# ---- datapath_sequencer ----
File: src/rtl/datapath_sequencer.sv
// Control-word sequencer for datapath1: replays a loaded program once or in a loop.
// Optional single-step mode is enabled by defining SEQ_SINGLE_STEP_EN.
module datapath_sequencer #(
  parameter int unsigned DEPTH = 16,
  parameter int unsigned AW    = 4
) (
  input  logic          i_CLK,
  input  logic          i_RST,
  input  logic          i_WrEn,
  input  logic [AW-1:0] i_WrAddr,
  input  logic [32:0]   i_WrData,
  input  logic [AW:0]   i_Len,
  input  logic          i_Loop,
  input  logic          i_Start,
  input  logic          i_Stop,
`ifdef SEQ_SINGLE_STEP_EN
  input  logic          i_StepMode,
  input  logic          i_Step,
`endif
  output logic          o_ALUSrc,
  output logic          o_AddSub,
  output logic [4:0]    o_RA0,
  output logic [4:0]    o_RA1,
  output logic [4:0]    o_WA,
  output logic [15:0]   o_Im,
  output logic          o_Valid,
  output logic          o_Busy,
  output logic          o_Done,
  output logic [7:0]    o_Pass,
  output logic          o_WrErr
);

  typedef enum logic [1:0] {StIdle, StRun, StDone} state_e;

  localparam logic [AW:0] LenMax = (AW+1)'(DEPTH);

  state_e        r_state, w_state_nxt;
  logic [AW-1:0] r_pc, w_pc_nxt;
  logic [AW:0]   r_len, w_len_nxt;
  logic          r_loop, w_loop_nxt;
  logic [32:0]   r_word, w_word_nxt;
  logic          r_valid, w_valid_nxt;
  logic          r_done, w_done_nxt;
  logic [7:0]    r_pass, w_pass_nxt;
  logic          r_wrerr;
  logic [32:0]   r_mem [DEPTH];
  logic          w_start;
  logic          w_adv;
  logic          w_last;

`ifdef SEQ_SINGLE_STEP_EN
  logic r_step_q;

  always_ff @(posedge i_CLK or posedge i_RST) begin
    if (i_RST) r_step_q <= 1'b0;
    else       r_step_q <= i_Step;
  end

  // In step mode a word is issued only on a rising edge of i_Step.
  assign w_adv = !i_StepMode || (i_Step && !r_step_q);
`else
  assign w_adv = 1'b1;
`endif

  assign w_start = i_Start && !i_Stop && (i_Len != '0);
  assign w_last  = ({1'b0, r_pc} == (r_len - (AW+1)'(1)));

  // Program memory is deliberately not reset.
  always_ff @(posedge i_CLK) begin
    if (i_WrEn && (r_state != StRun)) r_mem[i_WrAddr] <= i_WrData;
  end

  always_comb begin
    w_state_nxt = r_state;
    w_pc_nxt    = r_pc;
    w_len_nxt   = r_len;
    w_loop_nxt  = r_loop;
    w_word_nxt  = '0;
    w_valid_nxt = 1'b0;
    w_done_nxt  = r_done;
    w_pass_nxt  = r_pass;
    unique case (r_state)
      StIdle, StDone: begin
        if (r_state == StDone) w_done_nxt = 1'b1;
        if (i_Stop) begin
          w_state_nxt = StIdle;
        end else if (w_start) begin
          w_state_nxt = StRun;
          w_pc_nxt    = '0;
          w_len_nxt   = (i_Len > LenMax) ? LenMax : i_Len;
          w_loop_nxt  = i_Loop;
          w_done_nxt  = 1'b0;
          w_pass_nxt  = '0;
        end
      end
      StRun: begin
        if (i_Stop) begin
          w_state_nxt = StIdle;
        end else if (w_adv) begin
          w_word_nxt  = r_mem[r_pc];
          w_valid_nxt = 1'b1;
          if (w_last) begin
            if (r_pass != 8'hFF) w_pass_nxt = r_pass + 8'd1;
            w_pc_nxt = '0;
            if (!r_loop) w_state_nxt = StDone;
          end else begin
            w_pc_nxt = r_pc + AW'(1);
          end
        end else begin
          // Hold the last word but mark it invalid so no datapath write happens.
          w_word_nxt = r_word;
        end
      end
      default: w_state_nxt = StIdle;
    endcase
  end

  always_ff @(posedge i_CLK or posedge i_RST) begin
    if (i_RST) begin
      r_state <= StIdle;
      r_pc    <= '0;
      r_len   <= '0;
      r_loop  <= 1'b0;
      r_word  <= '0;
      r_valid <= 1'b0;
      r_done  <= 1'b0;
      r_pass  <= '0;
      r_wrerr <= 1'b0;
    end else begin
      r_state <= w_state_nxt;
      r_pc    <= w_pc_nxt;
      r_len   <= w_len_nxt;
      r_loop  <= w_loop_nxt;
      r_word  <= w_word_nxt;
      r_valid <= w_valid_nxt;
      r_done  <= w_done_nxt;
      r_pass  <= w_pass_nxt;
      r_wrerr <= i_WrEn && (r_state == StRun);
    end
  end

  assign {o_ALUSrc, o_AddSub, o_RA0, o_RA1, o_WA, o_Im} = r_word;
  assign o_Valid = r_valid;
  assign o_Busy  = (r_state == StRun);
  assign o_Done  = r_done;
  assign o_Pass  = r_pass;
  assign o_WrErr = r_wrerr;

endmodule

File: config.mk
export PLATFORM = sky130hd
export DESIGN_NAME = datapath_sequencer
export DESIGN_NICKNAME = d
export VERILOG_FILES = /design/src/rtl/datapath_sequencer.sv
export SDC_FILE = /design/constraint.sdc
export NUM_CORES = 1
export LEC_CHECK = 0
export CAP_MARGIN = 25
export CORE_ASPECT_RATIO = 1.25
export CORE_UTILIZATION = 60
export DETAILED_ROUTE_END_ITERATION = 10
export GPL_ROUTABILITY_DRIVEN = 0
export PLACE_DENSITY = 0.79
export SLEW_MARGIN = 40
export SYNTH_ARGS = -nofsm -noshare
export SYNTH_HDL_FRONTEND = slang
export SYNTH_SLANG_ARGS = --single-unit
export TNS_END_PERCENT = 30
File: constraint.sdc
create_clock -name i_CLK -period 10.1 [get_ports i_CLK]
set_input_delay 1.515 -clock i_CLK [delete_from_list [all_inputs] [get_ports i_CLK]]
set_output_delay 1.515 -clock i_CLK [all_outputs]
set_load 0.05 [all_outputs]
# ---- msix_irq_scheduler ----
===== config.mk =====
export PLATFORM = sky130hd
export DESIGN_NAME = msix_irq_scheduler
export DESIGN_NICKNAME = d
export VERILOG_FILES = /design/src/rtl/msix_irq_scheduler.sv
export SDC_FILE = /design/constraint.sdc
export NUM_CORES = 1
export LEC_CHECK = 0
export CORE_MARGIN = 8
export CORE_UTILIZATION = 42
export CTS_BUF_LIST = sky130_fd_sc_hd__clkbuf_16
export DETAILED_ROUTE_END_ITERATION = 8
export GPL_TIMING_DRIVEN = 0
export SETUP_SLACK_MARGIN = 0.05
export SYNTH_ARGS = -nofsm -noshare
export SYNTH_HDL_FRONTEND = slang
export SYNTH_SLANG_ARGS = --single-unit
export TNS_END_PERCENT = 20

===== constraint.sdc =====
create_clock -name clk -period 3.2 [get_ports clk]
set_input_delay 0.48 -clock clk [delete_from_list [all_inputs] [get_ports clk]]
set_output_delay 0.48 -clock clk [all_outputs]
set_load 0.1 [all_outputs]

===== src/rtl/msix_irq_scheduler.sv =====
// Round-robin MSI-X interrupt scheduler: latches per-source requests, issues one
// one-hot irq pulse at a time, waits for sent/fail/timeout, re-queues failures, then holds off.
module msix_irq_pend_cell (
  input  logic clk,
  input  logic rst_n,
  input  logic req,
  input  logic clr,
  input  logic requeue,
  output logic pend
);
  // Set beats clear, so a request arriving while its vector is in flight is kept.
  always_ff @(posedge clk or negedge rst_n)
    if (!rst_n) pend <= 1'b0;
    else        pend <= (pend & ~clr) | req | requeue;
endmodule

module msix_irq_scheduler #(
  parameter int C_NUM_IRQ_INPUTS = 4,
  parameter int C_HOLDOFF_CYCLES = 16,
  parameter int C_TIMEOUT_CYCLES = 1024,
  parameter int C_CNT_WIDTH      = 16
) (
  input  logic                        clk,
  input  logic                        rst_n,
  input  logic [C_NUM_IRQ_INPUTS-1:0] irq_req,
  input  logic [C_NUM_IRQ_INPUTS-1:0] irq_mask,
  input  logic [1:0]                  msix_enable,
  output logic [C_NUM_IRQ_INPUTS-1:0] irq_out,
  input  logic                        cfg_interrupt_msix_sent,
  input  logic                        cfg_interrupt_msix_fail,
  output logic [C_NUM_IRQ_INPUTS-1:0] pending,
  output logic                        busy,
  output logic [C_CNT_WIDTH-1:0]      fail_count,
  output logic                        timeout_flag
);
  localparam int N  = C_NUM_IRQ_INPUTS;
  localparam int IW = (N > 1) ? $clog2(N) : 1;

  typedef enum logic [1:0] {IDLE, GRANT, WAIT_ACK, HOLDOFF} state_t;

  state_t               state, state_nxt;
  logic [IW-1:0]        rr_ptr, g_idx, arb_idx;
  logic                 arb_hit;
  logic [C_CNT_WIDTH-1:0] cnt, cnt_nxt;
  logic [N-1:0]         elig, clr, requeue;
  logic                 fail_inc, set_tf, timeout;

  genvar i;
  generate
    for (i = 0; i < N; i++) begin : g_lane
      msix_irq_pend_cell u_cell (
        .clk     (clk),
        .rst_n   (rst_n),
        .req     (irq_req[i]),
        .clr     (clr[i]),
        .requeue (requeue[i]),
        .pend    (pending[i])
      );
    end
  endgenerate

  assign elig = pending & ~irq_mask & {N{|msix_enable}};
  assign busy = (state != IDLE);

  // First eligible source after rr_ptr, wrapping modulo N.
  always_comb begin
    int idx;
    idx     = 0;
    arb_hit = 1'b0;
    arb_idx = '0;
    for (int k = 1; k <= N; k++) begin
      idx = int'(rr_ptr) + k;
      if (idx >= N) idx = idx - N;
      if (!arb_hit && elig[IW'(idx)]) begin
        arb_hit = 1'b1;
        arb_idx = IW'(idx);
      end
    end
  end

  assign timeout = !cfg_interrupt_msix_sent && !cfg_interrupt_msix_fail &&
                   (cnt == C_CNT_WIDTH'(C_TIMEOUT_CYCLES - 1));

  always_comb begin
    state_nxt = state;
    cnt_nxt   = cnt;
    clr       = '0;
    requeue   = '0;
    irq_out   = '0;
    fail_inc  = 1'b0;
    set_tf    = 1'b0;
    case (state)
      IDLE: if (arb_hit) state_nxt = GRANT;
      GRANT: begin
        irq_out[g_idx] = 1'b1;
        clr[g_idx]     = 1'b1;
        cnt_nxt        = '0;
        state_nxt      = WAIT_ACK;
      end
      WAIT_ACK: begin
        cnt_nxt = cnt + 1'b1;
        // Simultaneous sent and fail is treated as a fail.
        if (cfg_interrupt_msix_fail || timeout) begin
          requeue[g_idx] = 1'b1;
          fail_inc       = 1'b1;
        end
        set_tf = timeout;
        if (cfg_interrupt_msix_sent || cfg_interrupt_msix_fail || timeout) begin
          cnt_nxt   = '0;
          state_nxt = (C_HOLDOFF_CYCLES == 0) ? IDLE : HOLDOFF;
        end
      end
      HOLDOFF: begin
        cnt_nxt = cnt + 1'b1;
        if (cnt == C_CNT_WIDTH'(C_HOLDOFF_CYCLES - 1)) begin
          cnt_nxt   = '0;
          state_nxt = IDLE;
        end
      end
      default: state_nxt = IDLE;
    endcase
  end

  always_ff @(posedge clk or negedge rst_n) begin
    if (!rst_n) begin
      state        <= IDLE;
      cnt          <= '0;
      rr_ptr       <= IW'(N - 1);
      g_idx        <= '0;
      fail_count   <= '0;
      timeout_flag <= 1'b0;
    end else begin
      state <= state_nxt;
      cnt   <= cnt_nxt;
      if (state == IDLE && arb_hit) begin
        g_idx  <= arb_idx;
        rr_ptr <= arb_idx;
      end
      if (fail_inc && fail_count != '1) fail_count <= fail_count + 1'b1;
      if (set_tf) timeout_flag <= 1'b1;
    end
  end
endmodule


# ---- dom_share_driver ----
<file path="config.mk">
export PLATFORM = sky130hd
export DESIGN_NAME = dom_share_driver
export DESIGN_NICKNAME = d
export VERILOG_FILES = /design/src/rtl/dom_pkg.sv /design/src/rtl/dom_share_driver_lfsr.sv /design/src/rtl/dom_share_driver.sv
export SDC_FILE = /design/constraint.sdc
export NUM_CORES = 1
export LEC_CHECK = 0
export ABC_AREA = 1
export ABC_CLOCK_PERIOD_IN_PS = 2700
export CAP_MARGIN = 0
export CORE_UTILIZATION = 50
export CTS_CLUSTER_SIZE = 28
export DETAILED_ROUTE_END_ITERATION = 7
export HOLD_SLACK_MARGIN = 0.06
export PLACE_DENSITY = 0.84
export SYNTH_ARGS = -nofsm -noshare
export SYNTH_HDL_FRONTEND = slang
export SYNTH_SLANG_ARGS = --single-unit
</file>
<file path="constraint.sdc">
create_clock -name clk -period 2.7 [get_ports clk]
set_input_delay 0.54 -clock clk [delete_from_list [all_inputs] [get_ports clk]]
set_output_delay 0.54 -clock clk [all_outputs]
set_load 0.05 [all_outputs]
</file>
<file path="src/rtl/dom_pkg.sv">
// Shared constants, state codes and a GF(4) reference multiply for the
// masked GF(4) multiplier driver.
package dom_pkg;

  // LFSR geometry: Galois right-shift form of x^16+x^14+x^13+x^11+1.
  localparam int                DOM_LFSR_W    = 16;
  localparam logic [15:0]       DOM_SEED      = 16'hACE1;
  localparam logic [15:0]       DOM_LFSR_POLY = 16'hB400;

  // Two-bit random fields drawn from the LFSR state.
  localparam int TAP_W  = 2;
  localparam int M0_LSB = 0;
  localparam int M1_LSB = 2;
  localparam int R0_LSB = 4;
  localparam int R1_LSB = 6;

  // Driver FSM state codes.
  typedef logic [2:0] dom_state_t;
  localparam dom_state_t ST_IDLE    = 3'd0;
  localparam dom_state_t ST_ARM     = 3'd1;
  localparam dom_state_t ST_EVAL    = 3'd2;
  localparam dom_state_t ST_CAPTURE = 3'd3;
  localparam dom_state_t ST_HOLD    = 3'd4;

  // GF(4) multiply in normal basis {w, w^2}; 2'b11 is the unit element.
  function automatic logic [1:0] gf4_mul(input logic [1:0] a, input logic [1:0] b);
    logic e;
    e = (a[1] ^ a[0]) & (b[1] ^ b[0]);
    return {(a[1] & b[1]) ^ e, (a[0] & b[0]) ^ e};
  endfunction

endpackage

</file>
<file path="src/rtl/dom_share_driver_lfsr.sv">
// Free-running Galois LFSR with synchronous reseed; the all-zero lock-up
// state is never entered, neither from the reset seed nor from a reload.
module dom_lfsr
  import dom_pkg::*;
#(
  parameter int                LFSR_W = DOM_LFSR_W,
  parameter logic [LFSR_W-1:0] SEED   = DOM_SEED
) (
  input  logic              clk,
  input  logic              reset,
  input  logic              seed_load,
  input  logic [LFSR_W-1:0] seed_in,
  output logic [LFSR_W-1:0] state
);

  localparam logic [LFSR_W-1:0] POLY      = LFSR_W'(DOM_LFSR_POLY);
  localparam logic [LFSR_W-1:0] ONE       = LFSR_W'(1);
  localparam logic [LFSR_W-1:0] SEED_SAFE = (SEED == '0) ? ONE : SEED;

  // Substitute a nonzero value for an all-zero seed.
  function automatic logic [LFSR_W-1:0] nonzero_seed(input logic [LFSR_W-1:0] v);
    return (v == '0) ? ONE : v;
  endfunction

  // Reload has priority over the per-cycle step.
  always_ff @(posedge clk or posedge reset) begin
    if (reset) begin
      state <= SEED_SAFE;
    end else if (seed_load) begin
      state <= nonzero_seed(seed_in);
    end else begin
      state <= (state >> 1) ^ (state[0] ? POLY : '0);
    end
  end

endmodule

</file>
<file path="src/rtl/dom_share_driver.sv">
// Masking front-end / unmasking back-end around the two-phase DOM GF(4)
// multiplier: splits one operand pair into Boolean shares, presents them
// with fresh randomness in phase with the multiplier, and recombines only
// the multiplier's output shares.
module dom_share_driver
  import dom_pkg::*;
#(
  parameter int                LFSR_W = DOM_LFSR_W,
  parameter logic [LFSR_W-1:0] SEED   = DOM_SEED
) (
  input  logic              clk,
  input  logic              reset,
  input  logic              seed_load,
  input  logic [LFSR_W-1:0] seed_in,
  input  logic              in_valid,
  output logic              in_ready,
  input  logic [1:0]        in_x,
  input  logic [1:0]        in_y,
  output logic [1:0]        Ax,
  output logic [1:0]        Bx,
  output logic [1:0]        Ay,
  output logic [1:0]        By,
  output logic [1:0]        Z0,
  output logic [1:0]        Z1,
  input  logic [1:0]        Aq,
  input  logic [1:0]        Bq,
  output logic              out_valid,
  input  logic              out_ready,
  output logic [1:0]        out_q,
  output logic              phase
);

  logic [LFSR_W-1:0] lfsr;
  logic [TAP_W-1:0]  m0, m1, r0, r1;
  logic              lfsr_unused;
  dom_state_t        state, state_nxt;

  dom_lfsr #(
    .LFSR_W (LFSR_W),
    .SEED   (SEED)
  ) u_lfsr (
    .clk       (clk),
    .reset     (reset),
    .seed_load (seed_load),
    .seed_in   (seed_in),
    .state     (lfsr)
  );

  assign m0 = lfsr[M0_LSB +: TAP_W];
  assign m1 = lfsr[M1_LSB +: TAP_W];
  assign r0 = lfsr[R0_LSB +: TAP_W];
  assign r1 = lfsr[R1_LSB +: TAP_W];

  // Upper LFSR bits only lengthen the period; they are never tapped.
  assign lfsr_unused = ^lfsr[LFSR_W-1:R1_LSB+TAP_W];

  assign in_ready = (state == ST_IDLE);

  // Phase mirror: leaves reset with the multiplier, so 0 marks its PHASE1 edge.
  always_ff @(posedge clk or posedge reset) begin
    if (reset) begin
      phase <= 1'b0;
    end else begin
      phase <= ~phase;
    end
  end

  // FSM state register.
  always_ff @(posedge clk or posedge reset) begin
    if (reset) begin
      state <= ST_IDLE;
    end else begin
      state <= state_nxt;
    end
  end

  // Next-state: ARM waits until the coming edge is the multiplier's PHASE1 edge.
  always_comb begin
    state_nxt = state;
    case (state)
      ST_IDLE:    if (in_valid)  state_nxt = ST_ARM;
      ST_ARM:     if (!phase)    state_nxt = ST_EVAL;
      ST_EVAL:                   state_nxt = ST_CAPTURE;
      ST_CAPTURE:                state_nxt = ST_HOLD;
      ST_HOLD:    if (out_ready) state_nxt = ST_IDLE;
      default:                   state_nxt = ST_IDLE;
    endcase
  end

  // Share/randomness buses and result register. Shares are registered once
  // on accept, so a later reseed cannot alter them; the unmasked operands
  // are never stored and the only recombination is of the output shares.
  always_ff @(posedge clk or posedge reset) begin
    if (reset) begin
      Ax        <= '0;
      Bx        <= '0;
      Ay        <= '0;
      By        <= '0;
      Z0        <= '0;
      Z1        <= '0;
      out_q     <= '0;
      out_valid <= 1'b0;
    end else begin
      case (state)
        ST_IDLE: begin
          if (in_valid) begin
            Ax <= in_x ^ m0;
            Bx <= m0;
            Ay <= in_y ^ m1;
            By <= m1;
            Z0 <= r0;
            Z1 <= r1;
          end
        end
        ST_CAPTURE: begin
          out_q     <= Aq ^ Bq;
          out_valid <= 1'b1;
          Ax        <= '0;
          Bx        <= '0;
          Ay        <= '0;
          By        <= '0;
          Z0        <= '0;
          Z1        <= '0;
        end
        ST_HOLD: begin
          if (out_ready) out_valid <= 1'b0;
        end
        default: begin
        end
      endcase
    end
  end

endmodule
</file>
# ---- sample_feeder ----
===== src/rtl/learn_pkg.sv =====
// Shared constants and state encoding for the training-sample feeder.
package learn_pkg;

  localparam int XW = 7;
  localparam int TW = 2;

  localparam logic [TW-1:0] T_POS = 2'b01;
  localparam logic [TW-1:0] T_NEG = 2'b11;

  typedef enum logic [1:0] {
    LOAD  = 2'd0,
    SERVE = 2'd1,
    DONE  = 2'd2
  } state_t;

endpackage


===== src/rtl/sample_mem.sv =====
// Simple dual-port sample store: one write port, one synchronous read port.
module sample_mem #(
  parameter int DEPTH = 16,
  parameter int W     = 16,
  parameter int AW    = $clog2(DEPTH)
) (
  input  logic          clk,
  input  logic          rst,
  input  logic          wrEn,
  input  logic [AW-1:0] wrAddr,
  input  logic [W-1:0]  wrData,
  input  logic          rdEn,
  input  logic [AW-1:0] rdAddr,
  output logic [W-1:0]  rdData
);

  logic [W-1:0] mem [DEPTH];

  // NOTE: the storage array has no reset; only the read register is cleared.
  always_ff @(posedge clk) begin
    if (wrEn) mem[wrAddr] <= wrData;
  end

  // NOTE: non-blocking assignments keep every register sampling pre-edge values.
  always_ff @(posedge clk) begin
    if (rst)       rdData <= '0;
    else if (rdEn) rdData <= mem[rdAddr];
  end

endmodule


===== src/rtl/sample_feeder.sv =====
// Loads a training set, then serves it sample by sample to a learner.
// Optional epoch limit enabled by defining FEEDER_EPOCH_LIMIT_EN.
module sample_feeder #(
  parameter int DEPTH = 16,
  parameter int XW    = learn_pkg::XW,
  parameter int TW    = learn_pkg::TW
`ifdef FEEDER_EPOCH_LIMIT_EN
  , parameter int MAX_EPOCHS = 100
`endif
) (
  input  logic                     clk,
  input  logic                     rst,
  input  logic                     clr,
  input  logic                     wr_en,
  input  logic [XW-1:0]            wr_x1,
  input  logic [XW-1:0]            wr_x2,
  input  logic [TW-1:0]            wr_t,
  input  logic                     start,
  input  logic                     ReadEn,
  input  logic                     Ready,
  output logic [XW-1:0]            x1Data,
  output logic [XW-1:0]            x2Data,
  output logic [TW-1:0]            tData,
  output logic                     data_valid,
  output logic                     epoch_done,
  output logic [15:0]              epoch_count,
  output logic [$clog2(DEPTH):0]   count,
  output logic                     full,
  output logic                     empty,
  output logic                     overflow
`ifdef FEEDER_EPOCH_LIMIT_EN
  , output logic                   limit_hit
`endif
);

  import learn_pkg::state_t;
  import learn_pkg::LOAD;
  import learn_pkg::SERVE;
  import learn_pkg::DONE;

  localparam int AW = $clog2(DEPTH);
  localparam int CW = AW + 1;
  localparam int SW = 2 * XW + TW;

  state_t        state, stateNext;
  logic [AW-1:0] rdPtr, rdAddr;
  logic          readEnQ, readEdge, lastIdx;
  logic          doWrite, dropWrite, rdEn, advance, wrap, rewind, hitLimit;
  logic [15:0]   epochInc;
  logic [SW-1:0] rdData;

  assign full     = (count == CW'(DEPTH));
  assign empty    = (count == '0);
  assign readEdge = ReadEn & ~readEnQ;
  assign lastIdx  = ({1'b0, rdPtr} == count - CW'(1));
  assign epochInc = (epoch_count == 16'hFFFF) ? epoch_count : epoch_count + 16'd1;

  always_ff @(posedge clk) begin
    if (rst) state <= LOAD;
    else     state <= stateNext;
  end

  // NOTE: every output of this block gets a default first so no latch is inferred.
  always_comb begin
    stateNext = state;
    doWrite   = 1'b0;
    dropWrite = 1'b0;
    rdEn      = 1'b0;
    rdAddr    = rdPtr;
    advance   = 1'b0;
    wrap      = 1'b0;
    rewind    = 1'b0;
    hitLimit  = 1'b0;
    if (clr) begin
      stateNext = LOAD;
    end else begin
      case (state)
        LOAD: begin
          if (wr_en) begin
            if (full) dropWrite = 1'b1;
            else      doWrite   = 1'b1;
          end
          if (start && !empty) begin
            stateNext = SERVE;
            rewind    = 1'b1;
            rdEn      = 1'b1;
            rdAddr    = '0;
          end
        end
        SERVE: begin
          // Ready wins over a coincident ReadEn edge
          if (Ready) begin
            stateNext = DONE;
          end else if (readEdge) begin
            advance = 1'b1;
            rdEn    = 1'b1;
            if (lastIdx) begin
              wrap   = 1'b1;
              rdAddr = '0;
`ifdef FEEDER_EPOCH_LIMIT_EN
              if (epochInc == 16'(MAX_EPOCHS)) begin
                stateNext = DONE;
                hitLimit  = 1'b1;
                rdEn      = 1'b0;
              end
`endif
            end else begin
              rdAddr = rdPtr + AW'(1);
            end
          end
        end
        DONE: begin
`ifdef FEEDER_EPOCH_LIMIT_EN
          if (start && !limit_hit) begin
`else
          if (start) begin
`endif
            stateNext = SERVE;
            rewind    = 1'b1;
            rdEn      = 1'b1;
            rdAddr    = '0;
          end
        end
        default: stateNext = LOAD;
      endcase
    end
  end

  always_ff @(posedge clk) begin
    if (rst) begin
      count       <= '0;
      rdPtr       <= '0;
      overflow    <= 1'b0;
      data_valid  <= 1'b0;
      epoch_done  <= 1'b0;
      epoch_count <= '0;
      readEnQ     <= 1'b0;
    end else begin
      readEnQ    <= ReadEn;
      epoch_done <= wrap;
      data_valid <= (stateNext == SERVE);
      if (clr) begin
        count    <= '0;
        rdPtr    <= '0;
        overflow <= 1'b0;
      end else begin
        if (doWrite)   count    <= count + CW'(1);
        if (dropWrite) overflow <= 1'b1;
        if (rewind)       rdPtr <= '0;
        else if (advance) rdPtr <= wrap ? '0 : rdPtr + AW'(1);
        if (wrap) epoch_count <= epochInc;
      end
    end
  end

`ifdef FEEDER_EPOCH_LIMIT_EN
  always_ff @(posedge clk) begin
    if (rst || clr)    limit_hit <= 1'b0;
    else if (hitLimit) limit_hit <= 1'b1;
  end
`endif

  sample_mem #(.DEPTH(DEPTH), .W(SW), .AW(AW)) uMem (
    .clk    (clk),
    .rst    (rst),
    .wrEn   (doWrite),
    .wrAddr (count[AW-1:0]),
    .wrData ({wr_x1, wr_x2, wr_t}),
    .rdEn   (rdEn),
    .rdAddr (rdAddr),
    .rdData (rdData)
  );

  assign {x1Data, x2Data, tData} = rdData;

endmodule


===== config.mk =====
export PLATFORM = sky130hd
export DESIGN_NAME = sample_feeder
export DESIGN_NICKNAME = d
export VERILOG_FILES = /design/src/rtl/learn_pkg.sv /design/src/rtl/sample_mem.sv /design/src/rtl/sample_feeder.sv
export SDC_FILE = /design/constraint.sdc
export NUM_CORES = 1
export LEC_CHECK = 0
export CORE_AREA = 2 2 160 162
export DETAILED_ROUTE_END_ITERATION = 7
export DIE_AREA = 0 0 162 164
export PLACE_DENSITY = 0.7
export SLEW_MARGIN = 15
export SYNTH_ARGS = -nofsm -noshare
export SYNTH_HDL_FRONTEND = slang
export SYNTH_SLANG_ARGS = --single-unit

===== constraint.sdc =====
create_clock -name clk -period 2.7 [get_ports clk]
set_input_delay 0.54 -clock clk [delete_from_list [all_inputs] [get_ports clk]]
set_output_delay 0.54 -clock clk [all_outputs]
set_load 0.1 [all_outputs]

sample_feeder, selected gate families:
Scale: 1.5 px per um.
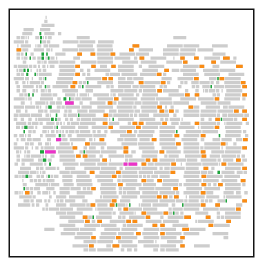
- orange: multiplexers (cells 130)
- magenta: AND-OR and OR-AND gates (cells 5; where west)
- green: NAND gates (cells 50)

==> flow report, sample_feeder <==
========================================================================
Standby leakage power                                            5.21 nW
Max frequency                                                    349 MHz
Post-Synthesis Cells                                                 776
Setup ws final                                                 -0.166 ns
Area added between synthesis and finish                            30.1%
Most common cell after layout, fill and taps aside          sky130_fd_sc_hd__edfxtp_1
Core region area                                             0.0248 mm^2
Seq cells post-synth                                                 303
Final tally of setup violations                                       16
Final weighted congestion in routability-driven placement          0.805
Main flop type after synthesis                              sky130_fd_sc_hd__edfxtp_1
Main power group                                            sequential cells
Number of signal-net buffers in the layout                           193
Tally of non-filler cells in the final layout                       1319
Most used standard cells in the synthesized netlist         256 x sky130_fd_sc_hd__edfxtp_1, 130 x sky130_fd_sc_hd__mux2i_1, 64 x sky130_fd_sc_hd__a22oi_1, 55 x sky130_fd_sc_hd__nor2_1, 47 x sky130_fd_sc_hd__dfxtp_1
Die extent in y                                                   164 um
Power in combinational cells                                    0.265 mW
Number of logic gates                                                427
Count of different cell masters after synthesis                       52
Overall overflow remaining after global route                          0
CTS clock-pin slew for the worst setup and hold paths            0.06 ns
Chip area from the yosys synthesis statistics                0.0122 mm^2
IO Port Bufs                                                          64
Placed insts                                                        1235
Vias in the first global route                                      7535
Violations in the final reports                             setup timing
Kind of end point of the critical path                          register
Worst path max stage delay                                       0.52 ns
Via count                                                           7440
Max_slew headroom                                                  0.526
Register Area                                               0.00865 mm^2
Worst-case vdd ir drop                                          0.445 mV
Outcome                                                     finished with violations
Switching power share of the total                                 0.200
========================================================================
[sample_feeder: metal layers]
metal  routed length, um  GRT usage  up-vias  part of all wire
li1                    -          -     3399                 -
met1               12500      0.302     3677              0.42
met2               14500      0.377      314              0.49
met3                2230     0.0376       50             0.075
met4                 655     0.0668        0             0.022
met5                   0          0        -                 0
[sample_feeder: cells by family after synthesis]
family	after synthesis	synth area share
DFF	303	0.705
and+or+nand+nor	143	0.0582
muxes	130	0.106
AOI/OAI and AO/OA	120	0.0815
buffers and inverters	48	0.0239
xor gates and xnor gates	25	0.0179
adders and majority gates	7	0.00716
[sample_feeder: worst paths after layout]
check             depth (start not counted)              end
hold reg to reg                           2         overflow
hold / removal                            3         state[1]
setup / recovery                         11  uMem.rdData[14]
setup reg to reg                         11  uMem.rdData[14]
[sample_feeder: flip-flops by register name, summed over array words and instances, names as in the netlist]
| name | flops |
|---|---|
| data_valid | 1 |
| state | 2 |
| overflow | 1 |
| epoch_done | 1 |
| uMem.rdData | 16 |
| readEnQ | 1 |
| uMem.mem | 256 |
| epoch_count | 16 |
| rdPtr | 4 |
| count | 5 |
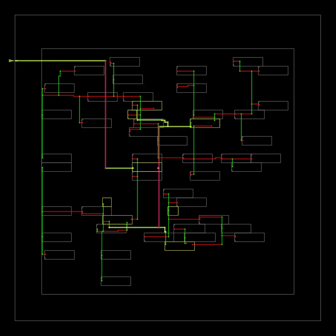
msix_irq_scheduler: the clock network
worst skew pair latency: 0.29 ns
CTS Buf Count: 5
flop count: 43
maximum clock skew at final layout: 0.00837 ns

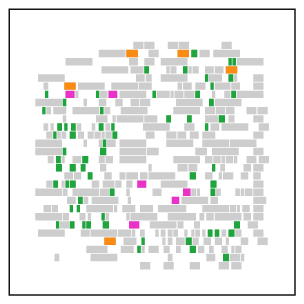
msix_irq_scheduler: selected gate families
Scale: 3 px per um.
- orange: multiplexers (cells 5)
- green: NAND gates (cells 64)
- magenta: AND-OR and OR-AND gates (cells 6)

==> flow report, msix_irq_scheduler <==
==================================================================
Outcome                                               finished clean
Cell area after synthesis                             0.00260 mm^2
Met1 routing resource usage after global routing             0.175
Setup repair after global routing missed its margin          false
CP Launch Point                                           state[1]
First-pass GRT wire length                                 9.97 mm
Internal power summed over all cells                       1.29 mW
Highest routed layer                                          met4
Chip area from the yosys synthesis statistics         0.00260 mm^2
Largest registers                                     cnt (16), fail_count (16), g_lane.u_cell.pend (4)
Post-route ant nets                                              0
Layout Utilization                                           0.546
Switching power                                            1.17 mW
Crit path to                                            irq_out[2]
Seq cells post-synth                                            43
==================================================================
==> msix_irq_scheduler: power groups by stage <==
stage | Sequential [mW] | Combinational (mW) | Clock, mW
floorplan | 0.956 | 0.700 | 0
global placement | 0.768 | 1.18 | 0
detailed placement | 0.770 | 1.19 | 0
CTS | 0.760 | 1.20 | 0.526
global route | 0.780 | 1.28 | 0.555
finish | 0.760 | 1.19 | 0.510
==> msix_irq_scheduler: per-stage QoR <==
step           total power, mW  hold WS [ns]
3_3_place_gp              1.95         0.455
5_1_grt                   2.61         0.159
2_1_floorplan             1.66         0.184
4_1_cts                   2.48         0.131
6_report                  2.46         0.123
3_5_place_dp              1.96         0.441
==> msix_irq_scheduler: what timing repair did <==
action / 4_1_cts / 5_1_grt
endpoints found under the setup margin: 0 / 2
hold buffers: 0 / 0
endpoints found under the hold margin: 0 / 0
resized: 0 / 2
==> msix_irq_scheduler: layout make-up <==
cell class / instances / area share
Multi-Input combinational cell: 204 / 0.415
Sequential cell: 43 / 0.332
Timing Repair Buffer: 40 / 0.125
Clock buffer: 5 / 0.0385
Buffer: 18 / 0.0354
Tap cell: 75 / 0.0288
Inverter: 16 / 0.0185
Clock inverter: 3 / 0.00731
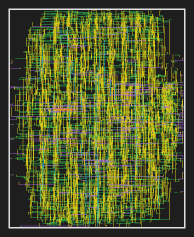
datapath_sequencer: wiring by layer
Scale: 1 px per um.
- orange: met5 (wire length 17.5 um)
- yellow: met2 (wire length 25.0 mm)
- cyan: met4 (wire length 1090 um)
- purple: met3 (wire length 3170 um)
- green: met1 (wire length 17800 um)

==> flow report, datapath_sequencer <==
==============================================================================
XORs/XNORs by Area                                                     0.00271
Avg Vias per Cell                                                         6.47
Number of enable flip-flop cells                                           528
Crit path to                                                            o_Busy
Busiest grt layer                                                         met2
Dominant kind of cell                                             flip-flops and latches
Met1 routing resource usage after global routing                         0.343
Clock group                                                            1.92 mW
Beginning of the worst register-to-register path                       r_pc[1]
DRC violations left                                                          0
Share of cell area taken by flip-flops and latches                       0.676
End point of the worst hold path                                        o_Done
Comb area                                                         0.00478 mm^2
Overall overflow remaining after global route                                0
Core region area                                                   0.0364 mm^2
Vias in the first global route                                           11100
Standby leakage power                                                  8.10 nW
Net count after synthesis                                                 1004
Root buffer cell                                                  sky130_fd_sc_hd__clkbuf_16
Row count                                                                   78
Total power                                                            5.35 mW
Share of cell area taken by muxes after synthesis                        0.168
R2r setup slk                                                          7.09 ns
CP Launch Point                                                     r_state[1]
Routed length per instance                                             29.3 um
Initial antenna violation count                                              3
Number of clock sinks seen by CTS                                          584
Chip area from the yosys synthesis statistics                      0.0222 mm^2
Outcome                                                           finished clean
CTS clock-pin slew for the worst setup and hold paths                  0.06 ns
Stages on worst setup path                                                   3
Post-Synthesis Cells                                                       953
Net count, final                                                          1134
Count of instantiated cells in the yosys netlist                           953
CP required                                                            8.59 ns
Cell area after synthesis                                          0.0222 mm^2
TritonCTS clock tree                                                       yes
Standard cell with the maximum stage delay on the critical path   sky130_fd_sc_hd__clkdlybuf4s50_1
Clock buffer count in the final layout                                      75
Main flop type after synthesis                                    sky130_fd_sc_hd__edfxtp_1
Final critical delay including setup and external delays               3.90 ns
==============================================================================
datapath_sequencer: synth_stat cells, types with 5 or more instances:
cell | instances | area share
sky130_fd_sc_hd__dfrtp_1 | 56 | 0.063
sky130_fd_sc_hd__o21ai_0 | 10 | 0.0023
sky130_fd_sc_hd__nand2_1 | 16 | 0.0027
sky130_fd_sc_hd__mux4_2 | 165 | 0.17
sky130_fd_sc_hd__buf_6 | 7 | 0.0036
sky130_fd_sc_hd__o31ai_1 | 5 | 0.0017
sky130_fd_sc_hd__nand3_1 | 8 | 0.0018
sky130_fd_sc_hd__nor3_1 | 6 | 0.0014
sky130_fd_sc_hd__edfxtp_1 | 528 | 0.71
sky130_fd_sc_hd__and2_1 | 35 | 0.0099
sky130_fd_sc_hd__nor2_1 | 18 | 0.0030
sky130_fd_sc_hd__nand2b_1 | 9 | 0.0025
sky130_fd_sc_hd__a21oi_1 | 5 | 0.0011
sky130_fd_sc_hd__clkbuf_1 | 20 | 0.0034
sky130_fd_sc_hd__inv_1 | 7 | 0.0012
sky130_fd_sc_hd__buf_2 | 16 | 0.0036
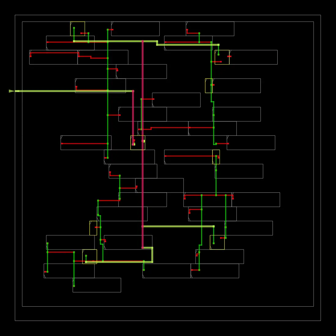
dom_share_driver: the clock network
flop count: 35
maximum clock skew at final layout: 0.00668 ns

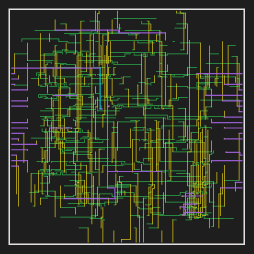
dom_share_driver: wiring by layer
Scale: 4 px per um.
- cyan: met4 (wire length 49.6 um)
- yellow: met2 (wire length 1560 um)
- purple: met3 (wire length 228 um)
- green: met1 (wire length 1310 um)

==> flow report, dom_share_driver <==
=================================================================
Detail Route met2 WL                                      1.56 mm
Data arrival time of the worst path                       1.88 ns
First-pass GRT wire length                                5.42 mm
Outcome                                              finished clean
Final Max-Slew Violation Tally                                  0
Net count, final                                              247
Kind of end point of the critical path               primary output
Share of cell area taken by flip-flops and latches          0.420
Standby leakage power                                    0.971 nW
Register area share after synthesis                         0.557
Chip area from the yosys synthesis statistics        0.00159 mm^2
Antenna diode instance count                                    0
Register Area                                            886 um^2
Main flop type after synthesis                       sky130_fd_sc_hd__dfrtp_1
Detailed-route wire length on metal 1                     1.31 mm
Post-Synthesis Cells                                          170
Instance area at placement                           0.00206 mm^2
CP Launch Point                                          state[0]
Peak fanout along the critical path                             5
Maximum clock path buffer count                                 2
=================================================================
-- dom_share_driver: power breakdown --
group	internal (mW)	leakage, nW	switching [mW]	total, mW
combinational	0.349	0.527	0.668	1.02
clock	0.104	0.0265	0.163	0.267
sequential	0.671	0.418	0.0997	0.771
-- dom_share_driver: per-stage QoR --
| step | util | hold WS (ns) | setup slack, ns | total power, mW |
|---|---|---|---|---|
| 2_1_floorplan | - | 0.418 | 1.32 | 1.50 |
| 3_3_place_gp | 0.681 | 0.431 | 0.708 | 1.76 |
| 3_5_place_dp | 0.681 | 0.431 | 0.651 | 1.81 |
| 4_1_cts | 0.697 | 0.445 | 0.269 | 2.07 |
| 5_1_grt | 0.697 | 0.475 | 0.201 | 2.18 |
| 6_report | 0.697 | 0.449 | 0.281 | 2.05 |
-- dom_share_driver: critical path, stage by stage, from the launching register on --
cell and delay (ns):
sky130_fd_sc_hd__dfrtp_1 0.45, sky130_fd_sc_hd__inv_2 0.11, sky130_fd_sc_hd__nand2_2 0.06, sky130_fd_sc_hd__nor2_4 0.11, sky130_fd_sc_hd__clkdlybuf4s50_1 0.81

==> screenshots <==
Signal wires on met3.
(a)
Scale: 3 px per um.
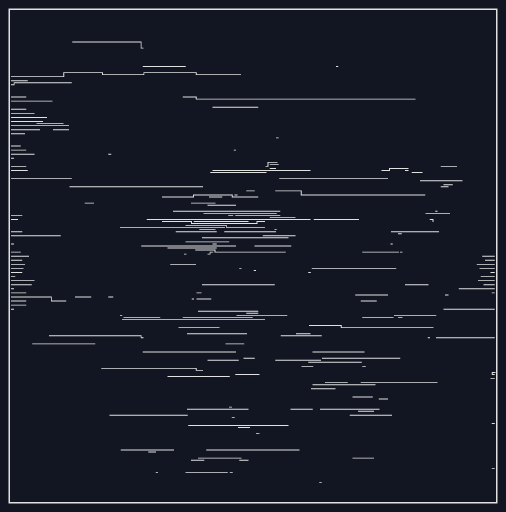
(b)
Scale: 2 px per um.
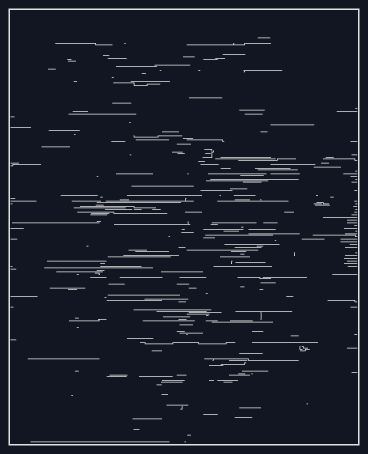
(c)
Scale: 4 px per um.
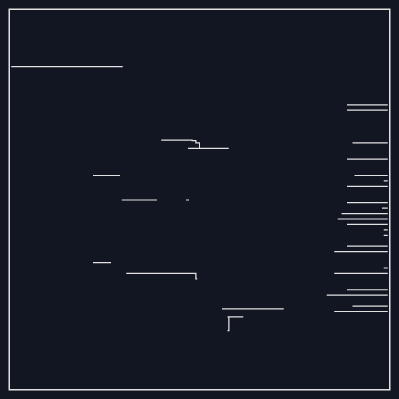
(d)
Scale: 8 px per um.
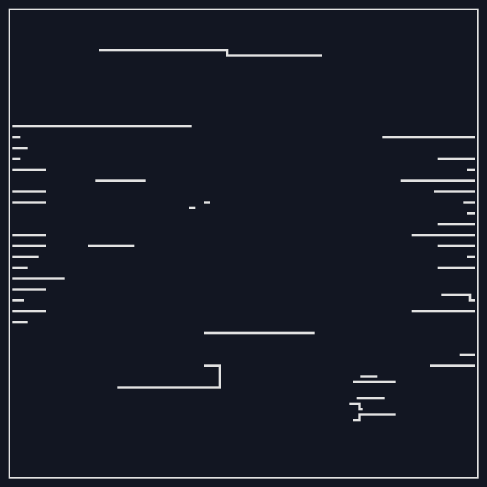
datapath_sequencer: (b)
dom_share_driver: (d)
msix_irq_scheduler: (c)
sample_feeder: (a)


# ---- pipe_skid_buffer ----
pipe_skid_buffer, clock network drawn from the DEF:
Scale: 6 px per um.
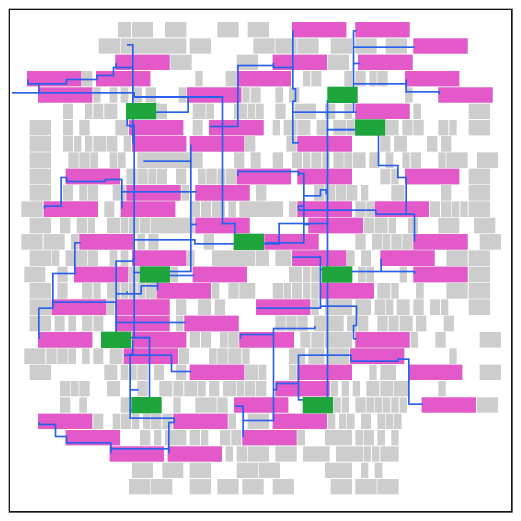

File: src/rtl/pipe_pkg.sv
// Shared definitions for the pipeline skid buffer: the occupancy state
// encoding and the default payload width.
package pipe_pkg;

  localparam int PIPE_WIDTH = 32;

  typedef enum logic [1:0] {
    EMPTY = 2'd0,
    BUSY  = 2'd1,
    FULL  = 2'd2
  } state_t;

endpackage

File: src/rtl/skid_data_reg.sv
// One payload register: async reset to zero, synchronous clear, and a load
// enable. The clear has priority over the load.
module skid_data_reg #(
  parameter int WIDTH = 32
) (
  input  logic             clk,
  input  logic             reset,
  input  logic             clr,
  input  logic             load,
  input  logic [WIDTH-1:0] d,
  output logic [WIDTH-1:0] q
);

  logic [WIDTH-1:0] data_q;
  logic [WIDTH-1:0] data_d;

  always_comb begin
    data_d = data_q;
    if (clr) begin
      data_d = '0;
    end else if (load) begin
      data_d = d;
    end
  end

  always_ff @(posedge clk or posedge reset) begin
    if (reset) begin
      data_q <= '0;
    end else begin
      data_q <= data_d;
    end
  end

  assign q = data_q;

endmodule

File: src/rtl/pipe_skid_buffer.sv
// Two-entry skid buffer: a main register feeding out_data plus a skid register
// that absorbs one word when downstream stalls. Handshake outputs come from state flops only.
module pipe_skid_buffer
  import pipe_pkg::*;
#(
  parameter int WIDTH = PIPE_WIDTH
) (
  input  logic             clk,
  input  logic             reset,
  input  logic             flush,
  input  logic             in_valid,
  output logic             in_ready,
  input  logic [WIDTH-1:0] in_data,
  output logic             out_valid,
  input  logic             out_ready,
  output logic [WIDTH-1:0] out_data,
  output logic [1:0]       count
);

  state_t           state_q;
  state_t           state_d;
  logic             main_load;
  logic             skid_load;
  logic             xfer_in;
  logic             xfer_out;
  logic [WIDTH-1:0] main_din;
  logic [WIDTH-1:0] main_q;
  logic [WIDTH-1:0] skid_q;

  always_comb begin
    in_ready  = 1'b0;
    out_valid = 1'b0;
    count     = 2'd0;
    case (state_q)
      EMPTY: begin in_ready = 1'b1; out_valid = 1'b0; count = 2'd0; end
      BUSY:  begin in_ready = 1'b1; out_valid = 1'b1; count = 2'd1; end
      FULL:  begin in_ready = 1'b0; out_valid = 1'b1; count = 2'd2; end
      default: begin in_ready = 1'b0; out_valid = 1'b0; count = 2'd0; end
    endcase
  end

  always_comb begin
    state_d   = state_q;
    main_load = 1'b0;
    skid_load = 1'b0;
    main_din  = in_data;
    xfer_in   = in_valid & in_ready;
    xfer_out  = out_valid & out_ready;
    case (state_q)
      EMPTY: begin
        if (xfer_in) begin
          main_load = 1'b1;
          state_d   = BUSY;
        end
      end
      BUSY: begin
        if (xfer_in && xfer_out) begin
          main_load = 1'b1;
        end else if (xfer_in) begin
          skid_load = 1'b1;
          state_d   = FULL;
        end else if (xfer_out) begin
          state_d = EMPTY;
        end
      end
      FULL: begin
        // Upstream is stalled here, so only the skid word can refill main.
        if (out_ready) begin
          main_load = 1'b1;
          main_din  = skid_q;
          state_d   = BUSY;
        end
      end
      default: state_d = EMPTY;
    endcase
    if (flush) begin
      state_d   = EMPTY;
      main_load = 1'b0;
      skid_load = 1'b0;
    end
  end

  always_ff @(posedge clk or posedge reset) begin
    if (reset) begin
      state_q <= EMPTY;
    end else begin
      state_q <= state_d;
    end
  end

  skid_data_reg #(.WIDTH(WIDTH)) u_main (
    .clk   (clk),
    .reset (reset),
    .clr   (flush),
    .load  (main_load),
    .d     (main_din),
    .q     (main_q)
  );

  skid_data_reg #(.WIDTH(WIDTH)) u_skid (
    .clk   (clk),
    .reset (reset),
    .clr   (flush),
    .load  (skid_load),
    .d     (in_data),
    .q     (skid_q)
  );

  assign out_data = main_q;

endmodule

File: config.mk
export PLATFORM = sky130hd
export DESIGN_NAME = pipe_skid_buffer
export DESIGN_NICKNAME = d
export VERILOG_FILES = /design/src/rtl/pipe_pkg.sv /design/src/rtl/skid_data_reg.sv /design/src/rtl/pipe_skid_buffer.sv
export SDC_FILE = /design/constraint.sdc
export NUM_CORES = 1
export LEC_CHECK = 0
export ABC_AREA = 1
export CORE_MARGIN = 1.5
export CORE_UTILIZATION = 50
export CTS_CLUSTER_SIZE = 16
export DETAILED_ROUTE_END_ITERATION = 8
export PLACE_DENSITY = 0.83
export SLEW_MARGIN = 25
export SYNTH_ARGS = -nofsm -noshare
export SYNTH_HDL_FRONTEND = slang
export SYNTH_SLANG_ARGS = --single-unit
File: constraint.sdc
create_clock -name clk -period 2.45 [get_ports clk]
set_clock_uncertainty 0.2 [all_clocks]
set_input_delay 0.245 -clock clk [delete_from_list [all_inputs] [get_ports clk]]
set_output_delay 0.245 -clock clk [all_outputs]
set_load 0.02 [all_outputs]
# ---- data_path_loader ----
File: config.mk
export PLATFORM = sky130hd
export DESIGN_NAME = data_path_loader
export DESIGN_NICKNAME = d
export VERILOG_FILES = /design/src/rtl/data_path_loader_pkg.sv /design/src/rtl/data_path_loader_index_counter.sv /design/src/rtl/data_path_loader.sv
export SDC_FILE = /design/constraint.sdc
export NUM_CORES = 1
export LEC_CHECK = 0
export CORE_MARGIN = 1.5
export CORE_UTILIZATION = 45
export CTS_BUF_LIST = sky130_fd_sc_hd__clkbuf_16
export CTS_CLUSTER_SIZE = 25
export DETAILED_ROUTE_END_ITERATION = 8
export PLACE_DENSITY = 0.74
export SYNTH_ARGS = -nofsm -noshare
export SYNTH_HDL_FRONTEND = slang
export SYNTH_SLANG_ARGS = --single-unit
File: constraint.sdc
create_clock -name clk_clk -period 7.85 [get_ports clk_clk]
set_input_delay 0.785 -clock clk_clk [delete_from_list [all_inputs] [get_ports clk_clk]]
set_output_delay 0.785 -clock clk_clk [all_outputs]
set_load 0.05 [all_outputs]
File: src/rtl/data_path_loader_pkg.sv
// -----------------------------------------------------------------------------
// data_path_loader_pkg
//
// Shared types and default widths for the data_path loader sequencer.
//   target_e : storage selected by a load job (code, input, label, weight)
//   state_e  : loader sequencer states
//   *_DEF    : default widths used as parameter defaults by the loader
//   is_empty_job : true when a job descriptor carries no payload
// -----------------------------------------------------------------------------
package data_path_loader_pkg;

  localparam int IDX_W_DEF   = 32;
  localparam int DATA_W_DEF  = 48;
  localparam int CODE_W_DEF  = 12;
  localparam int NUM_TARGETS = 4;

  typedef enum logic [1:0] {
    CODE   = 2'd0,
    INPUT  = 2'd1,
    LABEL  = 2'd2,
    WEIGHT = 2'd3
  } target_e;

  typedef enum logic [1:0] {
    IDLE    = 2'd0,
    LOAD    = 2'd1,
    LOC_RST = 2'd2,
    RUN     = 2'd3
  } state_e;

  // A job with zero layers or zero rows would never reach its last word, so
  // it is rejected up front instead of being loaded.
  function automatic logic is_empty_job(input logic any_layers,
                                        input logic any_rows);
    return !(any_layers && any_rows);
  endfunction

endpackage

File: src/rtl/data_path_loader_index_counter.sv
// -----------------------------------------------------------------------------
// dp_index_counter
//
// Write-address generator for the loader: a 2-D row/layer counter that wraps
// the row at rows-1 and then advances the layer, plus a linear line counter
// that advances on every step regardless of the wrap.
//
// Ports
//   clk_clk     in   clock
//   reset_reset in   synchronous active-high reset
//   clear       in   synchronous clear of all counters
//   step        in   advance by one word
//   layers      in   number of layers of the active job
//   rows        in   rows per layer of the active job
//   layer       out  current layer index
//   row         out  current row index
//   line        out  current linear line index
//   last        out  current position is the final word of the job
// -----------------------------------------------------------------------------
module dp_index_counter #(
  parameter int IDX_W = 32
) (
  input  logic             clk_clk,
  input  logic             reset_reset,
  input  logic             clear,
  input  logic             step,
  input  logic [IDX_W-1:0] layers,
  input  logic [IDX_W-1:0] rows,
  output logic [IDX_W-1:0] layer,
  output logic [IDX_W-1:0] row,
  output logic [IDX_W-1:0] line,
  output logic             last
);

  localparam logic [IDX_W-1:0] ONE = IDX_W'(1);

  logic [IDX_W-1:0] layer_reg;
  logic [IDX_W-1:0] row_reg;
  logic [IDX_W-1:0] line_reg;
  logic             row_wrap;

  // Per-dimension compares keep termination correct even when the product
  // layers*rows would overflow IDX_W.
  assign row_wrap = (row_reg == rows - ONE);
  assign last     = row_wrap && (layer_reg == layers - ONE);

  always_ff @(posedge clk_clk) begin
    if (reset_reset || clear) begin
      layer_reg <= '0;
      row_reg   <= '0;
      line_reg  <= '0;
    end else if (step) begin
      line_reg <= line_reg + ONE;
      if (row_wrap) begin
        row_reg   <= '0;
        layer_reg <= layer_reg + ONE;
      end else begin
        row_reg <= row_reg + ONE;
      end
    end
  end

  assign layer = layer_reg;
  assign row   = row_reg;
  assign line  = line_reg;

endmodule

File: src/rtl/data_path_loader.sv
// -----------------------------------------------------------------------------
// data_path_loader
//
// Sequencer in front of the data_path storages. Accepts load jobs, streams
// payload words into the selected storage with auto-incrementing layer/row
// and line indices, pulses the matrix-storage locator reset after each load,
// and enables the controller plus code storage for a run until run_done.
//
// Ports
//   clk_clk, reset_reset           clock, synchronous active-high reset
//   job_valid/job_ready            job descriptor handshake
//   job_target/job_layers/job_rows job descriptor fields
//   data_valid/data_ready/data_word payload word handshake
//   start_run, run_done            run request and run-complete indication
//   abort                          (only with DP_LOADER_ABORT_EN) abort load/run
//   *_is_write                     one-cycle write strobes per storage
//   wr_layer_index/wr_row_index/wr_line/wr_data  registered write address/data
//   locator_reset                  one-cycle locator reset pulse
//   controller_enable, code_storage_enable  held high during a run
//   busy                           loader not idle
//   job_error                      one-cycle pulse on a rejected job
//
// Build option: define DP_LOADER_ABORT_EN to add the abort input.
// -----------------------------------------------------------------------------
module data_path_loader
  import data_path_loader_pkg::*;
#(
  parameter int IDX_W  = IDX_W_DEF,
  parameter int DATA_W = DATA_W_DEF,
  parameter int CODE_W = CODE_W_DEF
) (
  input  logic              clk_clk,
  input  logic              reset_reset,
  input  logic              job_valid,
  output logic              job_ready,
  input  logic [1:0]        job_target,
  input  logic [IDX_W-1:0]  job_layers,
  input  logic [IDX_W-1:0]  job_rows,
  input  logic              data_valid,
  output logic              data_ready,
  input  logic [DATA_W-1:0] data_word,
  input  logic              start_run,
`ifdef DP_LOADER_ABORT_EN
  input  logic              abort,
`endif
  input  logic              run_done,
  output logic              code_is_write,
  output logic              input_is_write,
  output logic              label_is_write,
  output logic              weight_is_write,
  output logic [IDX_W-1:0]  wr_layer_index,
  output logic [IDX_W-1:0]  wr_row_index,
  output logic [IDX_W-1:0]  wr_line,
  output logic [DATA_W-1:0] wr_data,
  output logic              locator_reset,
  output logic              controller_enable,
  output logic              code_storage_enable,
  output logic              busy,
  output logic              job_error
);

  genvar gi;

  state_e            state_reg;
  state_e            state_next;
  target_e           target_reg;
  logic [IDX_W-1:0]  layers_reg;
  logic [IDX_W-1:0]  rows_reg;

  logic              abort_req;
  logic              job_take;
  logic              job_bad;
  logic              wr_fire;
  logic              cnt_last;
  logic [IDX_W-1:0]  cnt_layer;
  logic [IDX_W-1:0]  cnt_row;
  logic [IDX_W-1:0]  cnt_line;
  logic [DATA_W-1:0] data_masked;

  logic [NUM_TARGETS-1:0] strobe_next;
  logic [NUM_TARGETS-1:0] strobe_reg;
  logic [IDX_W-1:0]       wr_layer_reg;
  logic [IDX_W-1:0]       wr_row_reg;
  logic [IDX_W-1:0]       wr_line_reg;
  logic [DATA_W-1:0]      wr_data_reg;
  logic                   job_error_reg;

`ifdef DP_LOADER_ABORT_EN
  assign abort_req = abort;
`else
  assign abort_req = 1'b0;
`endif

  // Job acceptance happens in IDLE only; a job always takes priority over a
  // simultaneous start_run.
  assign job_take = (state_reg == IDLE) && job_valid;
  assign job_bad  = is_empty_job(|job_layers, |job_rows);

  // A handshaken word is written unless an abort arrives in the same cycle,
  // in which case the pending write is discarded.
  assign wr_fire = (state_reg == LOAD) && data_valid && !abort_req;

  // ---------------------------------------------------------------------------
  // State register
  // ---------------------------------------------------------------------------
  always_ff @(posedge clk_clk) begin
    if (reset_reset) begin
      state_reg <= IDLE;
    end else begin
      state_reg <= state_next;
    end
  end

  // ---------------------------------------------------------------------------
  // Next-state logic
  // ---------------------------------------------------------------------------
  always_comb begin
    state_next = state_reg;
    case (state_reg)
      IDLE: begin
        if (job_valid) begin
          if (!job_bad) begin
            state_next = LOAD;
          end
        end else if (start_run) begin
          state_next = RUN;
        end
      end
      LOAD: begin
        if (abort_req || (data_valid && cnt_last)) begin
          state_next = LOC_RST;
        end
      end
      LOC_RST: begin
        state_next = IDLE;
      end
      RUN: begin
        if (abort_req || run_done) begin
          state_next = LOC_RST;
        end
      end
      default: begin
        state_next = IDLE;
      end
    endcase
  end

  // ---------------------------------------------------------------------------
  // Job descriptor latch and error pulse
  // ---------------------------------------------------------------------------
  always_ff @(posedge clk_clk) begin
    if (reset_reset) begin
      target_reg    <= CODE;
      layers_reg    <= '0;
      rows_reg      <= '0;
      job_error_reg <= 1'b0;
    end else begin
      job_error_reg <= job_take && job_bad;
      if (job_take && !job_bad) begin
        target_reg <= target_e'(job_target);
        layers_reg <= job_layers;
        rows_reg   <= job_rows;
      end
    end
  end

  // ---------------------------------------------------------------------------
  // Index generation; counters sit at zero whenever the loader is not loading.
  // ---------------------------------------------------------------------------
  dp_index_counter #(
    .IDX_W (IDX_W)
  ) u_index_counter (
    .clk_clk     (clk_clk),
    .reset_reset (reset_reset),
    .clear       (state_reg != LOAD),
    .step        (wr_fire),
    .layers      (layers_reg),
    .rows        (rows_reg),
    .layer       (cnt_layer),
    .row         (cnt_row),
    .line        (cnt_line),
    .last        (cnt_last)
  );

  // ---------------------------------------------------------------------------
  // Write port: one registered strobe per storage, shared address and data.
  // ---------------------------------------------------------------------------
  generate
    for (gi = 0; gi < NUM_TARGETS; gi++) begin : g_strobe
      assign strobe_next[gi] = wr_fire && (target_reg == target_e'(2'(gi)));
    end
  endgenerate

  // Code storage only holds CODE_W bits; the rest of the word is zeroed.
  assign data_masked = (target_reg == CODE)
                     ? {{(DATA_W-CODE_W){1'b0}}, data_word[CODE_W-1:0]}
                     : data_word;

  always_ff @(posedge clk_clk) begin
    if (reset_reset) begin
      strobe_reg   <= '0;
      wr_layer_reg <= '0;
      wr_row_reg   <= '0;
      wr_line_reg  <= '0;
      wr_data_reg  <= '0;
    end else begin
      strobe_reg <= strobe_next;
      if (wr_fire) begin
        wr_layer_reg <= cnt_layer;
        wr_row_reg   <= cnt_row;
        wr_line_reg  <= cnt_line;
        wr_data_reg  <= data_masked;
      end
    end
  end

  // ---------------------------------------------------------------------------
  // Outputs
  // ---------------------------------------------------------------------------
  assign job_ready           = (state_reg == IDLE);
  assign data_ready          = (state_reg == LOAD);
  assign busy                = (state_reg != IDLE);
  assign locator_reset       = (state_reg == LOC_RST);
  assign controller_enable   = (state_reg == RUN);
  assign code_storage_enable = (state_reg == RUN);
  assign job_error           = job_error_reg;

  assign code_is_write   = strobe_reg[CODE];
  assign input_is_write  = strobe_reg[INPUT];
  assign label_is_write  = strobe_reg[LABEL];
  assign weight_is_write = strobe_reg[WEIGHT];
  assign wr_layer_index  = wr_layer_reg;
  assign wr_row_index    = wr_row_reg;
  assign wr_line         = wr_line_reg;
  assign wr_data         = wr_data_reg;

endmodule


==> gallery <==
The clock network.
shot_01.png
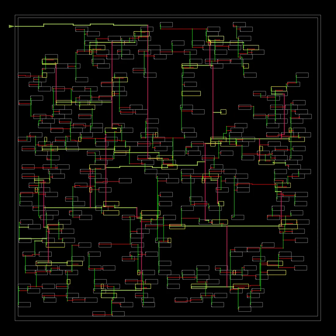
shot_02.png
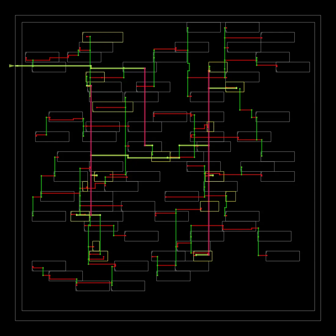
pipe_skid_buffer: shot_02.png
data_path_loader: shot_01.png
The one with the most sequential cells is shot_01.png.
The one with the most clock buffers is shot_01.png.

pipe_skid_buffer, signal wires on met3:
Scale: 6 px per um.
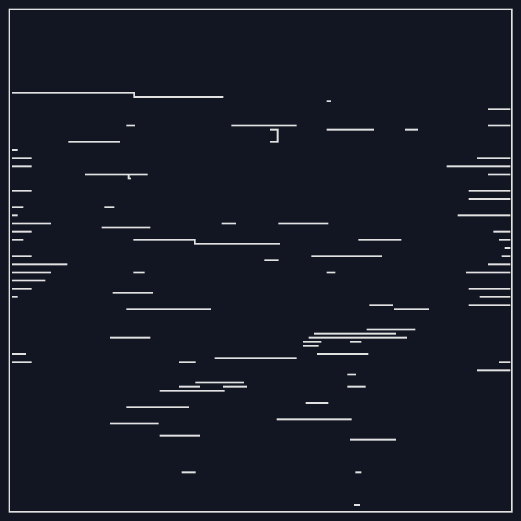
- longest straight run: 20.2 um
- wire length on this layer: 477 um
- share of all routed wire: 6.2%
- nets with wire on the layer: 58

About 'clock network drawn from the DEF' of pipe_skid_buffer:
- green: cells driving clock nets (count 9)
- blue: clock wires (length 829 um)
- magenta: flip-flops (count 66)
- flops lie: all over the die
- routed clock nets: 10

==> flow report, pipe_skid_buffer <==
==================================================================================
Share of final-layout standard cells stronger than drive strength 1         0.0651
Nature of the critical path startpoint                                    register
Number of clock sinks seen by CTS                                               66
Width of the chip                                                          83.5 um
IO Port Bufs                                                                    72
Root buffer cell                                                      sky130_fd_sc_hd__clkbuf_8
Outcome                                                               finished clean
Level count of the clock H-tree                                                  3
Post-synth ARST share                                                         1.00
Number of enable flip-flop cells                                                 0
Pin count of the biggest net entering global routing                            73
Antenna diode instance count                                                     0
Net count after synthesis                                                      439
Worst-case vdd ir drop                                                    0.840 mV
Met1 routing resource usage after global routing                             0.303
Number of maximum-capacitance violations                                         0
Final Hold Vio Count                                                             0
Seq cells post-synth                                                            66
CTS Buf Count                                                                    9
Hold bufs inserted after CTS                                                     0
Final Max-Slew Violation Tally                                                   0
Power density cells                                                    985 mW/mm^2
Setup repair after global routing missed its margin                          false
DP HPWL                                                                    4.96 mm
Post-route cell area                                                  0.00422 mm^2
Max_slew headroom                                                            0.611
Tally of non-filler cells in the final layout                                  538
==================================================================================
## pipe_skid_buffer: stage by stage
stage	total power, mW	hold slack (ns)	utilization
finish	4.16	0.0131	0.669
global route	4.41	0.0775	0.669
CTS	4.18	0.0181	0.669
detailed placement	3.15	0.291	0.634
global placement	3.11	0.288	0.634
floorplan	2.53	0.192	-
## pipe_skid_buffer: worst paths after layout
kind                               from  slack, ns      endpoint
setup reg to reg             state_q[0]       0.32  u_main.q[10]
setup / recovery             state_q[0]       0.16      in_ready
hold reg to reg            u_main.q[28]       0.31  u_main.q[28]
hold / removal                    reset       0.01  u_skid.q[19]
max in group asynchronous         reset       1.44   u_main.q[8]
min in group clk           u_main.q[28]       0.31  u_main.q[28]
## pipe_skid_buffer: where the power goes
group	leakage (nW)	switching [mW]	internal, mW
clock network	0.109	0.419	0.598
registers	0.874	0.144	1.34
logic	1.06	1.00	0.653
total	2.04	1.56	2.59
## pipe_skid_buffer: layout make-up
type / instances / area, um^2
clock buffer: 11 / 141
clock inverter: 5 / 77.6
fill: 526 / 2090
inverter: 42 / 158
multi-input combinational: 256 / 1270
sequential: 66 / 1650
tap: 77 / 96.3
timing repair buffer: 81 / 826
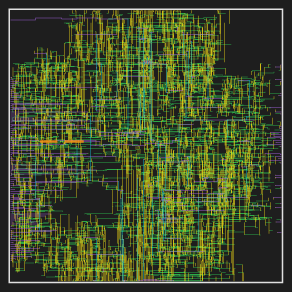
data_path_loader: wiring by layer
Scale: 1.5 px per um.
- purple: met3 (wire length 2680 um)
- orange: met5 (wire length 21.2 um)
- yellow: met2 (wire length 18800 um)
- cyan: met4 (wire length 1510 um)
- green: met1 (wire length 17400 um)

==> flow report, data_path_loader <==
==================================================================================
Most used standard cells in the synthesized netlist                   313 x sky130_fd_sc_hd__dfxtp_1, 313 x sky130_fd_sc_hd__nand2_1, 186 x sky130_fd_sc_hd__a21oi_1, 165 x sky130_fd_sc_hd__nor2_1, 94 x sky130_fd_sc_hd__clkbuf_1
Final Hold Vio Count                                                             0
Setup Total Neg Slack                                                         0 ns
Die extent in y                                                             181 um
Peak fanout along the critical path                                             31
Detail Route met2 WL                                                       18.8 mm
Initial antenna violation count                                                  4
Post-Synthesis Cells                                                          1742
Core region area                                                       0.0314 mm^2
Beginning of the worst register-to-register path                       rows_reg[0]
Count of different cell masters after synthesis                                 62
Global-route total usage across every layer                                  0.242
Cell area after synthesis                                              0.0143 mm^2
CTS Buf Count                                                                   36
DP HPWL                                                                    28.5 mm
Final period utilization                                                     0.635
First drt pass iteration count                                                   5
Setup fix buffers added after clock tree synthesis                               0
Avg Vias per Cell                                                             5.49
Level count of the clock H-tree                                                  2
Outcome                                                               finished clean
Detailed-route wire length on metal 1                                      17.4 mm
Share of final-layout standard cells stronger than drive strength 1         0.0456
Net count after synthesis                                                     1867
Worst path max stage delay                                                 1.00 ns
Seq cells post-synth                                                           313
Post-route ant nets                                                              0
Vias in the first global route                                               12500
IO Port Bufs                                                                   274
Worst skew pair latency                                                    0.52 ns
Stages on worst setup path                                                      11
Routed length per instance                                                 17.0 um
Main flop type after synthesis                                        sky130_fd_sc_hd__dfxtp_1
==================================================================================
## data_path_loader: cell families after synthesis
family	Yosys count	synth area share
DFF	313	0.439
and+or+nand+nor	798	0.268
AOI/OAI and AO/OA	275	0.111
adders and majority gates	5	0.00438
xor gates and xnor gates	144	0.0883
buffers and inverters	133	0.0372
muxes	74	0.0519
## data_path_loader: final cells by class
cell class / count / area [um^2] / area share
clock buffers: 37 / 926 / 0.0504
clock inverters: 26 / 255 / 0.0139
diodes: 2 / 5.00 / 0.000273
multi-input cells: 1296 / 7520 / 0.410
flip-flops and latches: 313 / 6270 / 0.341
well taps: 402 / 503 / 0.0274
inverters: 18 / 67.6 / 0.00368
repair buffers: 284 / 2820 / 0.154
## data_path_loader: worst max-delay path by stage
stage                           start  slack, ns                        end
after floorplan           rows_reg[0]       3.98  u_index_counter.layer[24]
after global routing      rows_reg[0]       2.48     u_index_counter.row[7]
after global placement    rows_reg[0]       3.10    u_index_counter.row[24]
after detailed placement  rows_reg[0]       2.90     u_index_counter.row[7]
final                     rows_reg[0]       2.86    u_index_counter.row[24]
after CTS                 rows_reg[0]       2.88    u_index_counter.row[17]

# ---- register_bank ----
register_bank, the clock network:
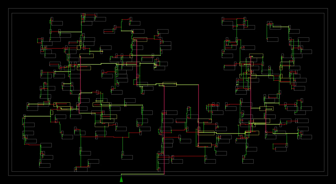
register_bank, cells coloured by instance:
Scale: 3 px per um.
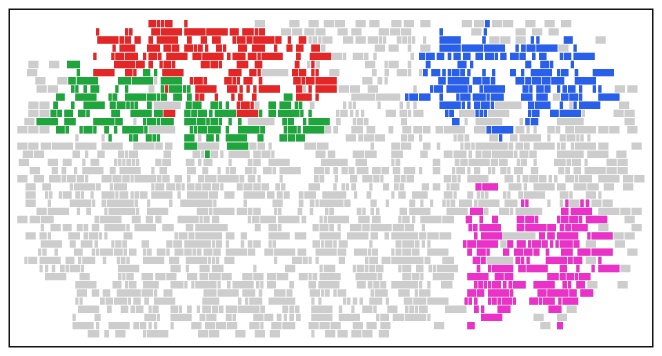
register_bank, signal wires on met3:
Scale: 3 px per um.
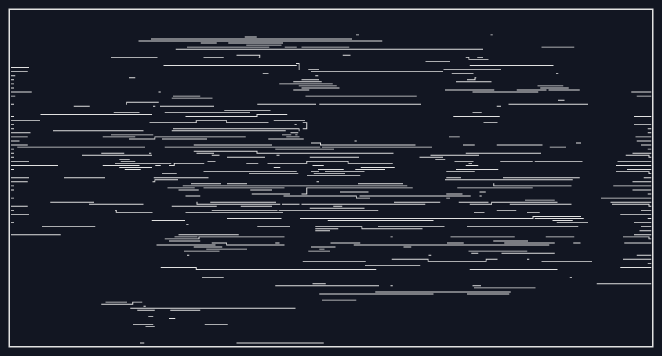
[config.mk]
export PLATFORM = sky130hd
export DESIGN_NAME = register_bank
export DESIGN_NICKNAME = d
export VERILOG_FILES = /design/src/rtl/regbank_pkg.sv /design/src/rtl/reg_cell.sv /design/src/rtl/register_bank.sv
export SDC_FILE = /design/constraint.sdc
export NUM_CORES = 1
export LEC_CHECK = 0
export ABC_CLOCK_PERIOD_IN_PS = 12590
export CORE_AREA = 2 2 212 110
export DETAILED_ROUTE_END_ITERATION = 10
export DIE_AREA = 0 0 214 112
export GPL_ROUTABILITY_DRIVEN = 0
export GPL_TIMING_DRIVEN = 0
export SYNTH_ARGS = -nofsm -noshare
export SYNTH_HDL_FRONTEND = slang
export SYNTH_HIERARCHICAL = 1
export SYNTH_SLANG_ARGS = --single-unit
[constraint.sdc]
create_clock -name clock -period 12.59 [get_ports clock]
set_input_delay 2.518 -clock clock [delete_from_list [all_inputs] [get_ports clock]]
set_output_delay 2.518 -clock clock [all_outputs]
set_load 0.03 [all_outputs]
[src/rtl/regbank_pkg.sv]
// Shared defaults and constants for the register bank.
// The optional PC-increment feature is controlled by REGBANK_PC_INC_EN.
package regbank_pkg;

    localparam int DEFAULT_DATA_W   = 16;
    localparam int DEFAULT_NUM_REGS = 8;

    localparam logic [7:0] WR_COUNT_MAX = 8'd255;

    // Index of the register that acts as the program counter.
    function automatic int pc_index(input int num_regs);
        return num_regs - 1;
    endfunction

    localparam int PC_IDX = pc_index(DEFAULT_NUM_REGS);

    typedef enum logic [1:0] {
        WR_NONE,
        WR_ONE,
        WR_MULTI
    } wr_kind_e;

endpackage

[src/rtl/reg_cell.sv]
// Single falling-edge register with sync reset, load and increment (load wins).
module reg_cell #(
    parameter int W = 16
) (
    input  logic         clock,
    input  logic         reset,
    input  logic         load,
    input  logic         inc,
    input  logic [W-1:0] d,
    output logic [W-1:0] q
);

    always_ff @(negedge clock) begin
        if (reset) begin
            q <= '0;
        end else if (load) begin
            q <= d;
        end else if (inc) begin
            q <= q + 1'b1;
        end
    end

endmodule

[src/rtl/register_bank.sv]
// Register bank with one-hot write port, read mux, conflict flag and write counter.
// Define REGBANK_PC_INC_EN to add the pc_inc port for the top register.
module register_bank
    import regbank_pkg::*;
#(
    parameter  int DATA_W   = DEFAULT_DATA_W,
    parameter  int NUM_REGS = DEFAULT_NUM_REGS,
    localparam int SEL_W    = $clog2(NUM_REGS)
) (
    input  logic                         clock,
    input  logic                         reset,
`ifdef REGBANK_PC_INC_EN
    input  logic                         pc_inc,
`endif
    input  logic [NUM_REGS-1:0]          wren,
    input  logic [DATA_W-1:0]            buswire,
    input  logic [SEL_W-1:0]             rd_sel,
    output logic [DATA_W-1:0]            rd_data,
    output logic [NUM_REGS*DATA_W-1:0]   reg_out,
    output logic                         wr_conflict,
    output logic [7:0]                   wr_count
);

    localparam int PC_SEL = pc_index(NUM_REGS);

    logic [DATA_W-1:0] q [NUM_REGS];
    wr_kind_e          wr_kind;
    logic              pc_inc_int;

`ifdef REGBANK_PC_INC_EN
    assign pc_inc_int = pc_inc;
`else
    assign pc_inc_int = 1'b0;
`endif

    always_comb begin
        wr_kind = WR_MULTI;
        if (wren == '0) begin
            wr_kind = WR_NONE;
        end else if ($onehot(wren)) begin
            wr_kind = WR_ONE;
        end
    end

    // A conflicting write is dropped entirely, but the PC increment still applies.
    for (genvar i = 0; i < NUM_REGS; i++) begin : g_cell
        reg_cell #(.W(DATA_W)) u_cell (
            .clock (clock),
            .reset (reset),
            .load  ((wr_kind == WR_ONE) && wren[i]),
            .inc   (pc_inc_int && (i == PC_SEL)),
            .d     (buswire),
            .q     (q[i])
        );
        assign reg_out[i*DATA_W +: DATA_W] = q[i];
    end

    always_comb begin
        rd_data = '0;
        for (int unsigned i = 0; i < NUM_REGS; i++) begin
            if (32'(rd_sel) == i) begin
                rd_data = q[i];
            end
        end
    end

    always_ff @(negedge clock) begin
        if (reset) begin
            wr_conflict <= 1'b0;
            wr_count    <= '0;
        end else begin
            if (wr_kind == WR_MULTI) begin
                wr_conflict <= 1'b1;
            end
            if ((wr_kind == WR_ONE) && (wr_count != WR_COUNT_MAX)) begin
                wr_count <= wr_count + 8'd1;
            end
        end
    end

endmodule

==> flow report <==
========================================================================
CP Class                                                    input pin to register
DRC violations left                                                    0
Met3 track demand over resource                                   0.0932
Number of primary I/O pins                                           182
Post-route cell area                                         0.0127 mm^2
Avg Vias per Cell                                                   5.76
Placed insts                                                        1585
CTS clock-pin slew for the worst setup and hold paths            0.04 ns
Seq cells post-synth                                                 137
Post-cts sizing count                                                 78
Final Hold Slack                                                0.484 ns
Most used standard cells in the synthesized netlist         144 x sky130_fd_sc_hd__nor2_1, 137 x sky130_fd_sc_hd__dfxtp_1, 95 x sky130_fd_sc_hd__nand2_1, 64 x sky130_fd_sc_hd__a211oi_1, 48 x sky130_fd_sc_hd__xnor2_1
Met2 demand-to-capacity share in global routing                    0.409
Final Max-Slew Violation Tally                                         0
Share of cell area taken by flip-flops and latches                 0.216
Pin count of the biggest net entering global routing                  31
Internal power summed over all cells                             1.28 mW
Most common cell after layout, fill and taps aside          sky130_fd_sc_hd__clkdlybuf4s50_1
Via count                                                          10100
Total power                                                      2.24 mW
Top logic cells by instance count in the layout             175 x sky130_fd_sc_hd__clkdlybuf4s50_1, 165 x sky130_fd_sc_hd__inv_1, 137 x sky130_fd_sc_hd__dfxtp_1
Setup ws final                                                  0.167 ns
Instance area at placement                                   0.0111 mm^2
Number of signal-net buffers in the layout                           257
Hold bufs inserted after CTS                                           0
Initial antenna violation count                                        0
Number of logic gates                                                854
Setup repair after global routing missed its margin                false
Global-route total usage across every layer                        0.312
Cell family with the largest share of critical-path delay    adder cells
Portion of total power attributed to combinational logic           0.365
Standby leakage power                                            5.03 nW
Start point of the worst hold path                           wr_conflict
Post-synth ARST share                                                  0
Outcome                                                     finished clean
Place WS                                                        -1.25 ns
DP HPWL                                                          28.2 mm
Nature of the critical path startpoint                         input pin
Net count, final                                                    1488
Most common cell type on the critical path                  sky130_fd_sc_hd__fa_1
Worst path max stage delay                                       0.56 ns
Core region area                                             0.0222 mm^2
Clock buffer count in the final layout                                17
Clk tree area frac                                                0.0898
Level count of the clock H-tree                                        4
Chip area from the yosys synthesis statistics               0.00872 mm^2
IO Port Bufs                                                         179
Switching power share of the total                                 0.429
Final tally of setup violations                                        0
Detailed-route wire length on metal 1                            18.2 mm
Area added between synthesis and finish                            45.7%
Root buffer cell                                            sky130_fd_sc_hd__clkbuf_16
Top cell type by total area after synthesis                 sky130_fd_sc_hd__dfxtp_1
Tally of OpenROAD warnings                                           164
Tally of non-filler cells in the final layout                       1762
Hold crit path type                                         register to register
Dominant kind of cell                                        logic gates
Main area contributors                                      sky130_fd_sc_hd__dfxtp_1 31%, sky130_fd_sc_hd__nor2_1 6.2%, sky130_fd_sc_hd__a211oi_1 5.5%
Busiest grt layer                                                   met1
Yosys synthesis warning count                                          6
CP Launch Point                                                  wren[3]
Setup fix buffers added after clock tree synthesis                     9
Peak fanout along the critical path                                   10
Vias in the first global route                                      9431
Main flop type after synthesis                              sky130_fd_sc_hd__dfxtp_1
========================================================================
Notes on 'the clock network' of register_bank above:
flop count: 137
CTS Buf Count: 17
worst skew pair latency: 0.46 ns
number of clock sinks seen by CTS: 137
maximum clock skew at final layout: 0.00600 ns

Notes on 'cells coloured by instance' of register_bank above:
- red: `g_cell[6].u_cell` (cells 125)
- green: `g_cell[5].u_cell` (cells 122)
- magenta: `g_cell[4].u_cell` (cells 126; where south-east)
- blue: `g_cell[7].u_cell` (cells 124; where north-east)

Notes on 'signal wires on met3' of register_bank above:
- nets with wire on the layer: 229
- wire length on this layer: 4410 um
- main direction: horizontal
- longest straight run: 102 um

-- cell families after synthesis --
| family | count (synthesis) | synth area share |
|---|---|---|
| compound gates | 255 | 0.206 |
| xor+xnor | 88 | 0.0883 |
| fa+ha+maj | 17 | 0.0278 |
| buf+inv | 107 | 0.0703 |
| flops | 137 | 0.314 |
| mux | 30 | 0.0423 |
| other cells | 1 | 0.000430 |
| simple gates | 424 | 0.251 |
-- power by group through the flow --
stage	Sequential, mW	Combinational, mW	Clock [mW]
6_report	0.690	0.815	0.730
5_1_grt	0.697	0.859	0.796
4_1_cts	0.680	0.779	0.742
3_5_place_dp	0.684	0.732	0.0711
3_3_place_gp	0.685	0.726	0.0711
2_1_floorplan	0.771	0.298	0.0711
-- path summary, 6_finish.rpt --
check / slack [ns] / cells past startpoint / end
max: 0.17 / 18 / g_cell[6].u_cell/q[3]
min: 0.48 / 2 / wr_conflict
max reg2reg: 10.70 / 6 / wr_count[6]
min reg2reg: 0.48 / 2 / wr_conflict
-- state kept, by name, summed over array words and instances (netlist names) --
register and count:
g_cell.u_cell/q 128, wr_conflict 1, wr_count 8


==> gallery <==
Clock network drawn from the DEF.
image #1
Scale: 3 px per um.
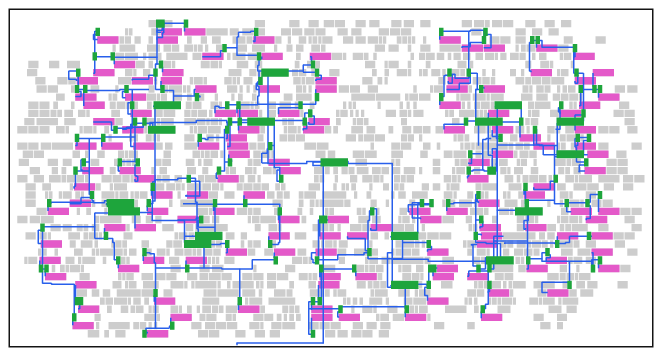
image #2
Scale: 2 px per um.
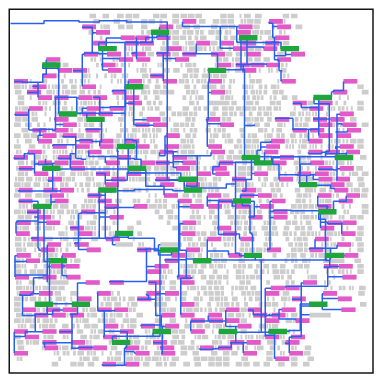
image #3
Scale: 3 px per um.
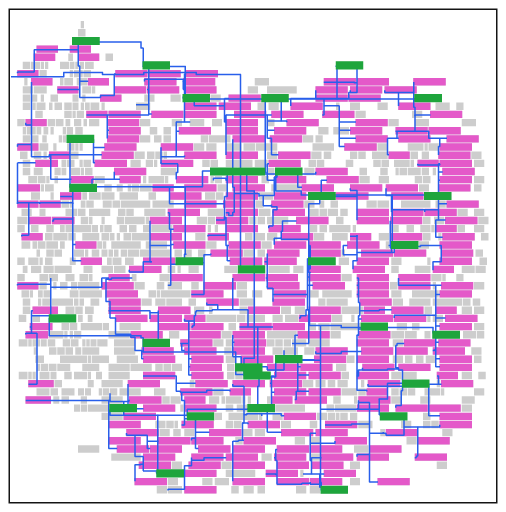
image #4
Scale: 8 px per um.
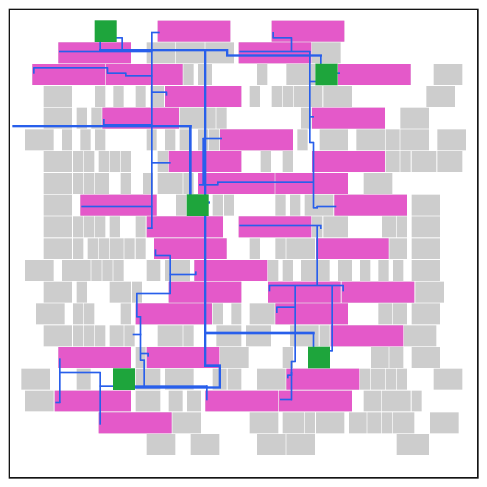
image #5
Scale: 4 px per um.
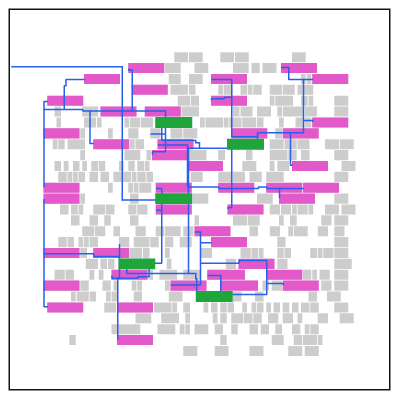
image #6
Scale: 2 px per um.
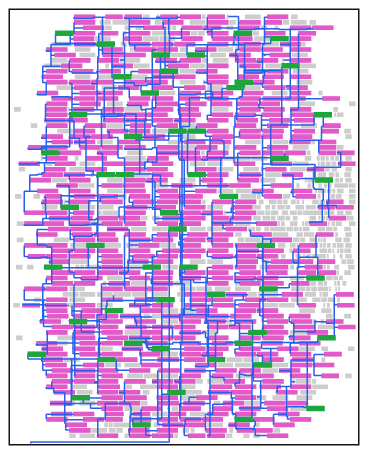
Image #3 is sample_feeder.
Image #2 is data_path_loader.
Image #4 is dom_share_driver.
Image #6 is datapath_sequencer.
Image #5 is msix_irq_scheduler.
Image #1 is register_bank.


==> layout pictures side by side <==
Selected gate families.
panel A
Scale: 4 px per um.
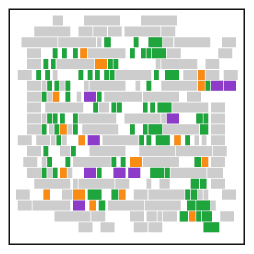
panel B
Scale: 3 px per um.
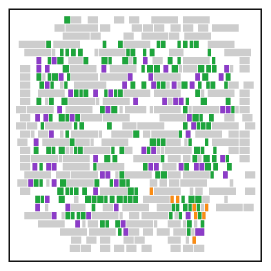
panel C
Scale: 1.5 px per um.
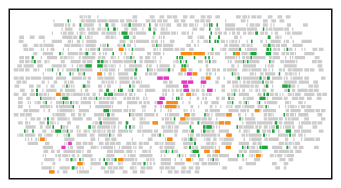
panel D
Scale: 1.5 px per um.
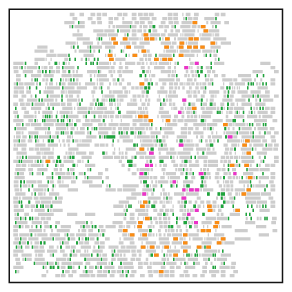
register_bank is panel C.
dom_share_driver is panel A.
pipe_skid_buffer is panel B.
data_path_loader is panel D.
The one with the most cells is panel D.

Key to panel B:
- orange: NOR gates (cells 8; where south-east)
- green: NAND gates (cells 175; where all over the die)
- purple: inverting AOI/OAI gates (cells 67)

Power is estimated from default activity; no workload was simulated.
